==================== design 1
Design 1, signal wires by layer:
Two of the layers only.
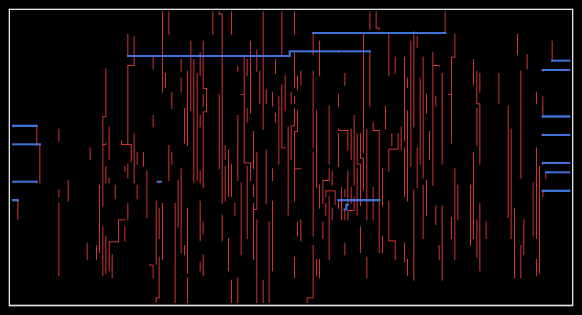
Design 1, routed metal per tile:
The die is cut into 16 by 9 equal tiles; dark purple is low, yellow is high, scaled to the fullest tile. Values are wire area over tile area, all layers added.
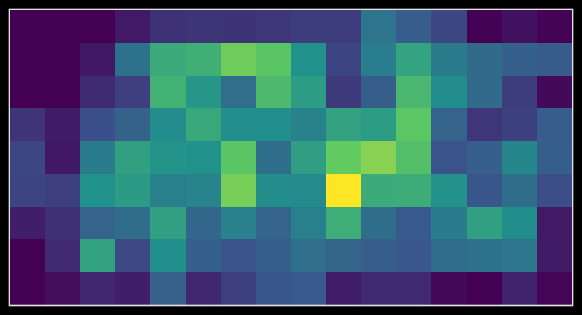
### config.mk
export PLATFORM = sky130hd
export DESIGN_NAME = serial_adder_flat
export DESIGN_NICKNAME = d
export VERILOG_FILES = /design/src/rtl/serial_adder_pkg.sv /design/src/rtl/serial_adder_if.sv /design/src/rtl/serial_adder_half_adder.sv /design/src/rtl/serial_adder.sv /design/src/flat_wrapper.sv
export SDC_FILE = /design/constraint.sdc
export NUM_CORES = 1
export LEC_CHECK = 0
export CAP_MARGIN = 20
export CORE_ASPECT_RATIO = 0.5
export CORE_MARGIN = 2
export CORE_UTILIZATION = 55
export DETAILED_ROUTE_END_ITERATION = 16
export PLACE_DENSITY = 0.9
export SYNTH_ARGS = -nofsm -noshare
export SYNTH_HDL_FRONTEND = slang
export SYNTH_SLANG_ARGS = --single-unit
### constraint.sdc
create_clock -name clk -period 3.99 [get_ports clk]
set_input_delay 0.798 -clock clk [delete_from_list [all_inputs] [get_ports clk]]
set_output_delay 0.798 -clock clk [all_outputs]
set_load 0.005 [all_outputs]
### src/rtl/serial_adder_pkg.sv
// Shared definitions for the bit-serial adder: FSM encoding and counter sizing.
// Optional feature macro used by this slice: SERIAL_ADDER_OVF_EN.
package serial_adder_pkg;

  localparam int DEFAULT_WIDTH = 8;

  typedef enum logic {
    ST_IDLE = 1'b0,
    ST_RUN  = 1'b1
  } state_e;

  // One spare bit so the bit counter reaches WIDTH-1 without wrapping.
  function automatic int cntWidth(input int width);
    return $clog2(width) + 1;
  endfunction

endpackage

### src/rtl/serial_adder_if.sv
// Request/response bundle of the bit-serial adder.
// The ovf signal exists only when SERIAL_ADDER_OVF_EN is defined.
interface serial_adder_if #(
  parameter int WIDTH = 8
);

  logic             start;
  logic [WIDTH-1:0] a;
  logic [WIDTH-1:0] b;
  logic             cin;
  logic             busy;
  logic             done;
  logic [WIDTH-1:0] sum;
  logic             cout;
`ifdef SERIAL_ADDER_OVF_EN
  logic             ovf;
`endif

  modport master (
    output start,
    output a,
    output b,
    output cin,
    input  busy,
    input  done,
    input  sum,
`ifdef SERIAL_ADDER_OVF_EN
    input  ovf,
`endif
    input  cout
  );

  modport slave (
    input  start,
    input  a,
    input  b,
    input  cin,
    output busy,
    output done,
    output sum,
`ifdef SERIAL_ADDER_OVF_EN
    output ovf,
`endif
    output cout
  );

endinterface

### src/rtl/serial_adder_half_adder.sv
// Half adder used twice per bit slice of the serial adder.
module half_adder (
  input  logic i_a,
  input  logic i_b,
  output logic o_s,
  output logic o_c
);

  assign o_s = i_a ^ i_b;
  assign o_c = i_a & i_b;

endmodule

### src/rtl/serial_adder.sv
// Bit-serial WIDTH-bit adder, LSB first, one bit per clock; {cout,sum} = a + b + cin.
// Define SERIAL_ADDER_OVF_EN to add a registered signed-overflow output (bus.ovf).
module serial_adder
  import serial_adder_pkg::*;
#(
  parameter int WIDTH = DEFAULT_WIDTH
) (
  input  logic          clk,
  input  logic          rst_n,
  serial_adder_if.slave bus
);

  localparam int CW = cntWidth(WIDTH);
  localparam logic [CW-1:0] LAST_BIT = CW'(WIDTH - 1);

  state_e           r_state;
  state_e           w_nextState;
  logic [WIDTH-1:0] r_aSh;
  logic [WIDTH-1:0] r_bSh;
  logic [WIDTH-1:0] r_res;
  logic [WIDTH-1:0] r_sum;
  logic [CW-1:0]    r_cnt;
  logic             r_carry;
  logic             r_cout;
  logic             r_done;
  logic             w_busy;
  logic             w_accept;
  logic             w_last;
  logic             w_s0;
  logic             w_c0;
  logic             w_s;
  logic             w_c1;
  logic             w_carryNext;
`ifdef SERIAL_ADDER_OVF_EN
  logic             r_ovf;
`endif

  half_adder u_ha0 (
    .i_a (r_aSh[0]),
    .i_b (r_bSh[0]),
    .o_s (w_s0),
    .o_c (w_c0)
  );

  half_adder u_ha1 (
    .i_a (w_s0),
    .i_b (r_carry),
    .o_s (w_s),
    .o_c (w_c1)
  );

  assign w_carryNext = w_c0 | w_c1;

  always_ff @(posedge clk or negedge rst_n) begin
    if (!rst_n) begin
      r_state <= ST_IDLE;
    end else begin
      r_state <= w_nextState;
    end
  end

  always_comb begin
    w_nextState = r_state;
    case (r_state)
      ST_IDLE: if (bus.start) w_nextState = ST_RUN;
      ST_RUN:  if (r_cnt == LAST_BIT) w_nextState = ST_IDLE;
      default: w_nextState = ST_IDLE;
    endcase
  end

  always_comb begin
    w_busy   = (r_state == ST_RUN);
    w_accept = (r_state == ST_IDLE) && bus.start;
    w_last   = (r_state == ST_RUN) && (r_cnt == LAST_BIT);
  end

  // Result registers change only at completion; they hold across the next run.
  always_ff @(posedge clk or negedge rst_n) begin
    if (!rst_n) begin
      r_aSh   <= '0;
      r_bSh   <= '0;
      r_res   <= '0;
      r_cnt   <= '0;
      r_carry <= 1'b0;
      r_sum   <= '0;
      r_cout  <= 1'b0;
      r_done  <= 1'b0;
`ifdef SERIAL_ADDER_OVF_EN
      r_ovf   <= 1'b0;
`endif
    end else begin
      r_done <= w_last;
      if (w_accept) begin
        r_aSh   <= bus.a;
        r_bSh   <= bus.b;
        r_carry <= bus.cin;
        r_cnt   <= '0;
      end else if (w_busy) begin
        r_aSh   <= r_aSh >> 1;
        r_bSh   <= r_bSh >> 1;
        r_res   <= {w_s, r_res[WIDTH-1:1]};
        r_carry <= w_carryNext;
        r_cnt   <= r_cnt + 1'b1;
        if (w_last) begin
          r_sum  <= {w_s, r_res[WIDTH-1:1]};
          r_cout <= w_carryNext;
`ifdef SERIAL_ADDER_OVF_EN
          // r_carry is still the carry into the MSB slice here.
          r_ovf  <= r_carry ^ w_carryNext;
`endif
        end
      end
    end
  end

  assign bus.busy = w_busy;
  assign bus.done = r_done;
  assign bus.sum  = r_sum;
  assign bus.cout = r_cout;
`ifdef SERIAL_ADDER_OVF_EN
  assign bus.ovf  = r_ovf;
`endif

endmodule

### src/flat_wrapper.sv
// flat-port wrapper written by rule: the top's interface ports become plain ports
module serial_adder_flat import serial_adder_pkg::*;
#(
  parameter int WIDTH = DEFAULT_WIDTH
)
  (clk, rst_n, bus_start, bus_a, bus_b, bus_cin, bus_busy, bus_done, bus_sum, bus_cout);
  serial_adder_if #(.WIDTH(WIDTH)) bus_i ();
  input  logic clk;
  input  logic rst_n;
  input wire logic [$bits(bus_i.start)-1:0] bus_start;
  input wire logic [$bits(bus_i.a)-1:0] bus_a;
  input wire logic [$bits(bus_i.b)-1:0] bus_b;
  input wire logic [$bits(bus_i.cin)-1:0] bus_cin;
  output wire logic [$bits(bus_i.busy)-1:0] bus_busy;
  output wire logic [$bits(bus_i.done)-1:0] bus_done;
  output wire logic [$bits(bus_i.sum)-1:0] bus_sum;
  output wire logic [$bits(bus_i.cout)-1:0] bus_cout;
  assign bus_i.start = bus_start;
  assign bus_i.a = bus_a;
  assign bus_i.b = bus_b;
  assign bus_i.cin = bus_cin;
  assign bus_busy = bus_i.busy;
  assign bus_done = bus_i.done;
  assign bus_sum = bus_i.sum;
  assign bus_cout = bus_i.cout;
  serial_adder #(.WIDTH(WIDTH)) u_core (.clk(clk), .rst_n(rst_n), .bus(bus_i));
endmodule
==> CHANGELOG.md <==
### Implementation results

* Initial antenna violation count at 0
* Post-cts resize count at 0
* Status: finished clean
* Die width at 82.26 um
* Vias in the first global route at 1001
* Sink Count at 39
* Via/cell ratio at 5.149
* Crit. End Element: flip-flop
* Synth Net Count at 151
* Adder share at 1.932%
* R2R Path Start: u_core.bus.busy
* Leakage at 0.9702 nW
* Critical Path Start Type: input port
* Non-Filler Instances at 202
* Top Ports at 31
* Crit path launch: bus_start
* Hold Path Depth at 2
* Hpwl dp at 2020 um
* Most frequent cells after synthesis: dfrtp_1, mux2i_1, o21ai_0
* Row Count at 14
* Clock Skews at 0.006235 ns
* Floorplan Core Area at 2960 um2
* Post-DRT Antenna Nets at 0
* Crit-path leading delay family: buffers and inverters
* Yosys top cell area share at 57.95%
* Met2 usage at 30.97%
* Buf+Inv Stages, Crit Path at 2
* Final count of pins violating max slew at 0
* Yosys warnings at 0
* Dpl ws at 1.609 ns
* Pwr/cell area at 713.3 nW/um2
* TritonCTS clock tree: done
* Post-Route WL at 2836 um
* Crit path depth at 4
About 'signal wires by layer' of design 1:
blue -> met3  # wire length 99.6 um
red -> met2  # wire length 1420 um

About 'routed metal per tile' of design 1:
emptiest ninth of the die = upper left
mean over tiles = 0.12
nearly empty tiles = 9.0%
densest ninth of the die = center

[final cells by class]
class                           count  area, um2
Tap cell                           40      50.05
Inverter                            3      18.77
Multi-Input combinational cell     80      650.6
Clock inverter                      3      20.02
Fill cell                         220      865.8
Timing Repair Buffer               32      310.3
Clock buffer                        5      68.82
Sequential cell                    39      975.9
[report_power, final]
group          switching (mW)  total [mW]  internal (mW)
combinational           0.233       0.564          0.331
clock                   0.138       0.259          0.122
sequential              0.110       0.671          0.561

==================== design 2
===== config.mk =====
export PLATFORM = sky130hd
export DESIGN_NAME = or_unit_initiator_flat
export DESIGN_NICKNAME = d
export VERILOG_FILES = /design/src/rtl/or_unit_initiator_if.sv /design/src/rtl/or_unit_initiator.sv /design/src/flat_wrapper.sv
export SDC_FILE = /design/constraint.sdc
export NUM_CORES = 1
export LEC_CHECK = 0
export ABC_AREA = 1
export CORE_MARGIN = 10
export CORE_UTILIZATION = 48
export CTS_CLUSTER_DIAMETER = 60
export DETAILED_ROUTE_END_ITERATION = 7
export HOLD_SLACK_MARGIN = 0.02
export PLACE_DENSITY = 0.92
export SLEW_MARGIN = 0
export SYNTH_ARGS = -nofsm -noshare
export SYNTH_HDL_FRONTEND = slang
export SYNTH_SLANG_ARGS = --single-unit

===== constraint.sdc =====
create_clock -name CLK -period 1.85 [get_ports CLK]
set_clock_uncertainty 0.1 [all_clocks]
set_input_delay 0.37 -clock CLK [delete_from_list [all_inputs] [get_ports CLK]]
set_output_delay 0.37 -clock CLK [all_outputs]
set_load 0.01 [all_outputs]

===== src/rtl/or_unit_initiator_if.sv =====
`default_nettype none
// ============================================================================
// Module      : or_unit_initiator_if
// Description : Command, response and register-bus signals of the OR unit
//               initiator.
// Revision    : 1.0 - initial release
// ============================================================================
interface or_unit_initiator_if;
  logic       cmd_valid;
  logic       cmd_ready;
  logic [7:0] cmd_a;
  logic [7:0] cmd_b;
  logic       res_valid;
  logic       res_ready;
  logic [7:0] res_data;
  logic       res_err;
  logic [2:0] write_address;
  logic [7:0] write_data;
  logic       write_en;
  logic       write_rdy;
  logic [2:0] read_address;
  logic       read_en;
  logic [7:0] read_data;
  logic       read_rdy;

  modport master (
    input  cmd_valid, cmd_a, cmd_b, res_ready, write_rdy, read_data, read_rdy,
    output cmd_ready, res_valid, res_data, res_err,
           write_address, write_data, write_en, read_address, read_en
  );

  modport slave (
    output cmd_valid, cmd_a, cmd_b, res_ready, write_rdy, read_data, read_rdy,
    input  cmd_ready, res_valid, res_data, res_err,
           write_address, write_data, write_en, read_address, read_en
  );
endinterface
`default_nettype wire


===== src/rtl/or_unit_initiator.sv =====
`default_nettype none
// ============================================================================
// Module      : or_unit_initiator
// Description : Drives one OR unit over its register bus: polls, writes A/B,
//               polls for and dequeues the result, returns it on res_*.
// Revision    : 1.0 - initial release
// ============================================================================
module or_unit_initiator #(
  parameter int POLL_LIMIT = 1023,
  parameter int POLL_W     = 10
) (
  input  wire logic           CLK,
  input  wire logic           RST,
  or_unit_initiator_if.master bus
);
  localparam logic [2:0] c_IDLE   = 3'd0;
  localparam logic [2:0] c_POLL_A = 3'd1;
  localparam logic [2:0] c_WR_A   = 3'd2;
  localparam logic [2:0] c_POLL_B = 3'd3;
  localparam logic [2:0] c_WR_B   = 3'd4;
  localparam logic [2:0] c_POLL_Y = 3'd5;
  localparam logic [2:0] c_RD_Y   = 3'd6;
  localparam logic [2:0] c_RESP   = 3'd7;

  localparam logic [POLL_W-1:0] c_POLL_LAST = POLL_W'(POLL_LIMIT - 1);

  logic [2:0]        r_state;
  logic [7:0]        r_a;
  logic [7:0]        r_b;
  logic [7:0]        r_res;
  logic              r_err;
  logic [POLL_W-1:0] r_poll_cnt;

  logic              w_cmd_ready;
  logic              w_res_valid;
  logic              w_write_en;
  logic [2:0]        w_write_address;
  logic [7:0]        w_write_data;
  logic              w_read_en;
  logic [2:0]        w_read_address;
  logic [2:0]        w_poll_pass;

  // Outputs depend on the state register only.
  always_comb begin
    w_cmd_ready     = 1'b0;
    w_res_valid     = 1'b0;
    w_write_en      = 1'b0;
    w_write_address = 3'd0;
    w_write_data    = 8'h00;
    w_read_en       = 1'b0;
    w_read_address  = 3'd0;
    w_poll_pass     = c_IDLE;
    case (r_state)
      c_IDLE:   w_cmd_ready = 1'b1;
      c_POLL_A: begin w_read_en = 1'b1; w_read_address = 3'd0; w_poll_pass = c_WR_A; end
      c_WR_A:   begin w_write_en = 1'b1; w_write_address = 3'd4; w_write_data = r_a; end
      c_POLL_B: begin w_read_en = 1'b1; w_read_address = 3'd1; w_poll_pass = c_WR_B; end
      c_WR_B:   begin w_write_en = 1'b1; w_write_address = 3'd5; w_write_data = r_b; end
      c_POLL_Y: begin w_read_en = 1'b1; w_read_address = 3'd2; w_poll_pass = c_RD_Y; end
      c_RD_Y:   begin w_read_en = 1'b1; w_read_address = 3'd3; end
      c_RESP:   w_res_valid = 1'b1;
      default:  w_cmd_ready = 1'b0;
    endcase
  end

  // Reset forces every output low immediately, not just after the next edge.
  assign bus.cmd_ready     = w_cmd_ready & ~RST;
  assign bus.res_valid     = w_res_valid & ~RST;
  assign bus.res_data      = RST ? 8'h00 : r_res;
  assign bus.res_err       = r_err & ~RST;
  assign bus.write_en      = w_write_en & ~RST;
  assign bus.write_address = RST ? 3'd0 : w_write_address;
  assign bus.write_data    = RST ? 8'h00 : w_write_data;
  assign bus.read_en       = w_read_en & ~RST;
  assign bus.read_address  = RST ? 3'd0 : w_read_address;

  always_ff @(posedge CLK) begin
    if (RST) begin
      r_state    <= c_IDLE;
      r_a        <= 8'h00;
      r_b        <= 8'h00;
      r_res      <= 8'h00;
      r_err      <= 1'b0;
      r_poll_cnt <= '0;
    end else begin
      case (r_state)
        c_IDLE: begin
          if (bus.cmd_valid) begin
            r_a     <= bus.cmd_a;
            r_b     <= bus.cmd_b;
            r_state <= c_POLL_A;
          end
        end
        c_POLL_A, c_POLL_B, c_POLL_Y: begin
          if (bus.read_rdy) begin
            if (bus.read_data[0]) begin
              r_state    <= w_poll_pass;
              r_poll_cnt <= '0;
            end else if (r_poll_cnt == c_POLL_LAST) begin
              r_state    <= c_RESP;
              r_res      <= 8'h00;
              r_err      <= 1'b1;
              r_poll_cnt <= '0;
            end else begin
              r_poll_cnt <= r_poll_cnt + 1'b1;
            end
          end
        end
        c_WR_A: if (bus.write_rdy) r_state <= c_POLL_B;
        c_WR_B: if (bus.write_rdy) r_state <= c_POLL_Y;
        c_RD_Y: begin
          if (bus.read_rdy) begin
            r_res   <= bus.read_data;
            r_err   <= 1'b0;
            r_state <= c_RESP;
          end
        end
        c_RESP:  if (bus.res_ready) r_state <= c_IDLE;
        default: r_state <= c_IDLE;
      endcase
    end
  end
endmodule
`default_nettype wire


===== src/flat_wrapper.sv =====
// flat-port wrapper written by rule: the top's interface ports become plain ports
module or_unit_initiator_flat 
#(
  parameter int POLL_LIMIT = 1023,
  parameter int POLL_W     = 10
)
  (CLK, RST, bus_cmd_valid, bus_cmd_a, bus_cmd_b, bus_res_ready, bus_write_rdy, bus_read_data, bus_read_rdy, bus_cmd_ready, bus_res_valid, bus_res_data, bus_res_err, bus_write_address, bus_write_data, bus_write_en, bus_read_address, bus_read_en);
  or_unit_initiator_if bus_i ();
  input  wire logic CLK;
  input  wire logic RST;
  input wire logic [$bits(bus_i.cmd_valid)-1:0] bus_cmd_valid;
  input wire logic [$bits(bus_i.cmd_a)-1:0] bus_cmd_a;
  input wire logic [$bits(bus_i.cmd_b)-1:0] bus_cmd_b;
  input wire logic [$bits(bus_i.res_ready)-1:0] bus_res_ready;
  input wire logic [$bits(bus_i.write_rdy)-1:0] bus_write_rdy;
  input wire logic [$bits(bus_i.read_data)-1:0] bus_read_data;
  input wire logic [$bits(bus_i.read_rdy)-1:0] bus_read_rdy;
  output wire logic [$bits(bus_i.cmd_ready)-1:0] bus_cmd_ready;
  output wire logic [$bits(bus_i.res_valid)-1:0] bus_res_valid;
  output wire logic [$bits(bus_i.res_data)-1:0] bus_res_data;
  output wire logic [$bits(bus_i.res_err)-1:0] bus_res_err;
  output wire logic [$bits(bus_i.write_address)-1:0] bus_write_address;
  output wire logic [$bits(bus_i.write_data)-1:0] bus_write_data;
  output wire logic [$bits(bus_i.write_en)-1:0] bus_write_en;
  output wire logic [$bits(bus_i.read_address)-1:0] bus_read_address;
  output wire logic [$bits(bus_i.read_en)-1:0] bus_read_en;
  assign bus_i.cmd_valid = bus_cmd_valid;
  assign bus_i.cmd_a = bus_cmd_a;
  assign bus_i.cmd_b = bus_cmd_b;
  assign bus_i.res_ready = bus_res_ready;
  assign bus_i.write_rdy = bus_write_rdy;
  assign bus_i.read_data = bus_read_data;
  assign bus_i.read_rdy = bus_read_rdy;
  assign bus_cmd_ready = bus_i.cmd_ready;
  assign bus_res_valid = bus_i.res_valid;
  assign bus_res_data = bus_i.res_data;
  assign bus_res_err = bus_i.res_err;
  assign bus_write_address = bus_i.write_address;
  assign bus_write_data = bus_i.write_data;
  assign bus_write_en = bus_i.write_en;
  assign bus_read_address = bus_i.read_address;
  assign bus_read_en = bus_i.read_en;
  or_unit_initiator #(.POLL_LIMIT(POLL_LIMIT), .POLL_W(POLL_W)) u_core (.CLK(CLK), .RST(RST), .bus(bus_i));
endmodule

==> CHANGELOG.md <==
### Implementation results

* Net Sw Power at 1.286 mW
* Sequential power share at 32.7%
* CLK BUF at 6
* Layout fillers at 318
* Switch share at 40.62%
* Most frequent cells in the layout: inv_1, nand2_1, dfxtp_1
* Yosys cell count at 295
* Asr flop ratio synth at 0%
* Clk slew on worst S/H paths at 0.08 ns
* Tool warning count at 30
* Peak supply drop at 574.6 uV
* Hold/Removal Path Class: reg2reg
* Grt ovf at 0
* Met3 wire length at 420 um
* Leakage at 1.284 nW
* Synth area leader: dfxtp_1
* Clock power share at 18.9%
* Setup violators final at 12
* Grt met3 use at 4.920%
* Main flop type: dfxtp_1
* GR Util met1 at 19.00%
* Synth Instances at 295
* Buf+Inv Stages, Crit Path at 4
* M1 wire length at 2749 um
* Post-CTS setup repair buffer count at 4
* Most frequent cells after synthesis: inv_1, nand2_1, dfxtp_1
* Bufs w/o clock at 84
* Hold Path Sink: u_core.r_res[0]
* TritonCTS clock tree: done
* Met2 wire len at 3067 um
* Chip area at 7317 um2
* Final hold slack at 0.3681 ns
* Crit. End Element: output port
* Die width at 85.54 um
* CP Capture Point: bus_write_en
* Status: complete, but fails checks
* Sink Count at 38
* Crit share post-route at 106.3%
* Initial antenna violation count at 0
* Setup ws final at -0.1163 ns
* Crit path launch: u_core.r_state[0]
* Hold Path Depth at 2
* Synthesized area at 2062 um2
* Max-cap violations at 0
* Failing checks: setup timing
* Dpl ws at -0.5911 ns
* Comb_multi_in at 191
* Share of layout cells above drive strength 1 at 28.61%
* Unrepaired setup endpoints after global routing: true
-- logic make-up (layout without fill, tap and decap cells) --
kind of cell / Yosys count / after routing / share of synthesized area (%)
flops: 38 / 38 / 36.89
xor+xnor: 3 / 3 / 1.275
simple gates: 119 / 121 / 27.37
buf+inv: 69 / 145 / 14.02
compound gates: 63 / 63 / 19.05
fa+ha+maj: 2 / 2 / 1.213
other cells: 1 / 2 / 0.1819
-- registers in the layout, summed over array words and instances (netlist names) --
name / flops
u_core.r_a: 8
u_core.r_b: 8
u_core.r_res: 8
u_core.r_poll_cnt: 10
u_core.r_state: 3
u_core.r_err: 1
Design 2, register map, names as in the netlist:
Bar = 20 um.
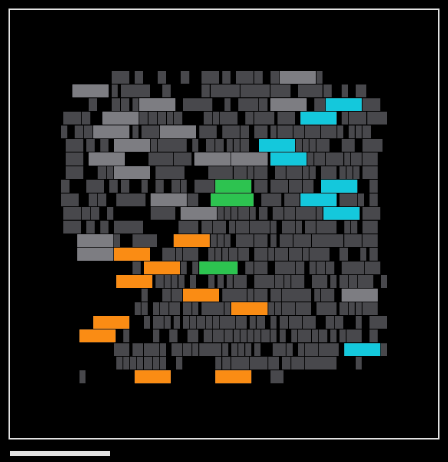
orange -> `u_core.r_poll_cnt`  # flops 10
green -> `u_core.r_state`  # flops 3
cyan -> `u_core.r_res`  # flops 8
not colored = 17
Seq area share: 25.69%
seq pwr: 1.03 mW
Reg area: 765.7 um2
Final Util: 72.93%

Design 2, signal wires by layer:
Two of the layers only.
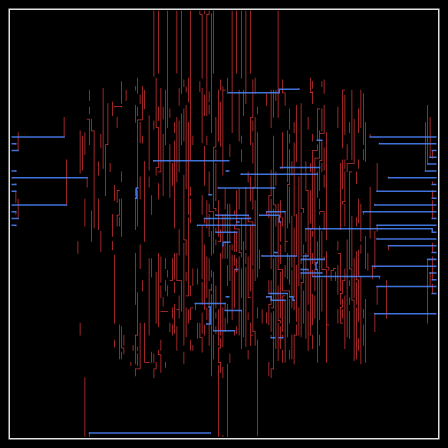
red -> met2  # wire length 3070 um
blue -> met3  # wire length 421 um
detailed-route wire length per cell: 15.05 um
Post-Route WL: 6381 um
Vias: 2216
GRT Total Usage: 16.28%


==================== design 3
==> config.mk <==
export PLATFORM = sky130hd
export DESIGN_NAME = seven_seg
export DESIGN_NICKNAME = d
export VERILOG_FILES = /design/src/rtl/seven_seg_pkg.sv /design/src/rtl/seven_seg_rom.sv /design/src/rtl/seven_seg.sv
export SDC_FILE = /design/constraint.sdc
export NUM_CORES = 1
export LEC_CHECK = 0
export ABC_AREA = 1
export CORE_MARGIN = 2
export CORE_UTILIZATION = 40
export CTS_BUF_LIST = sky130_fd_sc_hd__clkbuf_16
export CTS_CLUSTER_DIAMETER = 200
export DETAILED_ROUTE_END_ITERATION = 8
export PLACE_DENSITY = 0.73
export REMOVE_ABC_BUFFERS = 1
export SLEW_MARGIN = 10
export SYNTH_ARGS = -nofsm -noshare
export SYNTH_HDL_FRONTEND = slang
export SYNTH_SLANG_ARGS = --single-unit
==> constraint.sdc <==
create_clock -name CLOCK_50 -period 0.8 [get_ports CLOCK_50]
set_clock_uncertainty 0.15 [all_clocks]
set_input_delay 0.16 -clock CLOCK_50 [delete_from_list [all_inputs] [get_ports CLOCK_50]]
set_output_delay 0.16 -clock CLOCK_50 [all_outputs]
set_load 0.01 [all_outputs]
==> src/rtl/seven_seg_pkg.sv <==
// Shared constants for the seven-segment decoder: segment bit names,
// all-off/all-on patterns and the active-high gfedcba digit table.
package seven_seg_pkg;

  localparam int SEG_A  = 0;
  localparam int SEG_B  = 1;
  localparam int SEG_C  = 2;
  localparam int SEG_D  = 3;
  localparam int SEG_E  = 4;
  localparam int SEG_F  = 5;
  localparam int SEG_G  = 6;
  localparam int SEG_DP = 7;

  localparam logic [7:0] SEG_OFF = 8'h00;
  localparam logic [7:0] SEG_ALL = 8'hFF;

  // Entry [n] is the active-high gfedcba pattern for hex digit n
  localparam logic [15:0][6:0] SEG_TABLE = {
    7'h71, 7'h79, 7'h5E, 7'h39, 7'h7C, 7'h77, 7'h6F, 7'h7F,
    7'h07, 7'h7D, 7'h6D, 7'h66, 7'h4F, 7'h5B, 7'h06, 7'h3F
  };

endpackage

==> src/rtl/seven_seg_rom.sv <==
// Nibble to active-high gfedcba segment lookup.
// Latency: combinational. Backpressure: none.
// All 16 codes are defined, so every input value maps to a pattern.
module seven_seg_rom
  import seven_seg_pkg::*;
(
  input  logic [3:0] nibble,
  output logic [6:0] seg
);

  assign seg = SEG_TABLE[nibble];

endmodule

==> src/rtl/seven_seg.sv <==
// Registered hex digit to seven-segment driver with blank, lamp test and blink (SEVEN_SEG_BLINK_EN).
// Latency: 1 cycle from any input to OUT; RESET forces all-off asynchronously.
// Backpressure: none; OUT follows inputs every cycle.
module seven_seg
  import seven_seg_pkg::*;
#(
  parameter bit          ACTIVE_LOW = 1'b1,
  parameter int unsigned BLINK_DIV  = 25000000
) (
  input  logic       CLOCK_50,
  input  logic       RESET,
  input  logic [3:0] IN,
  input  logic       DP,
  input  logic       BLANK,
  input  logic       LAMP_TEST,
  input  logic       BLINK,
  output logic [7:0] OUT
);

  localparam logic [7:0] OFF_LEVEL = ACTIVE_LOW ? ~SEG_OFF : SEG_OFF;

  logic [6:0] rom_seg;
  logic       blink_off;
  logic [7:0] lit;
  logic [7:0] out_nxt;

  seven_seg_rom u_rom (
    .nibble (IN),
    .seg    (rom_seg)
  );

`ifdef SEVEN_SEG_BLINK_EN
  localparam int CNT_W = (BLINK_DIV > 1) ? $clog2(BLINK_DIV) : 1;

  logic [CNT_W-1:0] blink_cnt;
  logic             blink_phase;

  // Free-running regardless of BLINK so every digit blinks in step
  always_ff @(posedge CLOCK_50 or posedge RESET) begin
    if (RESET) begin
      blink_cnt   <= '0;
      blink_phase <= 1'b0;
    end else if (blink_cnt == CNT_W'(BLINK_DIV - 1)) begin
      blink_cnt   <= '0;
      blink_phase <= ~blink_phase;
    end else begin
      blink_cnt   <= blink_cnt + CNT_W'(1);
    end
  end

  assign blink_off = BLINK & blink_phase;
`else
  localparam int unsigned BLINK_DIV_UNUSED = BLINK_DIV;
  logic blink_unused;

  assign blink_unused = BLINK;
  assign blink_off    = 1'b0;
`endif

  always_comb begin
    lit                = SEG_OFF;
    lit[SEG_G:SEG_A]   = rom_seg;
    lit[SEG_DP]        = DP;
    if (LAMP_TEST) begin
      lit = SEG_ALL;
    end else if (BLANK || blink_off) begin
      lit = SEG_OFF;
    end
    out_nxt = ACTIVE_LOW ? ~lit : lit;
  end

  always_ff @(posedge CLOCK_50 or posedge RESET) begin
    if (RESET) begin
      OUT <= OFF_LEVEL;
    end else begin
      OUT <= out_nxt;
    end
  end

endmodule

Design 3, placed cells, one color a class:
Bar = 10 um.
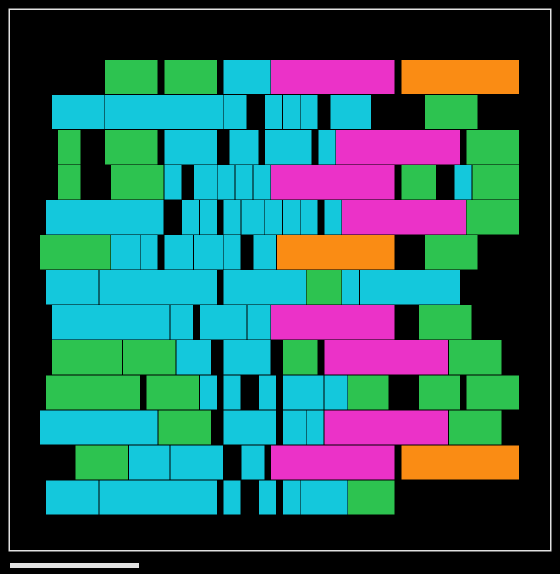
orange -> cells driving clock nets  # cells 3
green -> other buffers and delay cells  # cells 28
cyan -> all other logic  # cells 62
magenta -> flops  # cells 8
Final Util: 84.43%
Row Count: 13
Seq area share: 18.90%

Design 3, cell density map:
Bar = 10 um. The die is cut into 8 by 8 equal tiles; dark purple is low, yellow is high, 0 to 100% covered.
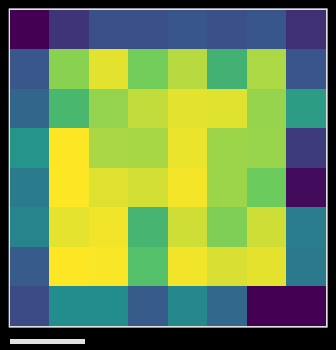
densest ninth of the die = center
mean over tiles = 62%
fullest tile = 100%
tiles over 75% full = 50%
nearly empty tiles = 4.7%

==> CHANGELOG.md <==
### Implementation results

* Dpl ws at -0.8361 ns
* Pre-antenna DRT Iters at 4
* Grt met3 use at 4.348%
* Failing checks: setup timing
* Data required, critical path at 0.49 ns
* Yosys cell count at 72
* Layout fillers at 78
* Area Growth Syn to Fin at 93.26%
* Syn Area/Cell at 7.994 um2
* Worst-case clock buffer depth at 2
* Net Sw Power at 0.4276 mW
* Delay of the slowest cell on the worst path at 0.52 ns
* Crit. End Element: output port
* Setup ws final at -0.3512 ns
* Fin Setup TNS at -3.053 ns
* Main area contributors: dfstp_2, ha_1, nand3_1
* Final instance area at 1112 um2
* Setup violators final at 15
* Hold/Removal Path Class: in2reg
* Pwr/cell area at 1586 nW/um2
* Largest registers: OUT: 8 flops
* Synth area leader: dfstp_2
* CP Cell Sequence: buf_6
* Min-Delay Startpoint: IN[1]
* Status: complete, but fails checks
* Clock power share at 47.3%
* Top Ports at 18
* Root buffer cell: clkbuf_16
* Hpwl dp at 908 um
* Antenna cells at 0
* Worst-Margin Slew at 0.2777 ns
* Most numerous logic cell after layout: buf_6
* Seq cells at 8
* GR Util met1 at 20.16%
* Placed inst area at 799.5 um2
* Post-DRT Antenna Nets at 0
* Synth Seq Share at 36.52%
* YS chip area at 575.6 um2
* Critical path's slowest cell: dfstp_2
* Residual DRC count at 0
* Share of layout cells above drive strength 1 at 64.36%
* Slew headroom at 81.47%
* Bufs w/o clock at 28
* Tool warning count at 33
* Vias in the first global route at 579
* Vias at 607
* Yosys simple share at 26.30%
* Main logic family after synthesis: simple AND/OR/NAND/NOR gates
* Starting DRT DRC Count at 11
* MUX share of area at 0%
* Clk slew on worst S/H paths at 0.04 ns
* Leakage at 0.5120 nW
* Final hold vios at 0
* GRT Total Usage at 19.06%
* CP Capture Point: OUT[2]
* Clk. pwr at 0.834 mW
* Final nets at 119
* Non-Filler Instances at 116
* Max-cap violations at 0
* Combinational power at 0.460 mW
* Detailed-route wire length per cell at 13.60 um
* N_taps at 15
[synth_stat cells]
library cell  count
a31oi_1           1
a21oi_2           1
nand3_1          12
inv_8             1
ha_1              6
o21ai_0           1
nor2_1            4
inv_1            13
nand2_1          14
nand2_2           2
inv_6             1
buf_6             2
a21oi_1           3
o211ai_1          1
o21ai_1           1
nor2_4            1
dfstp_2           8
[per-layer routing]
metal,share of wire (%),up-vias
met5,0,-
met4,2.7,0
met3,7.2,7
met2,52,31
met1,39,284
li1,-,285

==================== design 4
## src/rtl/d_phase_decoder.sv

```systemverilog
// d_phase_decoder: checks that each sequencer start pulse walks q1..q5 legally.
// Ports: clk, reset (async low), q1..q5, clr_err -> phase, busy, done, err, err_code, seq_count.
module d_phase_decoder #(
  parameter int CNT_W = 8
) (
  input  logic             clk,
  input  logic             reset,
  input  logic             q1,
  input  logic             q2,
  input  logic             q3,
  input  logic             q4,
  input  logic             q5,
  input  logic             clr_err,
  output logic [2:0]       phase,
  output logic             busy,
  output logic             done,
  output logic             err,
  output logic [1:0]       err_code,
  output logic [CNT_W-1:0] seq_count
);

  typedef enum logic [2:0] {
    IDLE = 3'd0,
    S1   = 3'd1,
    S2   = 3'd2,
    S3   = 3'd3,
    S4   = 3'd4,
    S5   = 3'd5,
    ERR  = 3'd6
  } state_t;

  state_t           r_state;
  logic [2:0]       r_phase;
  logic             r_busy;
  logic             r_done;
  logic             r_err;
  logic [1:0]       r_code;
  logic [CNT_W-1:0] r_cnt;

  logic [4:0] w_v;
  logic [4:0] w_exp;
  logic       w_zero;
  logic       w_multi;
  logic       w_start;
  logic [1:0] w_bad;

  assign w_v     = {q5, q4, q3, q2, q1};
  assign w_zero  = (w_v == 5'b00000);
  // Clearing the lowest set bit leaves something only if 2+ bits are set.
  assign w_multi = ((w_v & (w_v - 5'd1)) != 5'b00000);
  assign w_start = (w_v == 5'b00001);
  // Error cause priority: multi-hot, then dropped, then wrong phase.
  assign w_bad   = w_multi ? 2'd1 : (w_zero ? 2'd3 : 2'd2);

  always_comb begin
    w_exp = 5'b00000;
    unique case (r_state)
      S1:      w_exp = 5'b00010;
      S2:      w_exp = 5'b00100;
      S3:      w_exp = 5'b01000;
      S4:      w_exp = 5'b10000;
      default: w_exp = 5'b00000;
    endcase
  end

  always_ff @(posedge clk or negedge reset) begin
    if (!reset) begin
      r_state <= IDLE;
      r_phase <= 3'd0;
      r_busy  <= 1'b0;
      r_done  <= 1'b0;
      r_err   <= 1'b0;
      r_code  <= 2'd0;
      r_cnt   <= '0;
    end else begin
      r_done <= 1'b0;
      unique case (r_state)
        IDLE: begin
          if (w_multi) begin
            r_state <= ERR;
            r_err   <= 1'b1;
            r_code  <= w_bad;
          end else if (w_start) begin
            r_state <= S1;
            r_phase <= 3'd1;
            r_busy  <= 1'b1;
          end
        end
        S1, S2, S3, S4: begin
          if (w_v == w_exp) begin
            r_state <= state_t'(r_state + 3'd1);
            r_phase <= r_phase + 3'd1;
            r_busy  <= (r_state != S4);
            if (r_state == S4) begin
              r_done <= 1'b1;
              r_cnt  <= r_cnt + CNT_W'(1);
            end
          end else begin
            r_state <= ERR;
            r_err   <= 1'b1;
            r_code  <= w_bad;
            r_phase <= 3'd0;
            r_busy  <= 1'b0;
          end
        end
        S5: begin
          if (w_zero) begin
            r_state <= IDLE;
            r_phase <= 3'd0;
          end else if (w_start) begin
            // back-to-back walk
            r_state <= S1;
            r_phase <= 3'd1;
            r_busy  <= 1'b1;
          end else begin
            r_state <= ERR;
            r_err   <= 1'b1;
            r_code  <= w_bad;
            r_phase <= 3'd0;
          end
        end
        ERR: begin
          if (clr_err) begin
            r_state <= IDLE;
            r_err   <= 1'b0;
            r_code  <= 2'd0;
          end
        end
        default: begin
          r_state <= IDLE;
          r_phase <= 3'd0;
          r_busy  <= 1'b0;
        end
      endcase
    end
  end

  assign phase     = r_phase;
  assign busy      = r_busy;
  assign done      = r_done;
  assign err       = r_err;
  assign err_code  = r_code;
  assign seq_count = r_cnt;

endmodule

```

## config.mk

```make
export PLATFORM = sky130hd
export DESIGN_NAME = d_phase_decoder
export DESIGN_NICKNAME = d
export VERILOG_FILES = /design/src/rtl/d_phase_decoder.sv
export SDC_FILE = /design/constraint.sdc
export NUM_CORES = 1
export LEC_CHECK = 0
export CORE_MARGIN = 1.5
export CORE_UTILIZATION = 41
export DETAILED_ROUTE_END_ITERATION = 12
export PLACE_DENSITY_LB_ADDON = 0.2
export SYNTH_ARGS = -nofsm -noshare
export SYNTH_HDL_FRONTEND = slang
export SYNTH_SLANG_ARGS = --single-unit
```

## constraint.sdc

```tcl
create_clock -name clk -period 2.5 [get_ports clk]
set_input_delay 0.5 -clock clk [delete_from_list [all_inputs] [get_ports clk]]
set_output_delay 0.5 -clock clk [all_outputs]
set_load 0.05 [all_outputs]
```

Design 4, the clock network:
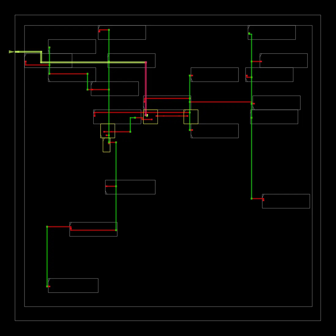
total CTS buffers: 3
Sink Count: 19
Seq cells: 19
Clock Skews: 0.001272 ns
Latency at later pin: 0.29 ns

Design 4, register map, names as in the netlist:
Bar = 20 um.
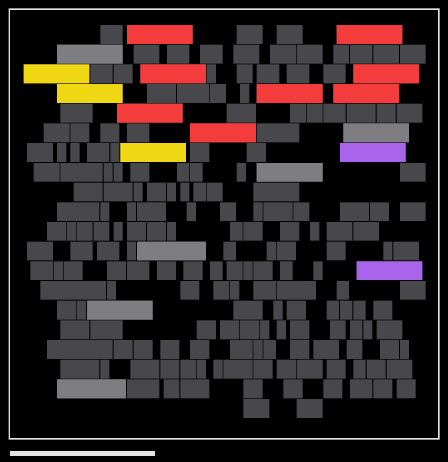
yellow -> `phase`  # flops 3
purple -> `err_code`  # flops 2
red -> `seq_count`  # flops 8
seq pwr: 0.443 mW
Final Util: 63.76%
Seq area share: 24.76%
Reg area: 478.0 um2

==> CHANGELOG.md <==
### Implementation results

* Top power group: combinational cells
* Net Sw Power at 0.8194 mW
* Setup ws final at -0.002091 ns
* Asr flop ratio synth at 100.0%
* Slew headroom at 50.28%
* Dominant kind of cell: multi-input combinational cells
* Yosys aoi share at 19.46%
* Status: complete, but fails checks
* Clk cell area share at 1.361%
* Hold/Removal Path Class: reg2reg
* Failing checks: setup timing
* Clk slew on worst S/H paths at 0.11 ns
* Post-cts resize count at 13
* Setup violators final at 1
* Internal power at 0.9807 mW
* Post-layout minimum cycle time at 2.502 ns
* Grt met3 use at 3.493%
* Worst-Margin Slew at 0.7395 ns
how the worst max path moves through the flow:
stage / startpoint / to / slack [ns] / cells after the start
global route: r_state[0] / r_state[1] / -0.06 / 7
global placement: q3 / phase[0] / -0.25 / 8
CTS: r_state[0] / seq_count[5] / -0.01 / 8
floorplan: r_state[0] / r_state[1] / -0.18 / 8
finish: r_state[0] / r_state[1] / -0.002 / 7
detailed placement: q3 / phase[0] / -0.31 / 8
critical path, stage by stage (launching register included):
cell and delay (ns):
dfrtp_2 0.46, buf_6 0.13, ha_4 0.16, or4_4 0.41, and4_4 0.20, or3_4 0.36
or4_1 0.50, a22o_1 0.18

==================== design 5
Design 5, register map, names as in the netlist:
Bar = 20 um.
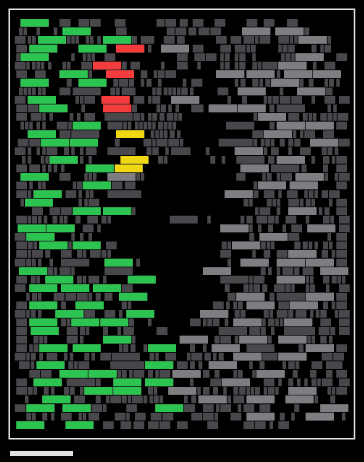
Design 5, routed metal per tile:
The die is cut into 22 by 27 equal tiles; dark purple is low, yellow is high, scaled to the fullest tile. Values are wire area over tile area, all layers added.
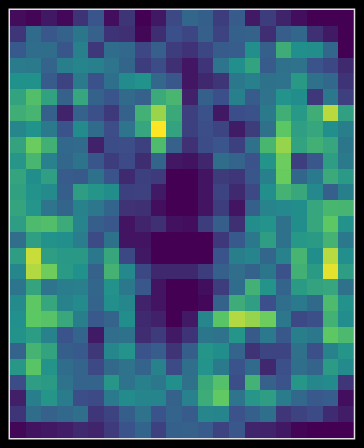
Design 5, signal wires by layer:
Two of the layers only.
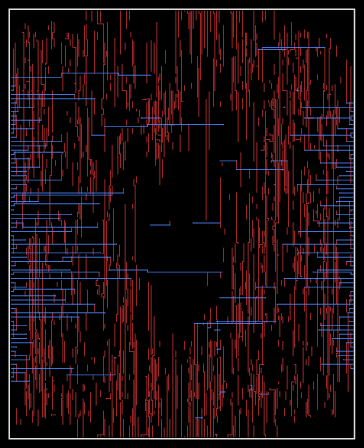
<file path="src/rtl/ff256ct_wb_master_if.sv">
// rtl/ff256ct_wb_master_if.sv - stream and Wishbone signal bundle for the FF256CT master
//
// Ports carried (names as seen from the master):
//   in_valid_i/in_ready_o/in_data_i     input vector stream (2*DATA_WIDTH wide)
//   out_valid_o/out_ready_i/out_data_o  result stream (2*DATA_WIDTH wide)
//   adr_o/data_o/data_i/we_o/sel_o/stb_o/cyc_o/ack_i  Wishbone classic bus
//   busy_o/err_o                        status (busy level, ack-timeout pulse)
interface ff256ct_wb_master_if #(
  parameter int BUS_WIDTH  = 1,
  parameter int DATA_WIDTH = 32,
  parameter int BE_WIDTH   = 4
);
  logic                      in_valid_i;
  logic                      in_ready_o;
  logic [2*DATA_WIDTH-1:0]   in_data_i;
  logic                      out_valid_o;
  logic                      out_ready_i;
  logic [2*DATA_WIDTH-1:0]   out_data_o;
  logic [BUS_WIDTH-1:0]      adr_o;
  logic [DATA_WIDTH-1:0]     data_o;
  logic [DATA_WIDTH-1:0]     data_i;
  logic                      we_o;
  logic [BE_WIDTH-1:0]       sel_o;
  logic                      stb_o;
  logic                      cyc_o;
  logic                      ack_i;
  logic                      busy_o;
  logic                      err_o;

  modport master (
    input  in_valid_i, in_data_i, out_ready_i, data_i, ack_i,
    output in_ready_o, out_valid_o, out_data_o, adr_o, data_o, we_o,
           sel_o, stb_o, cyc_o, busy_o, err_o
  );

  modport slave (
    output in_valid_i, in_data_i, out_ready_i, data_i, ack_i,
    input  in_ready_o, out_valid_o, out_data_o, adr_o, data_o, we_o,
           sel_o, stb_o, cyc_o, busy_o, err_o
  );
endinterface

</file>
<file path="src/rtl/ff256ct_wb_master.sv">
// rtl/ff256ct_wb_master.sv - Wishbone classic master feeding the FF256 cosine-transform slave
//
// Ports:
//   clk    clock
//   reset  asynchronous, active-low reset
//   bus    ff256ct_wb_master_if.master: input vector stream, result stream,
//          Wishbone classic master signals, busy_o and err_o status
//
// One vector at a time: write low word (adr 0), write high word (adr 1), idle
// WAIT_CYCLES for the slave pipeline, read adr 0 and adr 1, present the result.
module ff256ct_wb_master #(
  parameter int BUS_WIDTH   = 1,
  parameter int DATA_WIDTH  = 32,
  parameter int BE_WIDTH    = 4,
  parameter int WAIT_CYCLES = 4,
  parameter int TIMEOUT     = 16
) (
  input  logic                       clk,
  input  logic                       reset,
  ff256ct_wb_master_if.master        bus
);

  localparam logic [2:0] IDLE = 3'd0;
  localparam logic [2:0] WR0  = 3'd1;
  localparam logic [2:0] WR1  = 3'd2;
  localparam logic [2:0] WAIT = 3'd3;
  localparam logic [2:0] RD0  = 3'd4;
  localparam logic [2:0] RD1  = 3'd5;
  localparam logic [2:0] OUT  = 3'd6;

  localparam int CNT_MAX = (TIMEOUT > WAIT_CYCLES) ? TIMEOUT : WAIT_CYCLES;
  localparam int CNT_W   = $clog2(CNT_MAX + 1);
  localparam logic [CNT_W-1:0] TMO_LAST  = CNT_W'(TIMEOUT - 1);
  localparam logic [CNT_W-1:0] WAIT_LAST = CNT_W'((WAIT_CYCLES > 0) ? WAIT_CYCLES - 1 : 0);
  // With no settle time the second write goes straight into the first read.
  localparam logic [2:0] WR1_NEXT = (WAIT_CYCLES == 0) ? RD0 : WAIT;

  localparam int DW = DATA_WIDTH;

  logic [2:0]        state_q, state_d;
  logic [CNT_W-1:0]  cnt_q, cnt_d;
  logic [2*DW-1:0]   vec_q, vec_d;
  logic [2*DW-1:0]   res_q, res_d;
  logic              in_ready_q, in_ready_d;
  logic              out_valid_q, out_valid_d;
  logic              err_q, err_d;
  logic              bus_state;
  logic              timeout;

  assign bus_state = (state_q == WR0) || (state_q == WR1) ||
                     (state_q == RD0) || (state_q == RD1);
  // cnt_q holds the number of completed cycles in the current state.
  assign timeout   = bus_state && !bus.ack_i && (cnt_q == TMO_LAST);

  always_comb begin
    state_d = state_q;
    vec_d   = vec_q;
    res_d   = res_q;
    err_d   = 1'b0;
    case (state_q)
      IDLE: if (bus.in_valid_i && in_ready_q) begin
        vec_d   = bus.in_data_i;
        state_d = WR0;
      end
      WR0:  if (bus.ack_i) state_d = WR1;
      WR1:  if (bus.ack_i) state_d = WR1_NEXT;
      WAIT: if (cnt_q == WAIT_LAST) state_d = RD0;
      RD0:  if (bus.ack_i) begin
        res_d[DW-1:0] = bus.data_i;
        state_d       = RD1;
      end
      RD1:  if (bus.ack_i) begin
        res_d[2*DW-1:DW] = bus.data_i;
        state_d          = OUT;
      end
      OUT:  if (out_valid_q && bus.out_ready_i) state_d = IDLE;
      default: state_d = IDLE;
    endcase

    if (timeout) begin
      state_d = IDLE;
      err_d   = 1'b1;
    end

    // Counter restarts on every state change and only runs where it is used.
    if ((state_d != state_q) || !(bus_state || (state_q == WAIT)))
      cnt_d = '0;
    else
      cnt_d = cnt_q + 1'b1;

    in_ready_d  = (state_d == IDLE);
    // Result valid follows OUT entry by one cycle and drops on the handshake.
    out_valid_d = (state_q == OUT) && !(out_valid_q && bus.out_ready_i);
  end

  always_ff @(posedge clk or negedge reset) begin
    if (!reset) begin
      state_q     <= IDLE;
      cnt_q       <= '0;
      vec_q       <= '0;
      res_q       <= '0;
      in_ready_q  <= 1'b0;
      out_valid_q <= 1'b0;
      err_q       <= 1'b0;
    end else begin
      state_q     <= state_d;
      cnt_q       <= cnt_d;
      vec_q       <= vec_d;
      res_q       <= res_d;
      in_ready_q  <= in_ready_d;
      out_valid_q <= out_valid_d;
      err_q       <= err_d;
    end
  end

  // Bus signals are a pure decode of the registered state.
  assign bus.cyc_o       = bus_state;
  assign bus.stb_o       = bus_state;
  assign bus.we_o        = (state_q == WR0) || (state_q == WR1);
  assign bus.adr_o       = BUS_WIDTH'((state_q == WR1) || (state_q == RD1));
  assign bus.sel_o       = bus_state ? {BE_WIDTH{1'b1}} : {BE_WIDTH{1'b0}};
  assign bus.data_o      = (state_q == WR0) ? vec_q[DW-1:0] :
                           (state_q == WR1) ? vec_q[2*DW-1:DW] : '0;
  assign bus.busy_o      = (state_q != IDLE);
  assign bus.in_ready_o  = in_ready_q;
  assign bus.out_valid_o = out_valid_q;
  assign bus.out_data_o  = res_q;
  assign bus.err_o       = err_q;

endmodule
</file>
<file path="src/flat_wrapper.sv">
// flat-port wrapper written by rule: the top's interface ports become plain ports
module ff256ct_wb_master_flat 
#(
  parameter int BUS_WIDTH   = 1,
  parameter int DATA_WIDTH  = 32,
  parameter int BE_WIDTH    = 4,
  parameter int WAIT_CYCLES = 4,
  parameter int TIMEOUT     = 16
)
  (clk, reset, bus_in_valid_i, bus_in_data_i, bus_out_ready_i, bus_data_i, bus_ack_i, bus_in_ready_o, bus_out_valid_o, bus_out_data_o, bus_adr_o, bus_data_o, bus_we_o, bus_sel_o, bus_stb_o, bus_cyc_o, bus_busy_o, bus_err_o);
  ff256ct_wb_master_if #(.BUS_WIDTH(BUS_WIDTH), .DATA_WIDTH(DATA_WIDTH), .BE_WIDTH(BE_WIDTH)) bus_i ();
  input  logic clk;
  input  logic reset;
  input wire logic [$bits(bus_i.in_valid_i)-1:0] bus_in_valid_i;
  input wire logic [$bits(bus_i.in_data_i)-1:0] bus_in_data_i;
  input wire logic [$bits(bus_i.out_ready_i)-1:0] bus_out_ready_i;
  input wire logic [$bits(bus_i.data_i)-1:0] bus_data_i;
  input wire logic [$bits(bus_i.ack_i)-1:0] bus_ack_i;
  output wire logic [$bits(bus_i.in_ready_o)-1:0] bus_in_ready_o;
  output wire logic [$bits(bus_i.out_valid_o)-1:0] bus_out_valid_o;
  output wire logic [$bits(bus_i.out_data_o)-1:0] bus_out_data_o;
  output wire logic [$bits(bus_i.adr_o)-1:0] bus_adr_o;
  output wire logic [$bits(bus_i.data_o)-1:0] bus_data_o;
  output wire logic [$bits(bus_i.we_o)-1:0] bus_we_o;
  output wire logic [$bits(bus_i.sel_o)-1:0] bus_sel_o;
  output wire logic [$bits(bus_i.stb_o)-1:0] bus_stb_o;
  output wire logic [$bits(bus_i.cyc_o)-1:0] bus_cyc_o;
  output wire logic [$bits(bus_i.busy_o)-1:0] bus_busy_o;
  output wire logic [$bits(bus_i.err_o)-1:0] bus_err_o;
  assign bus_i.in_valid_i = bus_in_valid_i;
  assign bus_i.in_data_i = bus_in_data_i;
  assign bus_i.out_ready_i = bus_out_ready_i;
  assign bus_i.data_i = bus_data_i;
  assign bus_i.ack_i = bus_ack_i;
  assign bus_in_ready_o = bus_i.in_ready_o;
  assign bus_out_valid_o = bus_i.out_valid_o;
  assign bus_out_data_o = bus_i.out_data_o;
  assign bus_adr_o = bus_i.adr_o;
  assign bus_data_o = bus_i.data_o;
  assign bus_we_o = bus_i.we_o;
  assign bus_sel_o = bus_i.sel_o;
  assign bus_stb_o = bus_i.stb_o;
  assign bus_cyc_o = bus_i.cyc_o;
  assign bus_busy_o = bus_i.busy_o;
  assign bus_err_o = bus_i.err_o;
  ff256ct_wb_master #(.BUS_WIDTH(BUS_WIDTH), .DATA_WIDTH(DATA_WIDTH), .BE_WIDTH(BE_WIDTH), .WAIT_CYCLES(WAIT_CYCLES), .TIMEOUT(TIMEOUT)) u_core (.clk(clk), .reset(reset), .bus(bus_i));
endmodule
</file>
<file path="config.mk">
export PLATFORM = sky130hd
export DESIGN_NAME = ff256ct_wb_master_flat
export DESIGN_NICKNAME = d
export VERILOG_FILES = /design/src/rtl/ff256ct_wb_master_if.sv /design/src/rtl/ff256ct_wb_master.sv /design/src/flat_wrapper.sv
export SDC_FILE = /design/constraint.sdc
export NUM_CORES = 1
export LEC_CHECK = 0
export ABC_AREA = 1
export CORE_ASPECT_RATIO = 1.25
export CORE_UTILIZATION = 40
export DETAILED_ROUTE_END_ITERATION = 16
export GPL_TIMING_DRIVEN = 0
export PLACE_DENSITY = 0.73
export SLEW_MARGIN = 20
export SYNTH_ARGS = -nofsm -noshare
export SYNTH_HDL_FRONTEND = slang
export SYNTH_SLANG_ARGS = --single-unit
</file>
<file path="constraint.sdc">
create_clock -name clk -period 3.93 [get_ports clk]
set_input_delay 0.786 -clock clk [delete_from_list [all_inputs] [get_ports clk]]
set_output_delay 0.786 -clock clk [all_outputs]
set_load 0.02 [all_outputs]
</file>
==> CHANGELOG.md <==
### Implementation results

* End of the worst register-to-register path: u_core.vec_q[28]
* Main flop type: dfrtp_1
* F_max at 309.4 MHz
* Seq area share at 40.02%
* Leakage at 4.249 nW
* Switch share at 38.26%
* GRT Total Usage at 21.41%
* Placed inst area at 8079 um2
* Hold/Removal Path Class: in2async
* Synth Seq Share at 60.54%
* Crit path depth at 6
* Total CTS buffers at 17
* Layout fillers at 1214
* Dominant kind of cell: flip-flops and latches
* Status: finished clean
* Logic share of the area at 19.59%
* Dpl cells at 1033
* Post-DRT Antenna Nets at 0
* N_taps at 175
* Final nets at 980
* Flops & latches, synth at 139
* Met2 usage at 36.13%
* Final instance area at 8691 um2
* Internal power at 4.814 mW
* Combinational power at 3.88 mW
* Antenna cells at 0
* Via/cell ratio at 4.705
* Crit. End Element: output port
* Final count of pins violating max slew at 0
* Synth unique cells at 24
* Met3 wire length at 1487 um
* Cts-stage hold buffer count at 0
* Row Count at 48
* Comb gate area at 1703 um2
* Clk slew on worst S/H paths at 0.06 ns
* Max-cap violations at 0
* Total Power at 7.797 mW
* Seq pwr at 2.29 mW
* Floorplan Core Area at 13930 um2
* Die height at 136.0 um
* Non-clock inverters at 102
* Crit Path Max Fanout at 10
* Clock Skews at 0.004656 ns
* Met2 wire len at 7302 um
* TritonCTS clock tree: done
* Synthesized area at 5746 um2
* Worst Path Class, Setup: reg2out
* CLK BUF at 21
* CP Capture Point: bus_data_o[19]
* Synth Instances at 649
* Yosys cell count at 649
* Top power group: combinational cells
* Most frequent cells after synthesis: dfrtp_1, nand2_1, inv_1
* Setup violators final at 0
* Yosys warnings at 0
* Syn Area/Cell at 8.853 um2
* Critical path's slowest cell: clkdlybuf4s50_1
* Most Crowded Layer GR: met2
* Buf+Inv Stages, Crit Path at 4
* Starting DRT DRC Count at 292
About 'register map, names as in the netlist' of design 5:
green -> `u_core.bus.out_data_o`  # flops 64
red -> `u_core.cnt_q`  # flops 5
yellow -> `u_core.state_q`  # flops 3
not colored = 67

About 'routed metal per tile' of design 5:
fullest tile = 0.49
nearly empty tiles = 5.4%
tiles over half the peak = 23%
mean over tiles = 0.17

About 'signal wires by layer' of design 5:
red -> met2  # wire length 7300 um
blue -> met3  # wire length 1490 um

==> kinds of logic after synthesis <==
kind of cell | share of synthesized area, %
AND-OR/OR-AND | 13.02
flip-flops | 60.54
adder cells (fa/ha/maj) | 0.4355
XOR/XNOR | 0.3049
buffers and inverters | 9.821
AND/OR/NAND/NOR | 15.88

==================== design 6
**src/rtl/inst_sram_fetch_ctrl.sv**
```systemverilog
// Instruction SRAM fetch controller: two 16-bit SRAM reads (high half first) per 32-bit fetch.
// Optional last-instruction hit path enabled by defining LAST_INST_HIT_EN.
module inst_sram_fetch_ctrl #(
    parameter int unsigned ADDR_WIDTH      = 20,
    parameter int unsigned INST_WIDTH      = 32,
    parameter int unsigned SRAM_DATA_WIDTH = 16,
    parameter int unsigned WAIT_STATES     = 1
) (
    input  logic                       clk_in,
    input  logic                       rst_in,
    input  logic                       req_in,
    input  logic [ADDR_WIDTH-1:0]      req_addr_in,
    input  logic                       flush_in,
    output logic [INST_WIDTH-1:0]      inst_out,
    output logic                       inst_valid_out,
    output logic                       clk_en_out,
    output logic                       misalign_err_out,
    output logic [ADDR_WIDTH-1:0]      sram_addr_out,
    output logic                       sram_cs_n_out,
    output logic                       sram_oe_n_out,
    input  logic [SRAM_DATA_WIDTH-1:0] sram_data_in
);

    typedef enum logic [1:0] {StIdle, StRdHi, StRdLo, StDone} state_e;

    localparam logic [3:0] WaitInit = 4'(WAIT_STATES);

    state_e                r_state;
    logic [3:0]            r_wait;
    logic [ADDR_WIDTH-1:0] r_addr;
    logic [ADDR_WIDTH-1:0] r_sram_addr;
    logic [INST_WIDTH-1:0] r_inst;
    logic                  r_cs_n;
    logic                  r_oe_n;
    logic                  r_misalign;

    logic w_accepting;
    logic w_take;
    logic w_misalign;
    logic w_start;
    logic w_hit;

    assign w_accepting = (r_state == StIdle) || (r_state == StDone);
    // A flush alongside a request in an accepting state drops the request outright.
    assign w_take      = w_accepting && req_in && !flush_in;
    assign w_misalign  = w_take && req_addr_in[0];
    assign w_start     = w_take && !req_addr_in[0];

`ifdef LAST_INST_HIT_EN
    logic [ADDR_WIDTH-1:0] r_tag;
    logic                  r_tag_vld;
    logic [INST_WIDTH-1:0] r_hold;

    assign w_hit = w_start && r_tag_vld && (req_addr_in == r_tag);

    // Tag is only refreshed by an access that completes both reads.
    always_ff @(posedge clk_in or posedge rst_in) begin
        if (rst_in) begin
            r_tag     <= '0;
            r_tag_vld <= 1'b0;
            r_hold    <= '0;
        end else if (r_state == StRdLo && !flush_in && r_wait == 4'd0) begin
            r_tag     <= r_addr;
            r_tag_vld <= 1'b1;
            r_hold    <= {r_inst[INST_WIDTH-1 -: SRAM_DATA_WIDTH], sram_data_in};
        end
    end
`else
    assign w_hit = 1'b0;
`endif

    always_ff @(posedge clk_in or posedge rst_in) begin
        if (rst_in) begin
            r_state     <= StIdle;
            r_wait      <= 4'd0;
            r_addr      <= '0;
            r_sram_addr <= '0;
            r_inst      <= '0;
            r_cs_n      <= 1'b1;
            r_oe_n      <= 1'b1;
            r_misalign  <= 1'b0;
        end else begin
            r_misalign <= 1'b0;
            unique case (r_state)
                StIdle, StDone: begin
                    r_state <= StIdle;
                    if (w_misalign) begin
                        r_misalign <= 1'b1;
                    end else if (w_hit) begin
`ifdef LAST_INST_HIT_EN
                        r_inst  <= r_hold;
`endif
                        r_state <= StDone;
                    end else if (w_start) begin
                        r_state     <= StRdHi;
                        r_addr      <= req_addr_in;
                        r_sram_addr <= req_addr_in;
                        r_cs_n      <= 1'b0;
                        r_oe_n      <= 1'b0;
                        r_wait      <= WaitInit;
                    end
                end
                StRdHi: begin
                    if (flush_in) begin
                        r_state <= StIdle;
                        r_cs_n  <= 1'b1;
                        r_oe_n  <= 1'b1;
                    end else if (r_wait == 4'd0) begin
                        r_inst[INST_WIDTH-1 -: SRAM_DATA_WIDTH] <= sram_data_in;
                        r_state     <= StRdLo;
                        r_wait      <= WaitInit;
                        // Address is even, so setting bit 0 never carries.
                        r_sram_addr <= {r_addr[ADDR_WIDTH-1:1], 1'b1};
                    end else begin
                        r_wait <= r_wait - 4'd1;
                    end
                end
                StRdLo: begin
                    if (flush_in) begin
                        r_state <= StIdle;
                        r_cs_n  <= 1'b1;
                        r_oe_n  <= 1'b1;
                    end else if (r_wait == 4'd0) begin
                        r_inst[SRAM_DATA_WIDTH-1:0] <= sram_data_in;
                        r_state <= StDone;
                        r_cs_n  <= 1'b1;
                        r_oe_n  <= 1'b1;
                    end else begin
                        r_wait <= r_wait - 4'd1;
                    end
                end
                default: r_state <= StIdle;
            endcase
        end
    end

    assign inst_out         = r_inst;
    assign inst_valid_out   = (r_state == StDone) && !flush_in;
    assign clk_en_out       = w_accepting;
    assign misalign_err_out = r_misalign;
    assign sram_addr_out    = r_sram_addr;
    assign sram_cs_n_out    = r_cs_n;
    assign sram_oe_n_out    = r_oe_n;

endmodule

```
**config.mk**
```make
export PLATFORM = sky130hd
export DESIGN_NAME = inst_sram_fetch_ctrl
export DESIGN_NICKNAME = d
export VERILOG_FILES = /design/src/rtl/inst_sram_fetch_ctrl.sv
export SDC_FILE = /design/constraint.sdc
export NUM_CORES = 1
export LEC_CHECK = 0
export ABC_CLOCK_PERIOD_IN_PS = 6200
export CAP_MARGIN = 25
export CORE_ASPECT_RATIO = 0.75
export CORE_MARGIN = 10
export CORE_UTILIZATION = 51
export CTS_CLUSTER_DIAMETER = 150
export CTS_CLUSTER_SIZE = 24
export DETAILED_ROUTE_END_ITERATION = 7
export PLACE_DENSITY = 0.84
export RECOVER_POWER = 100
export SLEW_MARGIN = 20
export SYNTH_ARGS = -nofsm -noshare
export SYNTH_HDL_FRONTEND = slang
export SYNTH_SLANG_ARGS = --single-unit
```
**constraint.sdc**
```tcl
create_clock -name clk_in -period 6.2 [get_ports clk_in]
set_clock_uncertainty 0.2 [all_clocks]
set_input_delay 0.93 -clock clk_in [delete_from_list [all_inputs] [get_ports clk_in]]
set_output_delay 0.93 -clock clk_in [all_outputs]
set_load 0.03 [all_outputs]
```
==> CHANGELOG.md <==
### Implementation results

* Status: complete, but fails checks
* Failing checks: capacitance limit, slew limit
* Most numerous logic cell after layout: mux2_2
* Post-Synth XOR/XNOR Area at 0%
* Final hold slack at 0.2993 ns
* Dpl ws at 2.401 ns
* Synth Seq Share at 57.12%
* Vias in the first global route at 2415
* F_max at 222.2 MHz
* CTS H-tree lvls at 3
* Setup ws final at 1.699 ns
* M1 wire length at 3415 um
* Yosys aoi share at 2.926%
* Synthesized area at 3463 um2
* Hold Path Sink: inst_out[9]
* Flip-flops with a built-in enable at 0
* Starting DRT DRC Count at 51
* Max-cap violations at 1
* Arr. time, crit path at 4.54 ns
* Most frequent cells after synthesis: mux2_2, dfrtp_1, inv_1
* Tool warning count at 29
* Hold/Removal Path Class: reg2reg
* TritonCTS clock tree: done
* Final count of pins violating max slew at 18
* Min-Delay Startpoint: inst_out[9]
* Yosys simple share at 4.733%
* Post-cts resize count at 0
* Residual DRC count at 0
* Data required, critical path at 6.24 ns
* Asr flop ratio synth at 100.0%
* Met3 wire length at 585 um
* Internal power at 1.075 mW
* Crit path launch: flush_in
* Syn Area/Cell at 14.61 um2
* Comb power frac at 29.7%
* CP Cell Sequence: dlygate4sd3_1 -> nor3_1 -> a2bb2oi_2 -> buf_8 -> mux2_2
* Buf+Inv Stages, Crit Path at 2
* Initial antenna violation count at 0
* Top layer in use: met4
* Combinational power at 0.466 mW
* Synth Net Count at 282
* R2R setup slack at 1.74 ns
* Final nets at 379
==> final cells by class <==
| type | count | area (um2) | share of cell area [%] |
|---|---|---|---|
| flip-flops and latches | 79 | 1978 | 42.04 |
| multi-input cells | 136 | 1354 | 28.77 |
| repair buffers | 99 | 1007 | 21.40 |
| clock buffers | 11 | 151.4 | 3.217 |
| well taps | 81 | 101.3 | 2.154 |
| clock inverters | 5 | 78.83 | 1.675 |
| inverters | 9 | 35.03 | 0.7445 |
==> state kept, by name, summed over array words and instances, names as in the netlist <==
name              flops
sram_addr_out        20
r_addr               19
r_state               2
r_wait                4
misalign_err_out      1
sram_oe_n_out         1
inst_out             32
Design 6, the clock network:
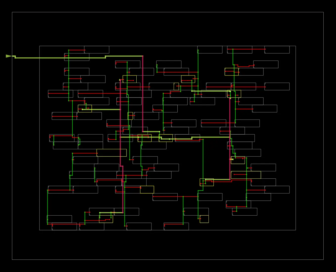
Clk. pwr: 0.438 mW
Latency at later pin: 0.36 ns

Design 6, routed metal per tile:
The die is cut into 23 by 18 equal tiles; dark purple is low, yellow is high, scaled to the fullest tile. Values are wire area over tile area, all layers added.
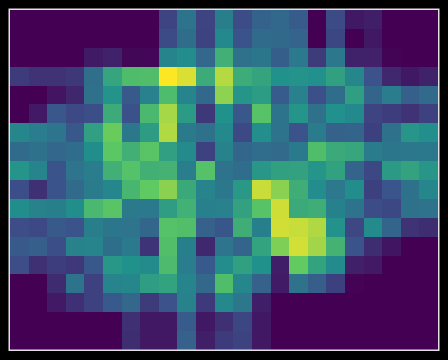
fullest tile = 0.39
nearly empty tiles = 22%
emptiest ninth of the die = lower right
detailed-route wire length per cell: 19.27 um
Vias: 2244
Post-Route WL: 8093 um
GRT Total Usage: 15.54%

Design 6, cell density map:
Bar = 20 um. The die is cut into 12 by 9 equal tiles; dark purple is low, yellow is high, 0 to 100% covered.
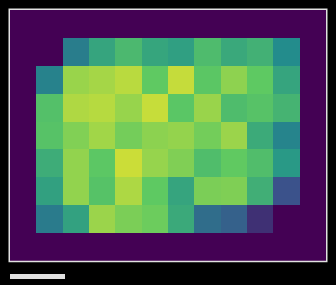
emptiest ninth of the die = lower right
fullest tile = 92%
tiles over 75% full = 28%
nearly empty tiles = 37%
Initial Util: 53.75%
Floorplan Core Area: 6444 um2
Final Util: 73.03%


==================== design 7
Design 7, signal wires by layer:
Two of the layers only.
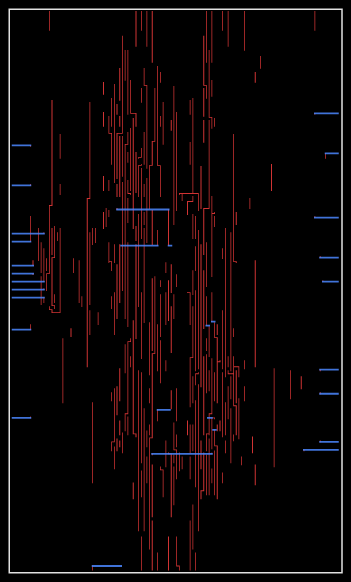
Design 7, routed metal per tile:
The die is cut into 11 by 19 equal tiles; dark purple is low, yellow is high, scaled to the fullest tile. Values are wire area over tile area, all layers added.
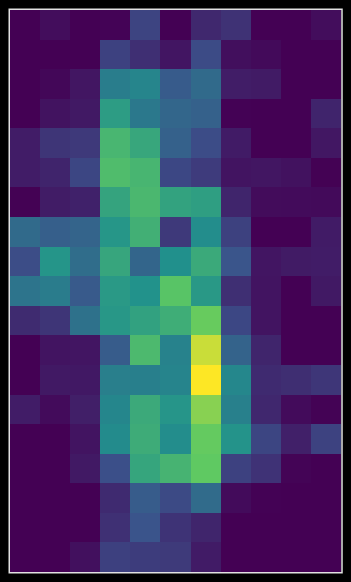
## src/rtl/hdmi_timing_scheduler.sv

```systemverilog
// hdmi_timing_scheduler
//
// Parametrised HDMI video timing generator and TMDS period scheduler. It walks
// the raster (cx, cy), produces the sync outputs and classifies each pixel
// period for the three TMDS channel encoders. Data islands are opened on
// demand in horizontal blanking when an upstream packet source has a packet
// pending, and grow slot by slot while packets keep arriving.
//
// Every period, sync and handshake output is registered from the current
// cx/cy, so it describes the position cx/cy showed one cycle earlier.
//
// Build option:
//   HDMI_TIMING_DATA_ISLAND_EN  defined   -> full HDMI behaviour (islands,
//                                            video preamble and video guard)
//                               undefined -> DVI output: no island FSM, no
//                                            preambles or guards, mode is 0/1
//
// Ports:
//   clk_pixel        in   pixel clock
//   reset            in   asynchronous, active-high reset
//   packet_valid     in   upstream has a packet pending
//   packet_ready     out  one-cycle pulse: packet consumed in this slot
//   packet_word      out  [4:0] offset 0..31 within the current packet
//   cx               out  [BIT_WIDTH:0] horizontal position
//   cy               out  [BIT_HEIGHT:0] vertical position
//   hsync, vsync     out  sync outputs, polarity set by SYNC_ACTIVE_HIGH
//   mode             out  [2:0] 0 control, 1 video, 2 video guard,
//                         3 data island, 4 island guard
//   video_preamble   out  CTL preamble before a video period
//   island_preamble  out  CTL preamble before a data island
//   frame_start      out  pulse for position (0,0)
module hdmi_timing_scheduler #(
    parameter int BIT_WIDTH        = 11,
    parameter int BIT_HEIGHT       = 10,
    parameter int FRAME_WIDTH      = 800,
    parameter int FRAME_HEIGHT     = 525,
    parameter int SCREEN_WIDTH     = 640,
    parameter int SCREEN_HEIGHT    = 480,
    parameter int HSYNC_START      = 16,
    parameter int HSYNC_WIDTH      = 96,
    parameter int VSYNC_START      = 0,
    parameter int VSYNC_WIDTH      = 2,
    parameter int SYNC_ACTIVE_HIGH = 0,
    parameter int ISLAND_START     = 4,
    parameter int MAX_PACKETS      = 18
) (
    input  logic                  clk_pixel,
    input  logic                  reset,
    input  logic                  packet_valid,
    output logic                  packet_ready,
    output logic [4:0]            packet_word,
    output logic [BIT_WIDTH:0]    cx,
    output logic [BIT_HEIGHT:0]   cy,
    output logic                  hsync,
    output logic                  vsync,
    output logic [2:0]            mode,
    output logic                  video_preamble,
    output logic                  island_preamble,
    output logic                  frame_start
);

    localparam int XW = BIT_WIDTH + 1;
    localparam int YW = BIT_HEIGHT + 1;
    localparam int SX = FRAME_WIDTH - SCREEN_WIDTH;
    localparam int SY = FRAME_HEIGHT - SCREEN_HEIGHT;

    // Island budget: preamble 8 + guard 2 + N*32 + guard 2 + holdoff 12 must
    // end by the video preamble at SX-10.
    localparam int NPK_FIT = (SX - 34 - ISLAND_START) / 32;
    localparam int NPK     = (MAX_PACKETS < NPK_FIT) ? MAX_PACKETS : NPK_FIT;

    localparam logic [XW-1:0] X_LAST   = XW'(FRAME_WIDTH - 1);
    localparam logic [YW-1:0] Y_LAST   = YW'(FRAME_HEIGHT - 1);
    localparam logic [XW-1:0] X_VIDEO  = XW'(SX);
    localparam logic [YW-1:0] Y_ACTIVE = YW'(SY);
    localparam logic [XW-1:0] X_HS_ON  = XW'(HSYNC_START);
    localparam logic [XW-1:0] X_HS_OFF = XW'(HSYNC_START + HSYNC_WIDTH);
    localparam logic [YW-1:0] Y_VS_ON  = YW'(VSYNC_START);
    localparam logic [YW-1:0] Y_VS_OFF = YW'(VSYNC_START + VSYNC_WIDTH);
    localparam logic          SYNC_ON  = (SYNC_ACTIVE_HIGH != 0);

    localparam logic [2:0] MODE_CTRL  = 3'd0;
    localparam logic [2:0] MODE_VIDEO = 3'd1;

    if ((NPK < 1) || (ISLAND_START + 46 > SX - 10)) begin : g_bad_params
        $error("hdmi_timing_scheduler: horizontal blanking too short for a data island");
    end

    logic [XW-1:0] cx_next;
    logic [YW-1:0] cy_next;
    logic          hs_active;
    logic          vs_active;
    logic [2:0]    video_mode;
    logic          vpre_next;
    logic [2:0]    isl_mode_next;
    logic          ipre_next;
    logic          ready_next;
    logic [4:0]    word_next;
    logic [2:0]    mode_next;

    always_comb begin
        cx_next = cx + XW'(1);
        cy_next = cy;
        if (cx == X_LAST) begin
            cx_next = '0;
            cy_next = (cy == Y_LAST) ? '0 : cy + YW'(1);
        end
    end

    assign hs_active = (cx >= X_HS_ON) && (cx < X_HS_OFF);
    assign vs_active = (cy >= Y_VS_ON) && (cy < Y_VS_OFF);

`ifdef HDMI_TIMING_DATA_ISLAND_EN
    localparam logic [2:0] MODE_VGUARD = 3'd2;
    localparam logic [2:0] MODE_DATA   = 3'd3;
    localparam logic [2:0] MODE_IGUARD = 3'd4;
    localparam logic [XW-1:0] X_VGUARD = XW'(SX - 2);
    localparam logic [XW-1:0] X_VPRE   = XW'(SX - 10);
    localparam logic [XW-1:0] X_ISLAND = XW'(ISLAND_START);
    localparam logic [7:0]    NPK_CNT  = 8'(NPK);

    always_comb begin
        video_mode = MODE_CTRL;
        vpre_next  = 1'b0;
        if (cy >= Y_ACTIVE) begin
            if (cx >= X_VIDEO) begin
                video_mode = MODE_VIDEO;
            end else if (cx >= X_VGUARD) begin
                video_mode = MODE_VGUARD;
            end else if (cx >= X_VPRE) begin
                vpre_next = 1'b1;
            end
        end
    end

    typedef enum logic [2:0] {
        S_IDLE,
        S_PREAMBLE,
        S_LEAD_GUARD,
        S_PACKET,
        S_TRAIL_GUARD,
        S_HOLDOFF
    } island_state_t;

    // state/cnt describe the same position as the registered outputs; the
    // next-state values are decoded straight into the output registers.
    island_state_t state, state_next;
    logic [4:0]    cnt, cnt_next;
    logic [7:0]    sent, sent_next;

    always_ff @(posedge clk_pixel or posedge reset) begin
        if (reset) begin
            state <= S_IDLE;
            cnt   <= '0;
            sent  <= '0;
        end else begin
            state <= state_next;
            cnt   <= cnt_next;
            sent  <= sent_next;
        end
    end

    always_comb begin
        state_next = state;
        cnt_next   = cnt + 5'd1;
        sent_next  = sent;
        case (state)
            S_IDLE: begin
                cnt_next = '0;
                if ((cx == X_ISLAND) && packet_valid) begin
                    state_next = S_PREAMBLE;
                end
            end
            S_PREAMBLE: begin
                if (cnt == 5'd7) begin
                    state_next = S_LEAD_GUARD;
                    cnt_next   = '0;
                end
            end
            S_LEAD_GUARD: begin
                if (cnt == 5'd1) begin
                    state_next = S_PACKET;
                    cnt_next   = '0;
                    sent_next  = 8'd1;
                end
            end
            S_PACKET: begin
                // cnt is packet_word here; the slot decision is made while
                // the last word is on the outputs.
                if (cnt == 5'd31) begin
                    cnt_next = '0;
                    if (packet_valid && (sent < NPK_CNT)) begin
                        sent_next = sent + 8'd1;
                    end else begin
                        state_next = S_TRAIL_GUARD;
                    end
                end
            end
            S_TRAIL_GUARD: begin
                if (cnt == 5'd1) begin
                    state_next = S_HOLDOFF;
                    cnt_next   = '0;
                end
            end
            S_HOLDOFF: begin
                if (cnt == 5'd11) begin
                    state_next = S_IDLE;
                    cnt_next   = '0;
                end
            end
            default: begin
                state_next = S_IDLE;
                cnt_next   = '0;
            end
        endcase
    end

    always_comb begin
        isl_mode_next = MODE_CTRL;
        ipre_next     = 1'b0;
        ready_next    = 1'b0;
        word_next     = '0;
        case (state_next)
            S_PREAMBLE:    ipre_next = 1'b1;
            S_LEAD_GUARD:  isl_mode_next = MODE_IGUARD;
            S_TRAIL_GUARD: isl_mode_next = MODE_IGUARD;
            S_PACKET: begin
                isl_mode_next = MODE_DATA;
                word_next     = cnt_next;
                ready_next    = (cnt_next == 5'd0);
            end
            default: ;
        endcase
    end
`else
    always_comb begin
        video_mode = MODE_CTRL;
        vpre_next  = 1'b0;
        if ((cy >= Y_ACTIVE) && (cx >= X_VIDEO)) begin
            video_mode = MODE_VIDEO;
        end
    end

    logic unused_packet_valid;
    assign unused_packet_valid = packet_valid;

    assign isl_mode_next = MODE_CTRL;
    assign ipre_next     = 1'b0;
    assign ready_next    = 1'b0;
    assign word_next     = '0;
`endif

    // Islands always finish before the video preamble, so the two period
    // sources never overlap; island classification takes priority.
    assign mode_next = (isl_mode_next != MODE_CTRL) ? isl_mode_next : video_mode;

    always_ff @(posedge clk_pixel or posedge reset) begin
        if (reset) begin
            cx              <= '0;
            cy              <= '0;
            hsync           <= ~SYNC_ON;
            vsync           <= ~SYNC_ON;
            mode            <= MODE_CTRL;
            video_preamble  <= 1'b0;
            island_preamble <= 1'b0;
            packet_ready    <= 1'b0;
            packet_word     <= '0;
            frame_start     <= 1'b0;
        end else begin
            cx              <= cx_next;
            cy              <= cy_next;
            hsync           <= hs_active ? SYNC_ON : ~SYNC_ON;
            vsync           <= vs_active ? SYNC_ON : ~SYNC_ON;
            mode            <= mode_next;
            video_preamble  <= vpre_next;
            island_preamble <= ipre_next;
            packet_ready    <= ready_next;
            packet_word     <= word_next;
            frame_start     <= (cx == '0) && (cy == '0);
        end
    end

endmodule

```

## config.mk

```make
export PLATFORM = sky130hd
export DESIGN_NAME = hdmi_timing_scheduler
export DESIGN_NICKNAME = d
export VERILOG_FILES = /design/src/rtl/hdmi_timing_scheduler.sv
export SDC_FILE = /design/constraint.sdc
export NUM_CORES = 1
export LEC_CHECK = 0
export ABC_CLOCK_PERIOD_IN_PS = 1900
export CORE_ASPECT_RATIO = 1.75
export CORE_MARGIN = 2
export CORE_UTILIZATION = 31
export CTS_BUF_LIST = sky130_fd_sc_hd__clkbuf_8
export DETAILED_ROUTE_END_ITERATION = 10
export PLACE_DENSITY = 0.68
export SYNTH_ARGS = -nofsm -noshare
export SYNTH_HDL_FRONTEND = slang
export SYNTH_SLANG_ARGS = --single-unit
```

## constraint.sdc

```tcl
create_clock -name clk_pixel -period 1.9 [get_ports clk_pixel]
set_input_delay 0.475 -clock clk_pixel [delete_from_list [all_inputs] [get_ports clk_pixel]]
set_output_delay 0.475 -clock clk_pixel [all_outputs]
set_load 0.01 [all_outputs]
```

==> CHANGELOG.md <==
### Implementation results

* Status: complete, but fails checks
* Failing checks: setup timing
* Clk slew on worst S/H paths at 0.10 ns
* Final nets at 210
* Logic share of the area at 37.01%
* Pre-antenna DRT Iters at 4
* Grt ovf at 0
* GR Util met1 at 14.76%
* Final instance area at 2018 um2
* Flip-flops with a built-in enable at 0
* Cts-stage hold buffer count at 0
* Leakage at 0.8763 nW
* Layout fillers at 449
* Synth unique cells at 38
* Final hold vios at 0
* Number of I/O port buffers at 28
* Grt met3 use at 1.357%
* End of the worst register-to-register path: cy[9]
* Share of layout cells above drive strength 1 at 18.91%
* Post-DRT Antenna Nets at 0
* Floorplan Core Area at 4624 um2
* Vias in the first global route at 1201
* Dpl cells at 246
* Clock Skews at 0.003531 ns
* Most Crowded Layer GR: met2
* Synth Seq Share at 45.82%
* Most frequent cells in the layout: clkdlybuf4s50_1, dfrtp_1, buf_4
* Die height at 95.41 um
* CLK BUF at 3
* CP Capture Point: cy[9]
* Initial Util at 32.01%
* Slew headroom at 60.73%
* Syn Area/Cell at 9.738 um2
* Post-CTS setup repair buffer count at 2
* Peak supply drop at 417.1 uV
* TritonCTS clock tree: done
* Asr flop ratio synth at 100.0%
* Final Util at 43.64%
* Non-clock inverters at 9
* Setup violators final at 1
* Setup ws final at -0.004282 ns
* Flops & latches, synth at 27
* Most numerous logic cell after layout: clkdlybuf4s50_1
* Via/cell ratio at 5.020
* Yosys top cell area share at 42.27%
* Post-cts resize count at 1
* First-pass GRT wire length at 5616 um
* Placer Congestion at 0.8822
* Root buffer cell: clkbuf_8
* Antenna cells at 0
* Post-layout minimum cycle time at 1.904 ns
* Worst Path Class, Setup: reg2reg
* Row Count at 33
* Hpwl dp at 2500 um
* Die width at 56.24 um
* R2R Path Start: cx[6]
Notes on 'signal wires by layer' of design 7 above:
blue -> met3  # wire length 107 um
red -> met2  # wire length 1840 um
Post-Route WL: 3373 um
GRT Total Usage: 13.48%
Vias: 1270
detailed-route wire length per cell: 13.33 um

Notes on 'routed metal per tile' of design 7 above:
mean over tiles = 0.099
emptiest ninth of the die = upper right
densest ninth of the die = center
fullest tile = 0.47
nearly empty tiles = 28%

flip-flops by register name (all words and copies together) (netlist names):
register     count
frame_start      1
cy              11
mode             1
vsync            1
hsync            1
cx              12
kinds of logic after synthesis:
family | synth area share (%)
AOI/OAI and AO/OA | 7.693
xor gates and xnor gates | 7.692
adders and majority gates | 4.227
buffers and inverters | 9.044
DFF | 45.82
other | 0.2533
and+or+nand+nor | 25.27
report_power, final:
group | total (mW) | internal, mW | leakage (nW) | switching (mW)
Combinational | 0.0230 | 0.00330 | 0.499 | 0.0197
Sequential | 0.574 | 0.574 | 0.356 | 0
Clock | 0.340 | 0.149 | 0.0217 | 0.191

==================== design 8
===== src/rtl/uop_pkg.sv =====
// Shared types and sizing for the uop dispatch slice.
package uop_pkg;

  localparam int INSTR_Q_WIDTH  = 2;
  localparam int INSTR_Q_DEPTH  = 8;
  localparam int DISPATCH_WIDTH = 2;
  localparam int NUM_RS         = 4;
  localparam int ROB_DEPTH      = 32;
  localparam int RETIRE_WIDTH   = 2;
  localparam int RS_SEL_W       = $clog2(NUM_RS);

  // One micro-op as seen by dispatch; rs_sel picks the reservation station.
  typedef struct packed {
    logic [7:0]          opcode;
    logic [5:0]          dst_tag;
    logic [RS_SEL_W-1:0] rs_sel;
  } uop_insn;

endpackage


===== src/rtl/uop_dispatch_rob_credit_counter.sv =====
// ROB free-slot credit register: credits - dispatched + retired, reloaded
// to ROB_DEPTH on reset or flush (retires arriving during a flush are dropped).
module rob_credit_counter
  import uop_pkg::*;
#(
  parameter int ROB_DEPTH = uop_pkg::ROB_DEPTH,
  parameter int DEQ_W     = 2,
  parameter int RET_W     = 2
) (
  input  logic                           clk_in,
  input  logic                           rst_in,
  input  logic                           flush_in,
  input  logic [DEQ_W-1:0]               deq_in,
  input  logic [RET_W-1:0]               retire_in,
  output logic [$clog2(ROB_DEPTH+1)-1:0] credits_out
);

  localparam int CRED_W = $clog2(ROB_DEPTH+1);
  localparam int SUM_W  = CRED_W + 2;

  logic [SUM_W-1:0] credits_next_s;

  // Full-width update; the extra bits expose any over/underflow to the checker.
  always_comb begin
    credits_next_s = SUM_W'(credits_out) + SUM_W'(retire_in) - SUM_W'(deq_in);
  end

  // Credit register with reset/flush reload.
  always_ff @(posedge clk_in) begin
    if (rst_in || flush_in) begin
      credits_out <= CRED_W'(ROB_DEPTH);
    end else begin
      credits_out <= credits_next_s[CRED_W-1:0];
    end
  end

  rob_credit_counter_chk #(
    .ROB_DEPTH (ROB_DEPTH),
    .CRED_W    (CRED_W),
    .SUM_W     (SUM_W)
  ) u_chk (
    .clk_in     (clk_in),
    .rst_in     (rst_in),
    .flush_in   (flush_in),
    .credits_in (credits_out),
    .next_in    (credits_next_s)
  );

endmodule

// Credits must never exceed the ROB size, before or after an update.
module rob_credit_counter_chk #(
  parameter int ROB_DEPTH = 32,
  parameter int CRED_W    = 6,
  parameter int SUM_W     = 8
) (
  input logic              clk_in,
  input logic              rst_in,
  input logic              flush_in,
  input logic [CRED_W-1:0] credits_in,
  input logic [SUM_W-1:0]  next_in
);

  a_credits_bound : assert property (@(posedge clk_in) disable iff (rst_in)
    credits_in <= CRED_W'(ROB_DEPTH));

  a_next_bound : assert property (@(posedge clk_in) disable iff (rst_in || flush_in)
    next_in <= SUM_W'(ROB_DEPTH));

endmodule


===== src/rtl/uop_dispatch.sv =====
// In-order dispatch: grants a contiguous prefix of the queue head window
// limited by occupancy, ROB credits and RS readiness/conflicts.
// Optional macro DISPATCH_STATS_EN adds dispatch/stall statistic counters.
module uop_dispatch
  import uop_pkg::*;
#(
  parameter int Q_WIDTH        = uop_pkg::INSTR_Q_WIDTH,
  parameter int Q_DEPTH        = uop_pkg::INSTR_Q_DEPTH,
  parameter int DISPATCH_WIDTH = uop_pkg::DISPATCH_WIDTH,
  parameter int NUM_RS         = uop_pkg::NUM_RS,
  parameter int ROB_DEPTH      = uop_pkg::ROB_DEPTH,
  parameter int RETIRE_WIDTH   = uop_pkg::RETIRE_WIDTH
) (
  input  logic                              clk_in,
  input  logic                              rst_in,
  input  logic                              flush_in,
  input  uop_insn [Q_WIDTH-1:0]             q_in,
  input  logic [$clog2(Q_DEPTH+1)-1:0]      q_size_in,
  output logic [$clog2(Q_WIDTH+1)-1:0]      deq_out,
  input  logic [$clog2(RETIRE_WIDTH+1)-1:0] rob_retire_in,
  input  logic [NUM_RS-1:0]                 rs_ready_in,
  output logic [NUM_RS-1:0]                 rs_valid_out,
  output uop_insn [NUM_RS-1:0]              rs_uop_out,
  output logic [DISPATCH_WIDTH-1:0]         rob_valid_out,
  output uop_insn [DISPATCH_WIDTH-1:0]      rob_uop_out,
  output logic [$clog2(ROB_DEPTH+1)-1:0]    credits_out
`ifdef DISPATCH_STATS_EN
  ,
  output logic [31:0]                       stat_dispatched_out,
  output logic [31:0]                       stat_rob_stall_out,
  output logic [31:0]                       stat_rs_stall_out
`endif
);

  localparam int QS_W   = $clog2(Q_DEPTH+1);
  localparam int DEQ_W  = $clog2(Q_WIDTH+1);
  localparam int CRED_W = $clog2(ROB_DEPTH+1);
  localparam int RET_W  = $clog2(RETIRE_WIDTH+1);

  logic [DISPATCH_WIDTH-1:0]    grant_s;
  logic [NUM_RS-1:0]            rs_claim_s;
  uop_insn [DISPATCH_WIDTH-1:0] rob_uop_s;
  uop_insn [NUM_RS-1:0]         rs_uop_s;
  logic [DEQ_W-1:0]             grant_cnt_s;
  logic                         scan_stop_s;
`ifdef DISPATCH_STATS_EN
  logic                         rob_stall_s;
  logic                         rs_stall_s;
`endif

  // In-order grant scan; the first failing slot blocks all younger slots.
  always_comb begin
    grant_s     = '0;
    rs_claim_s  = '0;
    rob_uop_s   = '0;
    rs_uop_s    = '0;
    grant_cnt_s = '0;
    scan_stop_s = 1'b0;
`ifdef DISPATCH_STATS_EN
    rob_stall_s = 1'b0;
    rs_stall_s  = 1'b0;
`endif
    for (int i = 0; i < DISPATCH_WIDTH; i++) begin
      if (scan_stop_s) begin
        scan_stop_s = 1'b1;
      end else if (q_size_in <= QS_W'(i)) begin
        scan_stop_s = 1'b1;
      end else if (credits_out <= CRED_W'(i)) begin
        scan_stop_s = 1'b1;
`ifdef DISPATCH_STATS_EN
        rob_stall_s = 1'b1;
`endif
      end else if (!rs_ready_in[q_in[i].rs_sel] || rs_claim_s[q_in[i].rs_sel]) begin
        scan_stop_s = 1'b1;
`ifdef DISPATCH_STATS_EN
        rs_stall_s  = 1'b1;
`endif
      end else begin
        grant_s[i]                  = 1'b1;
        rob_uop_s[i]                = q_in[i];
        rs_claim_s[q_in[i].rs_sel]  = 1'b1;
        rs_uop_s[q_in[i].rs_sel]    = q_in[i];
        grant_cnt_s                 = grant_cnt_s + DEQ_W'(1);
      end
    end
  end

  // Dequeue count seen by the queue this cycle; nothing leaves during reset/flush.
  always_comb begin
    if (rst_in || flush_in) begin
      deq_out = '0;
    end else begin
      deq_out = grant_cnt_s;
    end
  end

  // One-cycle dispatch register toward the ROB and reservation stations.
  always_ff @(posedge clk_in) begin
    if (rst_in || flush_in) begin
      rob_valid_out <= '0;
      rob_uop_out   <= '0;
      rs_valid_out  <= '0;
      rs_uop_out    <= '0;
    end else begin
      rob_valid_out <= grant_s;
      rob_uop_out   <= rob_uop_s;
      rs_valid_out  <= rs_claim_s;
      rs_uop_out    <= rs_uop_s;
    end
  end

  rob_credit_counter #(
    .ROB_DEPTH (ROB_DEPTH),
    .DEQ_W     (DEQ_W),
    .RET_W     (RET_W)
  ) u_credits (
    .clk_in      (clk_in),
    .rst_in      (rst_in),
    .flush_in    (flush_in),
    .deq_in      (deq_out),
    .retire_in   (rob_retire_in),
    .credits_out (credits_out)
  );

`ifdef DISPATCH_STATS_EN
  // Wrapping statistics: uops dispatched, credit stalls, RS stalls.
  always_ff @(posedge clk_in) begin
    if (rst_in || flush_in) begin
      stat_dispatched_out <= 32'd0;
      stat_rob_stall_out  <= 32'd0;
      stat_rs_stall_out   <= 32'd0;
    end else begin
      stat_dispatched_out <= stat_dispatched_out + 32'(grant_cnt_s);
      stat_rob_stall_out  <= stat_rob_stall_out + (rob_stall_s ? 32'd1 : 32'd0);
      stat_rs_stall_out   <= stat_rs_stall_out + (rs_stall_s ? 32'd1 : 32'd0);
    end
  end
`endif

endmodule


===== config.mk =====
export PLATFORM = sky130hd
export DESIGN_NAME = uop_dispatch
export DESIGN_NICKNAME = d
export VERILOG_FILES = /design/src/rtl/uop_pkg.sv /design/src/rtl/uop_dispatch_rob_credit_counter.sv /design/src/rtl/uop_dispatch.sv
export SDC_FILE = /design/constraint.sdc
export NUM_CORES = 1
export LEC_CHECK = 0
export ABC_CLOCK_PERIOD_IN_PS = 3730
export CORE_MARGIN = 5
export CORE_UTILIZATION = 39
export CTS_CLUSTER_SIZE = 8
export DETAILED_ROUTE_END_ITERATION = 8
export MAX_ROUTING_LAYER = met4
export PLACE_DENSITY = 0.76
export SKIP_LAST_GASP = 1
export SYNTH_ARGS = -nofsm -noshare
export SYNTH_HDL_FRONTEND = slang
export SYNTH_SLANG_ARGS = --single-unit

===== constraint.sdc =====
create_clock -name clk_in -period 3.73 [get_ports clk_in]
set_input_delay 0.746 -clock clk_in [delete_from_list [all_inputs] [get_ports clk_in]]
set_output_delay 0.746 -clock clk_in [all_outputs]
set_load 0.05 [all_outputs]

Design 8, the clock network:
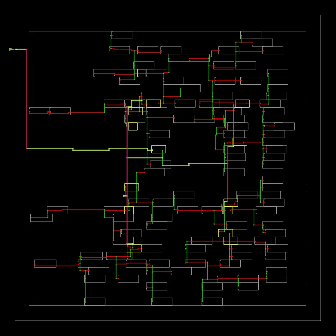
Clk. pwr: 0.658 mW
Seq cells: 108
Clock Skews: 0.006511 ns
Sink Count: 108
CLK BUF: 10

==> CHANGELOG.md <==
### Implementation results

* Worst-case clock buffer depth at 2
* Share of layout cells above drive strength 1 at 13.10%
* Total CTS buffers at 9
* Asr flop ratio synth at 0%
* Yosys aoi share at 17.10%
* Comb gate area at 1524 um2
* Placed inst area at 5620 um2
* Post-Synth XOR/XNOR Area at 0.2285%
* Root buffer cell: clkbuf_8
* Grt ovf at 0
* Die width at 109.1 um
* Top layer in use: met4
* Dpl cells at 613
* Synthesized area at 3834 um2
* Syn Area/Cell at 11.72 um2
* Dpl ws at -0.2277 ns
* Met3 wire length at 718 um
* Largest register FFs at 64
* CTS H-tree lvls at 3
* Tool warning count at 29
* Final Util at 59.97%
* Final non-clock buffer share at 29.25%
* Bufs w/o clock at 174
* YS chip area at 3834 um2
* Largest Register: rs_uop_out
* Final count of pins violating max slew at 0
* Chip area at 11910 um2
* Synth Instances at 327
* MUX share of area at 0.8486%
* Min-Delay Startpoint: u_credits.credits_out[2]
* Crit share post-route at 94.40%
* Most numerous logic cell after layout: clkdlybuf4s50_1
* End of the worst register-to-register path: u_credits.credits_out[5]
* Synth unique cells at 47
* Die height at 109.1 um
* Post-layout minimum cycle time at 3.521 ns
* Status: finished clean
* Vias in the first global route at 3304
* Leakage at 2.247 nW
* Synth area leader: dfxtp_1
* Post-CTS setup repair buffer count at 0
* Largest registers: rs_uop_out: 64 flops, rob_uop_out: 32 flops, u_credits.credits_out: 6 flops
* R2R setup slack at 0.53 ns
Design 8, routed metal per tile:
The die is cut into 22 by 22 equal tiles; dark purple is low, yellow is high, scaled to the fullest tile. Values are wire area over tile area, all layers added.
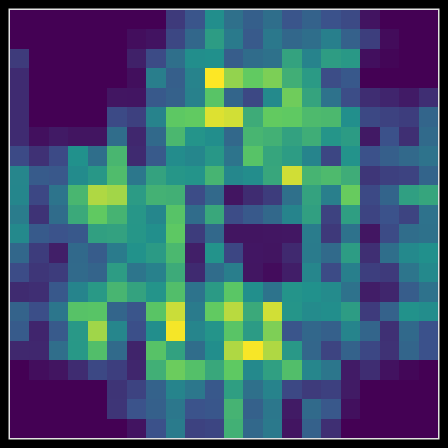
densest ninth of the die = bottom center
nearly empty tiles = 16%
tiles over half the peak = 25%
detailed-route wire length per cell: 17.91 um
Vias: 3229
Post-Route WL: 11270 um
GRT Total Usage: 19.73%

[critical path, stage by stage]
cell and delay [ns]:
clkdlybuf4s50_1 0.50, mux4_2 0.53, and3_1 0.17, ha_1 0.20, and3_4 0.16, fa_1 0.55
inv_1 0.05, ha_1 0.27, a21o_1 0.17, a21oi_2 0.19, o2111a_1 0.20, nor3_1 0.05
[power by group]
group,internal [mW],switching [mW],leakage (nW)
Combinational,0.225,0.350,1.28
Sequential,1.20,0.0170,0.876
Clock,0.266,0.392,0.0893

==================== design 9
Design 9, routed metal per tile:
The die is cut into 27 by 27 equal tiles; dark purple is low, yellow is high, scaled to the fullest tile. Values are wire area over tile area, all layers added.
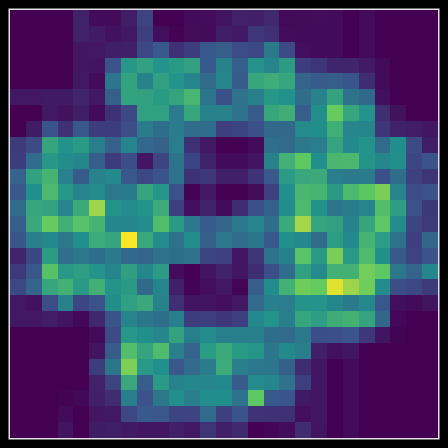
### config.mk
export PLATFORM = sky130hd
export DESIGN_NAME = vc_input_port
export DESIGN_NICKNAME = d
export VERILOG_FILES = /design/src/rtl/vc_input_port.sv
export SDC_FILE = /design/constraint.sdc
export NUM_CORES = 1
export LEC_CHECK = 0
export ABC_AREA = 1
export CAP_MARGIN = 20
export CORE_MARGIN = 5
export CORE_UTILIZATION = 33
export DETAILED_ROUTE_END_ITERATION = 6
export PLACE_DENSITY = 0.63
export SLEW_MARGIN = 20
export SYNTH_ARGS = -nofsm -noshare
export SYNTH_HDL_FRONTEND = slang
export SYNTH_SLANG_ARGS = --single-unit
### constraint.sdc
create_clock -name clk -period 4.6 [get_ports clk]
set_input_delay 0.69 -clock clk [delete_from_list [all_inputs] [get_ports clk]]
set_output_delay 0.69 -clock clk [all_outputs]
set_load 0.005 [all_outputs]
### src/rtl/vc_input_port.sv
// vc_input_port: two-VC polarity-interleaved input port with per-VC FIFOs and XY route computation.
// Optional statistics counters (acc_cnt, drop_cnt) are enabled by defining VC_INPUT_STATS_EN.
module vc_input_port #(
  parameter int DATA_W   = 64,
  parameter int DEPTH    = 4,
  parameter int HOP_W    = 8,
  parameter int VC_BIT   = 63,
  parameter int DIRX_BIT = 62,
  parameter int DIRY_BIT = 61,
  parameter int HOPX_LSB = 48,
  parameter int HOPY_LSB = 40
) (
  input  logic              clk,
  input  logic              reset,
  input  logic              polarity,
  input  logic              si,
  input  logic [DATA_W-1:0] datai,
  output logic              ri,
  output logic [4:0]        req,
  output logic [DATA_W-1:0] dout,
  input  logic              clear,
`ifdef VC_INPUT_STATS_EN
  output logic [15:0]       acc_cnt,
  output logic [7:0]        drop_cnt,
`endif
  output logic              err_vc
);
  localparam int AW = $clog2(DEPTH);
  logic [DATA_W-1:0] mem [2][DEPTH];
  logic [1:0][AW:0]  wp, rp;
  logic              wvc, rvc, full_w, empty_r, wr, bad, pop;
  logic [DATA_W-1:0] h;
  logic [HOP_W-1:0]  hx, hy;
  assign wvc     = polarity;
  assign rvc     = ~polarity;
  assign full_w  = (wp[wvc] ^ rp[wvc]) == {1'b1, {AW{1'b0}}};
  assign empty_r = wp[rvc] == rp[rvc];
  assign ri      = ~reset & ~full_w;
  assign wr      = si & ri & (datai[VC_BIT] == wvc);
  assign bad     = si & ri & (datai[VC_BIT] != wvc);
  assign pop     = clear & (req != 5'd0);
  assign h       = mem[rvc][rp[rvc][AW-1:0]];
  assign hx      = h[HOPX_LSB+:HOP_W];
  assign hy      = h[HOPY_LSB+:HOP_W];
  // XY routing on the read-VC head: X hops first, then Y, then eject to PE
  always_comb begin
    req  = 5'd0;
    dout = '0;
    if (!empty_r) begin
      dout = h;
      if (hx != '0) begin
        req = h[DIRX_BIT] ? 5'b00010 : 5'b00001;
        dout[HOPX_LSB+:HOP_W] = hx - 1'b1;
      end else if (hy != '0) begin
        req = h[DIRY_BIT] ? 5'b01000 : 5'b00100;
        dout[HOPY_LSB+:HOP_W] = hy - 1'b1;
      end else begin
        req = 5'b10000;
      end
    end
  end
  // flit storage; contents need no reset since the pointers define validity
  always_ff @(posedge clk)
    if (wr) mem[wvc][wp[wvc][AW-1:0]] <= datai;
  // FIFO pointers and the sticky VC-mismatch flag
  always_ff @(posedge clk) begin
    if (reset) begin
      wp     <= '0;
      rp     <= '0;
      err_vc <= 1'b0;
    end else begin
      if (wr) wp[wvc] <= wp[wvc] + 1'b1;
      if (pop) rp[rvc] <= rp[rvc] + 1'b1;
      if (bad) err_vc <= 1'b1;
    end
  end
`ifdef VC_INPUT_STATS_EN
  // saturating accept/drop counters
  always_ff @(posedge clk) begin
    if (reset) begin
      acc_cnt  <= '0;
      drop_cnt <= '0;
    end else begin
      if (wr && acc_cnt != 16'hFFFF) acc_cnt <= acc_cnt + 1'b1;
      if (bad && drop_cnt != 8'hFF) drop_cnt <= drop_cnt + 1'b1;
    end
  end
`endif
endmodule

==> CHANGELOG.md <==
### Implementation results

* Status: finished clean
* Root buffer cell: clkbuf_16
* Initial antenna violation count at 6
* Reg area at 15640 um2
* Slew headroom at 39.98%
* Sink Count at 525
* Area Growth Syn to Fin at 18.98%
* Starting DRT DRC Count at 982
* Dominant kind of cell: flip-flops and latches
* Comb power frac at 13.3%
* Final instance area at 26110 um2
* Critical path's slowest cell: clkdlybuf4s50_1
* Most Crowded Layer GR: met2
* Syn Area/Cell at 11.89 um2
* Pre-antenna DRT Iters at 4
* YS chip area at 21940 um2
* N_taps at 864
* Delay of the slowest cell on the worst path at 0.53 ns
* Dpl cells at 2778
* Synth Net Count at 1921
* Final nets at 2048
* Main logic family after synthesis: simple AND/OR/NAND/NOR gates
* Final hold slack at 0.4471 ns
* Post-CTS setup repair buffer count at 0
* Clock power share at 39.9%
* Synth unique cells at 35
* Final hold vios at 0
* Number of I/O port buffers at 139
* Critical Path Start Type: input port
* First-pass GRT wire length at 81560 um
* End of the worst register-to-register path: mem[0][157]
* Detailed-route wire length per cell at 18.58 um
* Placed inst area at 24220 um2
## Picture notes: 'routed metal per tile' of design 9
nearly empty tiles = 18%
emptiest ninth of the die = lower right
mean over tiles = 0.12
tiles over half the peak = 19%
fullest tile = 0.44

synth_stat cells, drive strengths merged, types with 2 or more instances:
| cell | instances |
|---|---|
| a21oi | 13 |
| buf | 87 |
| clkbuf | 22 |
| dfxtp | 13 |
| edfxtp | 512 |
| ha | 7 |
| inv | 44 |
| nand2 | 328 |
| nand3 | 46 |
| nor2 | 495 |
| nor3 | 140 |
| o21a | 2 |
| o21ai | 28 |
| o221ai | 2 |
| o31ai | 46 |
| o32ai | 46 |
| xnor2 | 5 |
| xor2 | 6 |
registers in the layout (all words and copies together), names as in the netlist:
name / flops
wp: 6
mem: 512
err_vc: 1
rp: 6

==================== design 10
File: src/rtl/glyph_pkg.sv
// glyph_pkg: shared glyph constants and 16x16 row generator; operator glyphs for codes 10-13 only when GLYPH_FETCH_OPS_EN is defined
package glyph_pkg;
  localparam int CODE_W = 4;
  localparam int ROW_W = 4;
  localparam logic [CODE_W-1:0] OP_ADD = 4'd10;
  localparam logic [CODE_W-1:0] OP_SUB = 4'd11;
  localparam logic [CODE_W-1:0] OP_MUL = 4'd12;
  localparam logic [CODE_W-1:0] OP_DIV = 4'd13;
  localparam logic [15:0] BAR = 16'h1FF8;
  localparam logic [15:0] VL = 16'h1800;
  localparam logic [15:0] VR = 16'h001F;
  localparam logic [15:0] STEM = 16'h0180;
  // seven-segment masks {g,f,e,d,c,b,a} for digits 0-9; codes 10-15 have no segments
  localparam logic [15:0][6:0] SEG = {7'h00, 7'h00, 7'h00, 7'h00, 7'h00, 7'h00,
                                      7'h6F, 7'h7F, 7'h07, 7'h7D, 7'h6D,
                                      7'h66, 7'h4F, 7'h5B, 7'h06, 7'h3F};

  // digits: row 0 top bar, rows 1-6 upper verticals, row 6 middle bar, rows 7-11 lower verticals, row 12 bottom bar
  function automatic logic [15:0] glyph_row16(input logic [CODE_W-1:0] c, input logic [ROW_W-1:0] r);
    logic [6:0] s;
    logic [15:0] o;
`ifdef GLYPH_FETCH_OPS_EN
    logic [3:0] i;
    logic [15:0] fwd, bwd;
`endif
    s = SEG[c];
    o = '0;
    o |= (r == 4'd0 && s[0]) ? BAR : '0;
    o |= (r >= 4'd1 && r <= 4'd6) ? (({16{s[5]}} & VL) | ({16{s[1]}} & VR)) : '0;
    o |= (r == 4'd6 && s[6]) ? BAR : '0;
    o |= (r >= 4'd7 && r <= 4'd11) ? (({16{s[4]}} & VL) | ({16{s[2]}} & VR)) : '0;
    o |= (r == 4'd12 && s[3]) ? BAR : '0;
`ifdef GLYPH_FETCH_OPS_EN
    i = r - 4'd2;
    fwd = (r >= 4'd2 && r <= 4'd11) ? (16'h0008 << i) : '0;
    bwd = (r >= 4'd2 && r <= 4'd11) ? (16'h1000 >> i) : '0;
    o |= (c == OP_ADD) ? (((r >= 4'd3 && r <= 4'd11) ? STEM : '0) | ((r == 4'd7) ? BAR : '0)) : '0;
    o |= (c == OP_SUB && r == 4'd7) ? BAR : '0;
    o |= (c == OP_MUL) ? (fwd | bwd) : '0;
    o |= (c == OP_DIV) ? fwd : '0;
`endif
    return o;
  endfunction
endpackage

File: src/rtl/rr_arbiter.sv
// rr_arbiter: round-robin arbiter, search starts at the pointer, pointer moves past the winner
module rr_arbiter #(
  parameter int N = 4
) (
  input  logic         clk,
  input  logic         rst_n,
  input  logic [N-1:0] req,
  output logic [N-1:0] grant
);
  localparam int PW = N > 1 ? $clog2(N) : 1;
  logic [PW-1:0] ptr, nxt, idx;
  // scan from the highest offset down so the lowest offset from the pointer wins
  always_comb begin
    grant = '0;
    nxt = ptr;
    idx = '0;
    for (int i = N - 1; i >= 0; i--) begin
      idx = PW'((int'(ptr) + i) % N);
      if (req[idx]) begin
        grant = '0;
        grant[idx] = 1'b1;
        nxt = PW'((int'(idx) + 1) % N);
      end
    end
  end
  // pointer holds when nothing requests
  always_ff @(posedge clk or negedge rst_n) begin
    if (!rst_n) ptr <= '0;
    else ptr <= nxt;
  end
endmodule

File: src/rtl/glyph_fetch_rr.sv
// glyph_fetch_rr: multi-channel glyph row fetch, round-robin shared table port, 2-stage pipeline; GLYPH_FETCH_OPS_EN adds operator glyphs
module glyph_fetch_rr import glyph_pkg::*; #(
  parameter int NUM_CH = 4,
  parameter int GLYPH_W = 16,
  parameter int GLYPH_H = 16
) (
  input  logic                        clk,
  input  logic                        rst_n,
  input  logic [NUM_CH-1:0]           req,
  input  logic [NUM_CH*CODE_W-1:0]    code,
  input  logic [NUM_CH*ROW_W-1:0]     row,
  output logic [NUM_CH-1:0]           ack,
  output logic [NUM_CH-1:0]           valid,
  output logic [NUM_CH*GLYPH_W-1:0]   data
);
  logic [NUM_CH-1:0] gnt;
  logic [CODE_W-1:0] code_sel, s1_code;
  logic [ROW_W-1:0] row_sel, s1_row;
  logic [15:0] rd16;
  logic [GLYPH_W-1:0] rd;

  rr_arbiter #(.N(NUM_CH)) u_arb (
    .clk   (clk),
    .rst_n (rst_n),
    .req   (req),
    .grant (gnt)
  );

  // one-hot grant selects the winner's code and row
  always_comb begin
    code_sel = '0;
    row_sel = '0;
    for (int k = 0; k < NUM_CH; k++) begin
      code_sel |= gnt[k] ? code[k*CODE_W +: CODE_W] : '0;
      row_sel |= gnt[k] ? row[k*ROW_W +: ROW_W] : '0;
    end
  end

  // stage 1: capture the winner's request; the registered grant is the ack pulse
  always_ff @(posedge clk or negedge rst_n) begin
    if (!rst_n) begin
      ack <= '0;
      s1_code <= '0;
      s1_row <= '0;
    end else begin
      ack <= gnt;
      s1_code <= code_sel;
      s1_row <= row_sel;
    end
  end

  assign rd16 = ({1'b0, s1_row} < 5'(GLYPH_H)) ? glyph_row16(s1_code, s1_row) : '0;
  assign rd = rd16[15 -: GLYPH_W];

  // stage 2: load only the acked channel's slice; other slices hold
  always_ff @(posedge clk or negedge rst_n) begin
    if (!rst_n) begin
      valid <= '0;
      data <= '0;
    end else begin
      valid <= ack;
      for (int k = 0; k < NUM_CH; k++)
        if (ack[k]) data[k*GLYPH_W +: GLYPH_W] <= rd;
    end
  end
endmodule

File: config.mk
export PLATFORM = sky130hd
export DESIGN_NAME = glyph_fetch_rr
export DESIGN_NICKNAME = d
export VERILOG_FILES = /design/src/rtl/glyph_pkg.sv /design/src/rtl/rr_arbiter.sv /design/src/rtl/glyph_fetch_rr.sv
export SDC_FILE = /design/constraint.sdc
export NUM_CORES = 1
export LEC_CHECK = 0
export CAP_MARGIN = 0
export CORE_ASPECT_RATIO = 0.8
export CORE_UTILIZATION = 40
export DETAILED_ROUTE_END_ITERATION = 12
export PLACE_DENSITY = 0.77
export SLEW_MARGIN = 30
export SYNTH_ARGS = -nofsm -noshare
export SYNTH_HDL_FRONTEND = slang
export SYNTH_SLANG_ARGS = --single-unit
File: constraint.sdc
create_clock -name clk -period 3.9 [get_ports clk]
set_clock_uncertainty 0.1 [all_clocks]
set_input_delay 0.78 -clock clk [delete_from_list [all_inputs] [get_ports clk]]
set_output_delay 0.78 -clock clk [all_outputs]
set_load 0.01 [all_outputs]
Design 10, routed metal per tile:
The die is cut into 19 by 15 equal tiles; dark purple is low, yellow is high, scaled to the fullest tile. Values are wire area over tile area, all layers added.
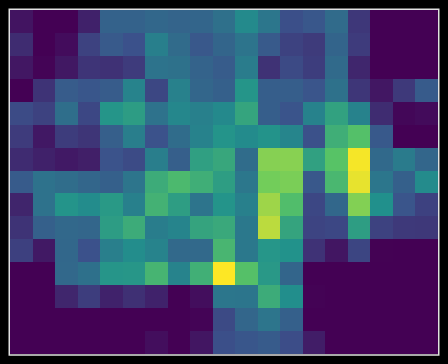
tiles over half the peak = 18%
emptiest ninth of the die = lower right
nearly empty tiles = 22%
fullest tile = 0.51
Vias: 2252
GRT Total Usage: 18.88%

==> CHANGELOG.md <==
### Implementation results

* Dominant kind of cell: multi-input combinational cells
* MUX share of area at 11.18%
* Comb_multi_in at 188
* Post-DRT Antenna Nets at 0
* Final Util at 53.92%
* Post-Synth XOR/XNOR Area at 1.283%
* Crit-path leading delay family: AND-OR/OR-AND gates
* N_taps at 84
* Setup violators final at 0
* Starting DRT DRC Count at 186
* Total Power at 3.292 mW
* Status: finished clean
* Placer Congestion at 0.8006
* Adder share at 5.955%
* Synth Instances at 277
* Worst-case clock buffer depth at 2
* Root buffer cell: clkbuf_8
* Bufs w/o clock at 99
* Combinational power at 2.28 mW
* Unrepaired setup endpoints after global routing: false
* YS chip area at 2731 um2
* Top-count cell post-synth: buf_4
* Data required, critical path at 3.96 ns
* Hold Path Sink: valid[3]
* Die width at 94.39 um
* Fin Setup TNS at 0 ns
* Yosys simple share at 10.22%
* Hold Path Depth at 0
* Reg area at 850.8 um2
* Floorplan Core Area at 6506 um2
* Yosys top cell area share at 31.15%
* End of the worst register-to-register path: s1_row[2]
* Worst-Margin Slew at 0.6882 ns
* Hpwl dp at 4943 um
* Post-layout minimum cycle time at 3.016 ns
* Final hold vios at 0
* Hold/Removal Path Class: reg2reg
* Dpl cells at 411
* Pwr/cell area at 938.3 nW/um2
* R2R Path Start: u_arb.ptr[1]
* Final non-clock buffer share at 28.10%
* Clk slew on worst S/H paths at 0.07 ns
* Post-cts resize count at 0
* Final instance area at 3508 um2
* Comb gate area at 1465 um2
* Via/cell ratio at 5.388
* CP Capture Point: s1_row[2]
* Detailed-route wire length per cell at 15.67 um
* Critical Path Start Type: flip-flop
* Peak supply drop at 371.3 uV
* Residual DRC count at 0
* TritonCTS clock tree: done
* Non-Filler Instances at 418
* Area Growth Syn to Fin at 28.45%
* Synth area leader: dfrtp_1
* Top power group: combinational cells
Design 10, the clock network:
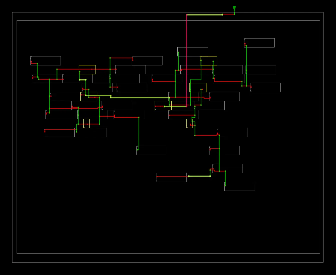
total CTS buffers: 5
Seq cells: 34
CLK BUF: 5
Clk. pwr: 0.241 mW
Sink Count: 34

-- per-layer routing --
metal,GRT usage (%),part of all wire [%],vias to the layer above
met3,2.912,6.0,4
met2,30.36,49,79
li1,-,-,1062
met4,4.769,0.64,0
met1,26.35,44,1107
met5,0,0,-
-- flip-flops by register name, indices dropped and copies added (netlist names) --
register / flops
s1_row: 4
s1_code: 4
data: 16
u_arb.ptr: 2
ack: 4
valid: 4

==================== design 11
Design 11, signal wires by layer:
Two of the layers only.
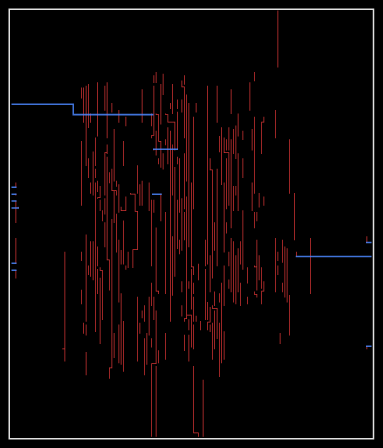
### config.mk
export PLATFORM = sky130hd
export DESIGN_NAME = prog_dump_tx_flat
export DESIGN_NICKNAME = d
export VERILOG_FILES = /design/src/rtl/fourbits_pkg.sv /design/src/rtl/prog_dump_tx_if.sv /design/src/rtl/prog_dump_tx_baud_tick.sv /design/src/rtl/prog_dump_tx.sv /design/src/flat_wrapper.sv
export SDC_FILE = /design/constraint.sdc
export NUM_CORES = 1
export LEC_CHECK = 0
export CAP_MARGIN = 40
export CORE_ASPECT_RATIO = 1.25
export CORE_MARGIN = 10
export CORE_UTILIZATION = 45
export DETAILED_ROUTE_END_ITERATION = 10
export GPL_TIMING_DRIVEN = 0
export MAX_ROUTING_LAYER = met4
export PLACE_DENSITY_LB_ADDON = 0.25
export SLEW_MARGIN = 0
export SYNTH_ARGS = -nofsm -noshare
export SYNTH_HDL_FRONTEND = slang
export SYNTH_SLANG_ARGS = --single-unit
### constraint.sdc
create_clock -name clk -period 2.1 [get_ports clk]
set_clock_uncertainty 0.2 [all_clocks]
set_input_delay 0.42 -clock clk [delete_from_list [all_inputs] [get_ports clk]]
set_output_delay 0.42 -clock clk [all_outputs]
set_load 0.005 [all_outputs]
### src/rtl/fourbits_pkg.sv
// Shared types and constants for the fourbits program-store dump path.
// Imported by the transmitter and its baud sub-module.
package fourbits_pkg;

   typedef enum logic [1:0] {
      IDLE,
      START,
      DATA,
      STOP
   } state_t;

   localparam logic [7:0] DUMP_HDR   = 8'hA5;
   localparam int         FRAME_BITS = 10;

endpackage

### src/rtl/prog_dump_tx_if.sv
// Control, program-store read port and serial line of prog_dump_tx.
// slave is the transmitter side, master is the host/store side.
interface prog_dump_tx_if #(
   parameter int INSTR_W = 5
);

   logic               start;
   logic [3:0]         rd_addr;
   logic [INSTR_W-1:0] rd_data;
   logic               tx;
   logic               busy;
   logic               done;

   modport master (
      output start,
      output rd_data,
      input  rd_addr,
      input  tx,
      input  busy,
      input  done
   );

   modport slave (
      input  start,
      input  rd_data,
      output rd_addr,
      output tx,
      output busy,
      output done
   );

endinterface

### src/rtl/prog_dump_tx_baud_tick.sv
// Modulo-CLKS_PER_BIT bit timer with synchronous restart.
// tick is high on the last cycle of each bit period.
module baud_tick #(
   parameter int CLKS_PER_BIT = 16
) (
   input  logic clk,
   input  logic clear,
   input  logic restart,
   output logic tick
);

   localparam int CNT_W = (CLKS_PER_BIT > 2) ? $clog2(CLKS_PER_BIT) : 1;
   localparam logic [CNT_W-1:0] LAST = CNT_W'(CLKS_PER_BIT - 1);

   logic [CNT_W-1:0] cnt_q;
   logic [CNT_W-1:0] cnt_d;

   assign tick = (cnt_q == LAST);

   always_comb begin
      cnt_d = cnt_q + CNT_W'(1);
      if (restart || tick) begin
         cnt_d = '0;
      end
   end

   always_ff @(posedge clk or negedge clear) begin
      if (!clear) begin
         cnt_q <= '0;
      end else begin
         cnt_q <= cnt_d;
      end
   end

endmodule

### src/rtl/prog_dump_tx.sv
// Program-store readback transmitter: header 8'hA5 then one byte
// per store entry, 8N1 framing, frames sent back to back.
module prog_dump_tx
   import fourbits_pkg::*;
#(
   parameter int CLKS_PER_BIT = 16,
   parameter int DEPTH        = 16,
   parameter int INSTR_W      = 5
) (
   input logic           clk,
   input logic           clear,
   prog_dump_tx_if.slave bus
);

   localparam int IDX_W = $clog2(DEPTH + 1);
   localparam logic [IDX_W-1:0] LAST_IDX = IDX_W'(DEPTH);

   state_t             state_q;
   state_t             state_d;
   logic [7:0]         sh_q;
   logic [7:0]         sh_d;
   logic [2:0]         bit_q;
   logic [2:0]         bit_d;
   logic [IDX_W-1:0]   idx_q;
   logic [IDX_W-1:0]   idx_d;
   logic [3:0]         addr_q;
   logic [3:0]         addr_d;
   logic               done_q;
   logic               done_d;
   logic               tick;
   logic               restart;
   logic               tx_bit;
   logic [INSTR_W-1:0] instr;

   assign instr = bus.rd_data;

   // Counter held at zero in IDLE and cleared on every state change.
   assign restart = (state_q == IDLE) || (state_d != state_q);

   baud_tick #(
      .CLKS_PER_BIT(CLKS_PER_BIT)
   ) u_baud (
      .clk    (clk),
      .clear  (clear),
      .restart(restart),
      .tick   (tick)
   );

   always_comb begin
      state_d = state_q;
      sh_d    = sh_q;
      bit_d   = bit_q;
      idx_d   = idx_q;
      addr_d  = addr_q;
      done_d  = 1'b0;
      unique case (state_q)
         IDLE: begin
            if (bus.start) begin
               state_d = START;
               sh_d    = DUMP_HDR;
               idx_d   = '0;
               bit_d   = '0;
               addr_d  = '0;
            end
         end
         START: begin
            if (tick) begin
               state_d = DATA;
            end
         end
         DATA: begin
            if (tick) begin
               sh_d  = {1'b0, sh_q[7:1]};
               bit_d = bit_q + 3'd1;
               if (bit_q == 3'd7) begin
                  state_d = STOP;
                  // Advance early so rd_data settles for a full stop bit.
                  if (idx_q != '0 && idx_q != LAST_IDX) begin
                     addr_d = addr_q + 4'd1;
                  end
               end
            end
         end
         STOP: begin
            if (tick) begin
               if (idx_q == LAST_IDX) begin
                  state_d = IDLE;
                  done_d  = 1'b1;
                  addr_d  = '0;
               end else begin
                  state_d = START;
                  idx_d   = idx_q + IDX_W'(1);
                  sh_d    = 8'(instr);
               end
            end
         end
         default: begin
            state_d = IDLE;
         end
      endcase
   end

   always_comb begin
      tx_bit = 1'b1;
      unique case (state_q)
         START:   tx_bit = 1'b0;
         DATA:    tx_bit = sh_q[0];
         default: tx_bit = 1'b1;
      endcase
   end

   always_ff @(posedge clk or negedge clear) begin
      if (!clear) begin
         state_q <= IDLE;
         sh_q    <= '0;
         bit_q   <= '0;
         idx_q   <= '0;
         addr_q  <= '0;
         done_q  <= 1'b0;
      end else begin
         state_q <= state_d;
         sh_q    <= sh_d;
         bit_q   <= bit_d;
         idx_q   <= idx_d;
         addr_q  <= addr_d;
         done_q  <= done_d;
      end
   end

   assign bus.tx      = tx_bit;
   assign bus.busy    = (state_q != IDLE);
   assign bus.done    = done_q;
   assign bus.rd_addr = addr_q;

endmodule

### src/flat_wrapper.sv
// flat-port wrapper written by rule: the top's interface ports become plain ports
module prog_dump_tx_flat import fourbits_pkg::*;
#(
   parameter int CLKS_PER_BIT = 16,
   parameter int DEPTH        = 16,
   parameter int INSTR_W      = 5
)
  (clk, clear, bus_start, bus_rd_data, bus_rd_addr, bus_tx, bus_busy, bus_done);
  prog_dump_tx_if #(.INSTR_W(INSTR_W)) bus_i ();
  input logic clk;
  input logic clear;
  input wire logic [$bits(bus_i.start)-1:0] bus_start;
  input wire logic [$bits(bus_i.rd_data)-1:0] bus_rd_data;
  output wire logic [$bits(bus_i.rd_addr)-1:0] bus_rd_addr;
  output wire logic [$bits(bus_i.tx)-1:0] bus_tx;
  output wire logic [$bits(bus_i.busy)-1:0] bus_busy;
  output wire logic [$bits(bus_i.done)-1:0] bus_done;
  assign bus_i.start = bus_start;
  assign bus_i.rd_data = bus_rd_data;
  assign bus_rd_addr = bus_i.rd_addr;
  assign bus_tx = bus_i.tx;
  assign bus_busy = bus_i.busy;
  assign bus_done = bus_i.done;
  prog_dump_tx #(.CLKS_PER_BIT(CLKS_PER_BIT), .DEPTH(DEPTH), .INSTR_W(INSTR_W)) u_core (.clk(clk), .clear(clear), .bus(bus_i));
endmodule
==> CHANGELOG.md <==
### Implementation results

* Final count of pins violating max slew at 0
* Total Power at 1.893 mW
* Placer Congestion at 0.7429
* Area Growth Syn to Fin at 20.02%
* Worst-case clock buffer depth at 2
* Row Count at 23
* R2R cell count at 6
* R2R setup slack at 0.17 ns
* Largest register FFs at 8
* Hold/Removal Path Class: in2async
* Critical path's slowest cell: dfrtp_1
* Clk. pwr at 0.296 mW
* Post-layout minimum cycle time at 1.956 ns
* Sequential power share at 43.8%
* Initial Util at 46.38%
* Chip area at 6002 um2
* Leakage at 0.7618 nW
* Cts-stage hold buffer count at 0
* Data required, critical path at 1.48 ns
* Critical Path Start Type: flip-flop
* Tool warning count at 27
* Final nets at 176
* Total CTS buffers at 3
* Top Ports at 15
* Largest Register: u_core.sh_q
* Post-CTS setup repair buffer count at 3
* Slew headroom at 61.77%
* Pwr/cell area at 1065 nW/um2
* Syn Area/Cell at 10.58 um2
* Asr flop ratio synth at 100.0%
* Arr. time, crit path at 1.34 ns
* Share of layout cells above drive strength 1 at 16.15%
* Final Util at 55.66%
* Non-Filler Instances at 198
* Dpl ws at -0.06366 ns
* R2R Path Start: u_core.idx_q[0]
* Main area contributors: dfrtp_1, mux2i_1, ha_1
* Synth Instances at 140
* M1 wire length at 1417 um
* F_max at 511.3 MHz
* Yosys warnings at 0
* Seq pwr at 0.830 mW
* Status: finished clean
* Die width at 71.32 um
* Clk slew on worst S/H paths at 0.09 ns
* Floorplan Core Area at 3194 um2
* Crit Path Max Fanout at 19
* Main flop type: dfrtp_1
* Max-cap violations at 0
* Fin Setup TNS at 0 ns
* Worst-Margin Slew at 0.5716 ns
* Post-Route WL at 3081 um
* Largest registers: u_core.sh_q: 8 flops, u_core.idx_q: 5 flops
* Detailed-route wire length per cell at 15.56 um
* Synthesized area at 1481 um2
* Most numerous logic cell after layout: dfrtp_1
* Grt met3 use at 1.885%
* Internal power at 1.222 mW
* Number of I/O port buffers at 14
* Crit path depth at 4
* Root buffer cell: clkbuf_8
* Vias in the first global route at 1169
* End of the worst register-to-register path: u_core.state_q[0]
Notes on 'signal wires by layer' of design 11 above:
blue -> met3  # wire length 56.6 um
red -> met2  # wire length 1590 um

layout make-up:
class / count / area [um2]
buffer: 5 / 47.55
tap: 37 / 46.29
multi-input combinational: 103 / 757.0
sequential: 27 / 675.6
fill: 282 / 1416
clock buffer: 4 / 45.04
inverter: 4 / 15.01
timing repair buffer: 18 / 191.4
kinds of logic (layout without fill, tap and decap cells):
group / after synthesis / in the layout / synth area share [%]
simple gates: 54 / 54 / 22.04
compound gates: 28 / 28 / 13.01
buf+inv: 10 / 31 / 3.632
xor+xnor: 2 / 2 / 1.183
flops: 27 / 27 / 45.61
mux: 13 / 13 / 9.459
fa+ha+maj: 6 / 6 / 5.067


## Gallery

Signal wires by layer.
Two of the layers only.
Plate I
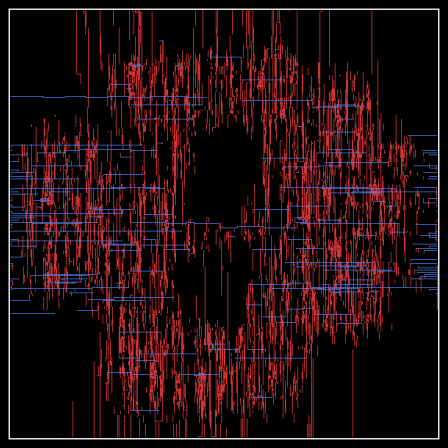
Plate II
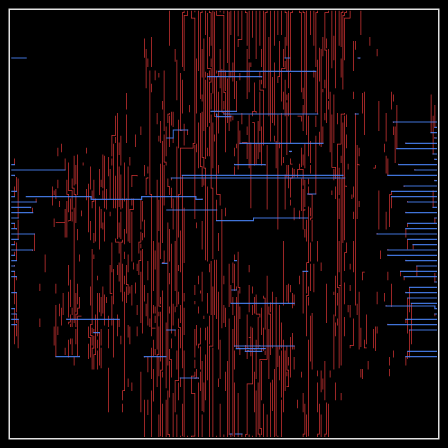
Plate III
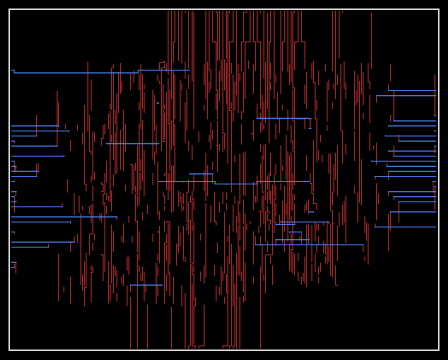
Plate IV
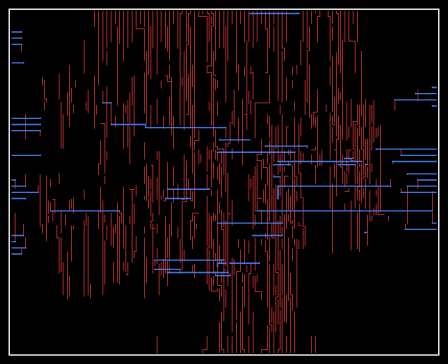
Plate V
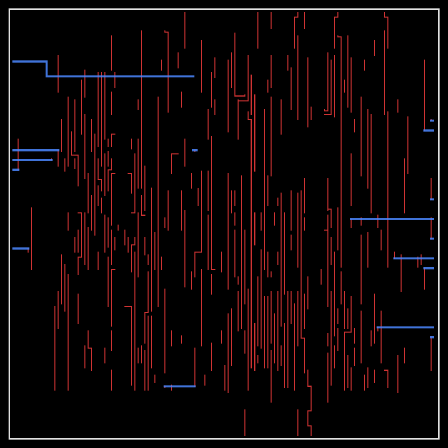
Plate VI
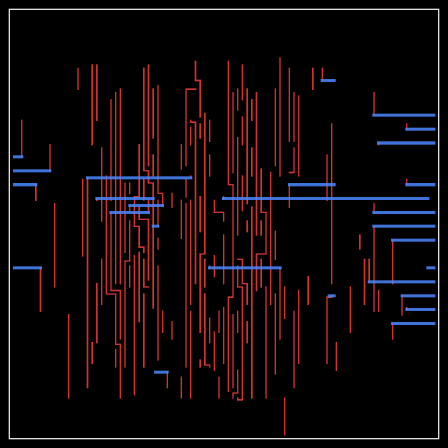
| from | picture |
|---|---|
| design 8 | Plate II |
| design 9 | Plate I |
| design 6 | Plate III |
| design 10 | Plate IV |
| design 3 | Plate VI |
| design 4 | Plate V |

Key to Plate I:
red -> met2  # wire length 24.4 mm
blue -> met3  # wire length 3640 um


## Gallery

Cell density map.
image #1
Bar = 100 um. The die is cut into 27 by 27 equal tiles; dark purple is low, yellow is high, 0 to 100% covered.
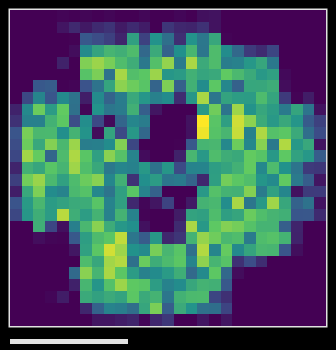
image #2
Bar = 20 um. The die is cut into 12 by 12 equal tiles; dark purple is low, yellow is high, 0 to 100% covered.
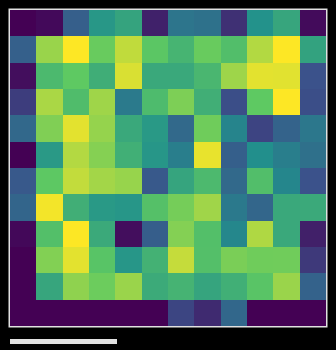
image #3
Bar = 20 um. The die is cut into 7 by 8 equal tiles; dark purple is low, yellow is high, 0 to 100% covered.
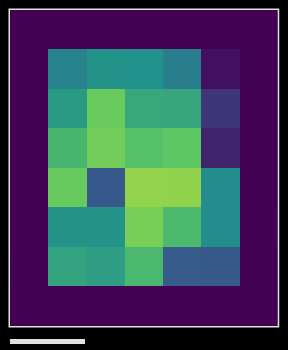
image #4
Bar = 20 um. The die is cut into 11 by 14 equal tiles; dark purple is low, yellow is high, 0 to 100% covered.
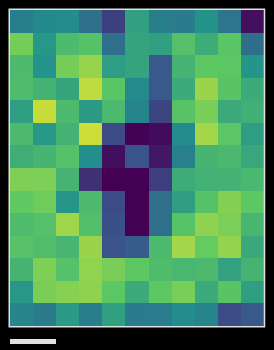
image #5
Bar = 20 um. The die is cut into 9 by 8 equal tiles; dark purple is low, yellow is high, 0 to 100% covered.
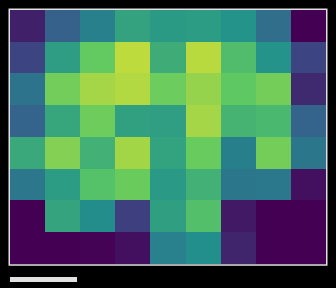
image #6
Bar = 20 um. The die is cut into 9 by 9 equal tiles; dark purple is low, yellow is high, 0 to 100% covered.
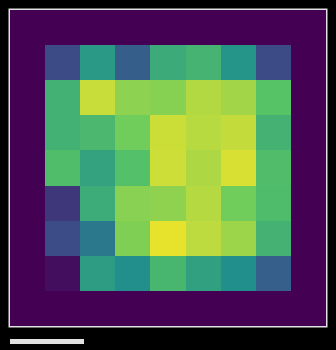
The one with the smallest die is image #2.
design 2 -> image #6
design 9 -> image #1
design 10 -> image #5
design 11 -> image #3
design 4 -> image #2
design 5 -> image #4

Key to image #4:
tiles over 75% full = 18%
emptiest ninth of the die = center
fullest tile = 92%
mean over tiles = 57%
nearly empty tiles = 3.2%

Power is estimated from default activity; no workload was simulated.
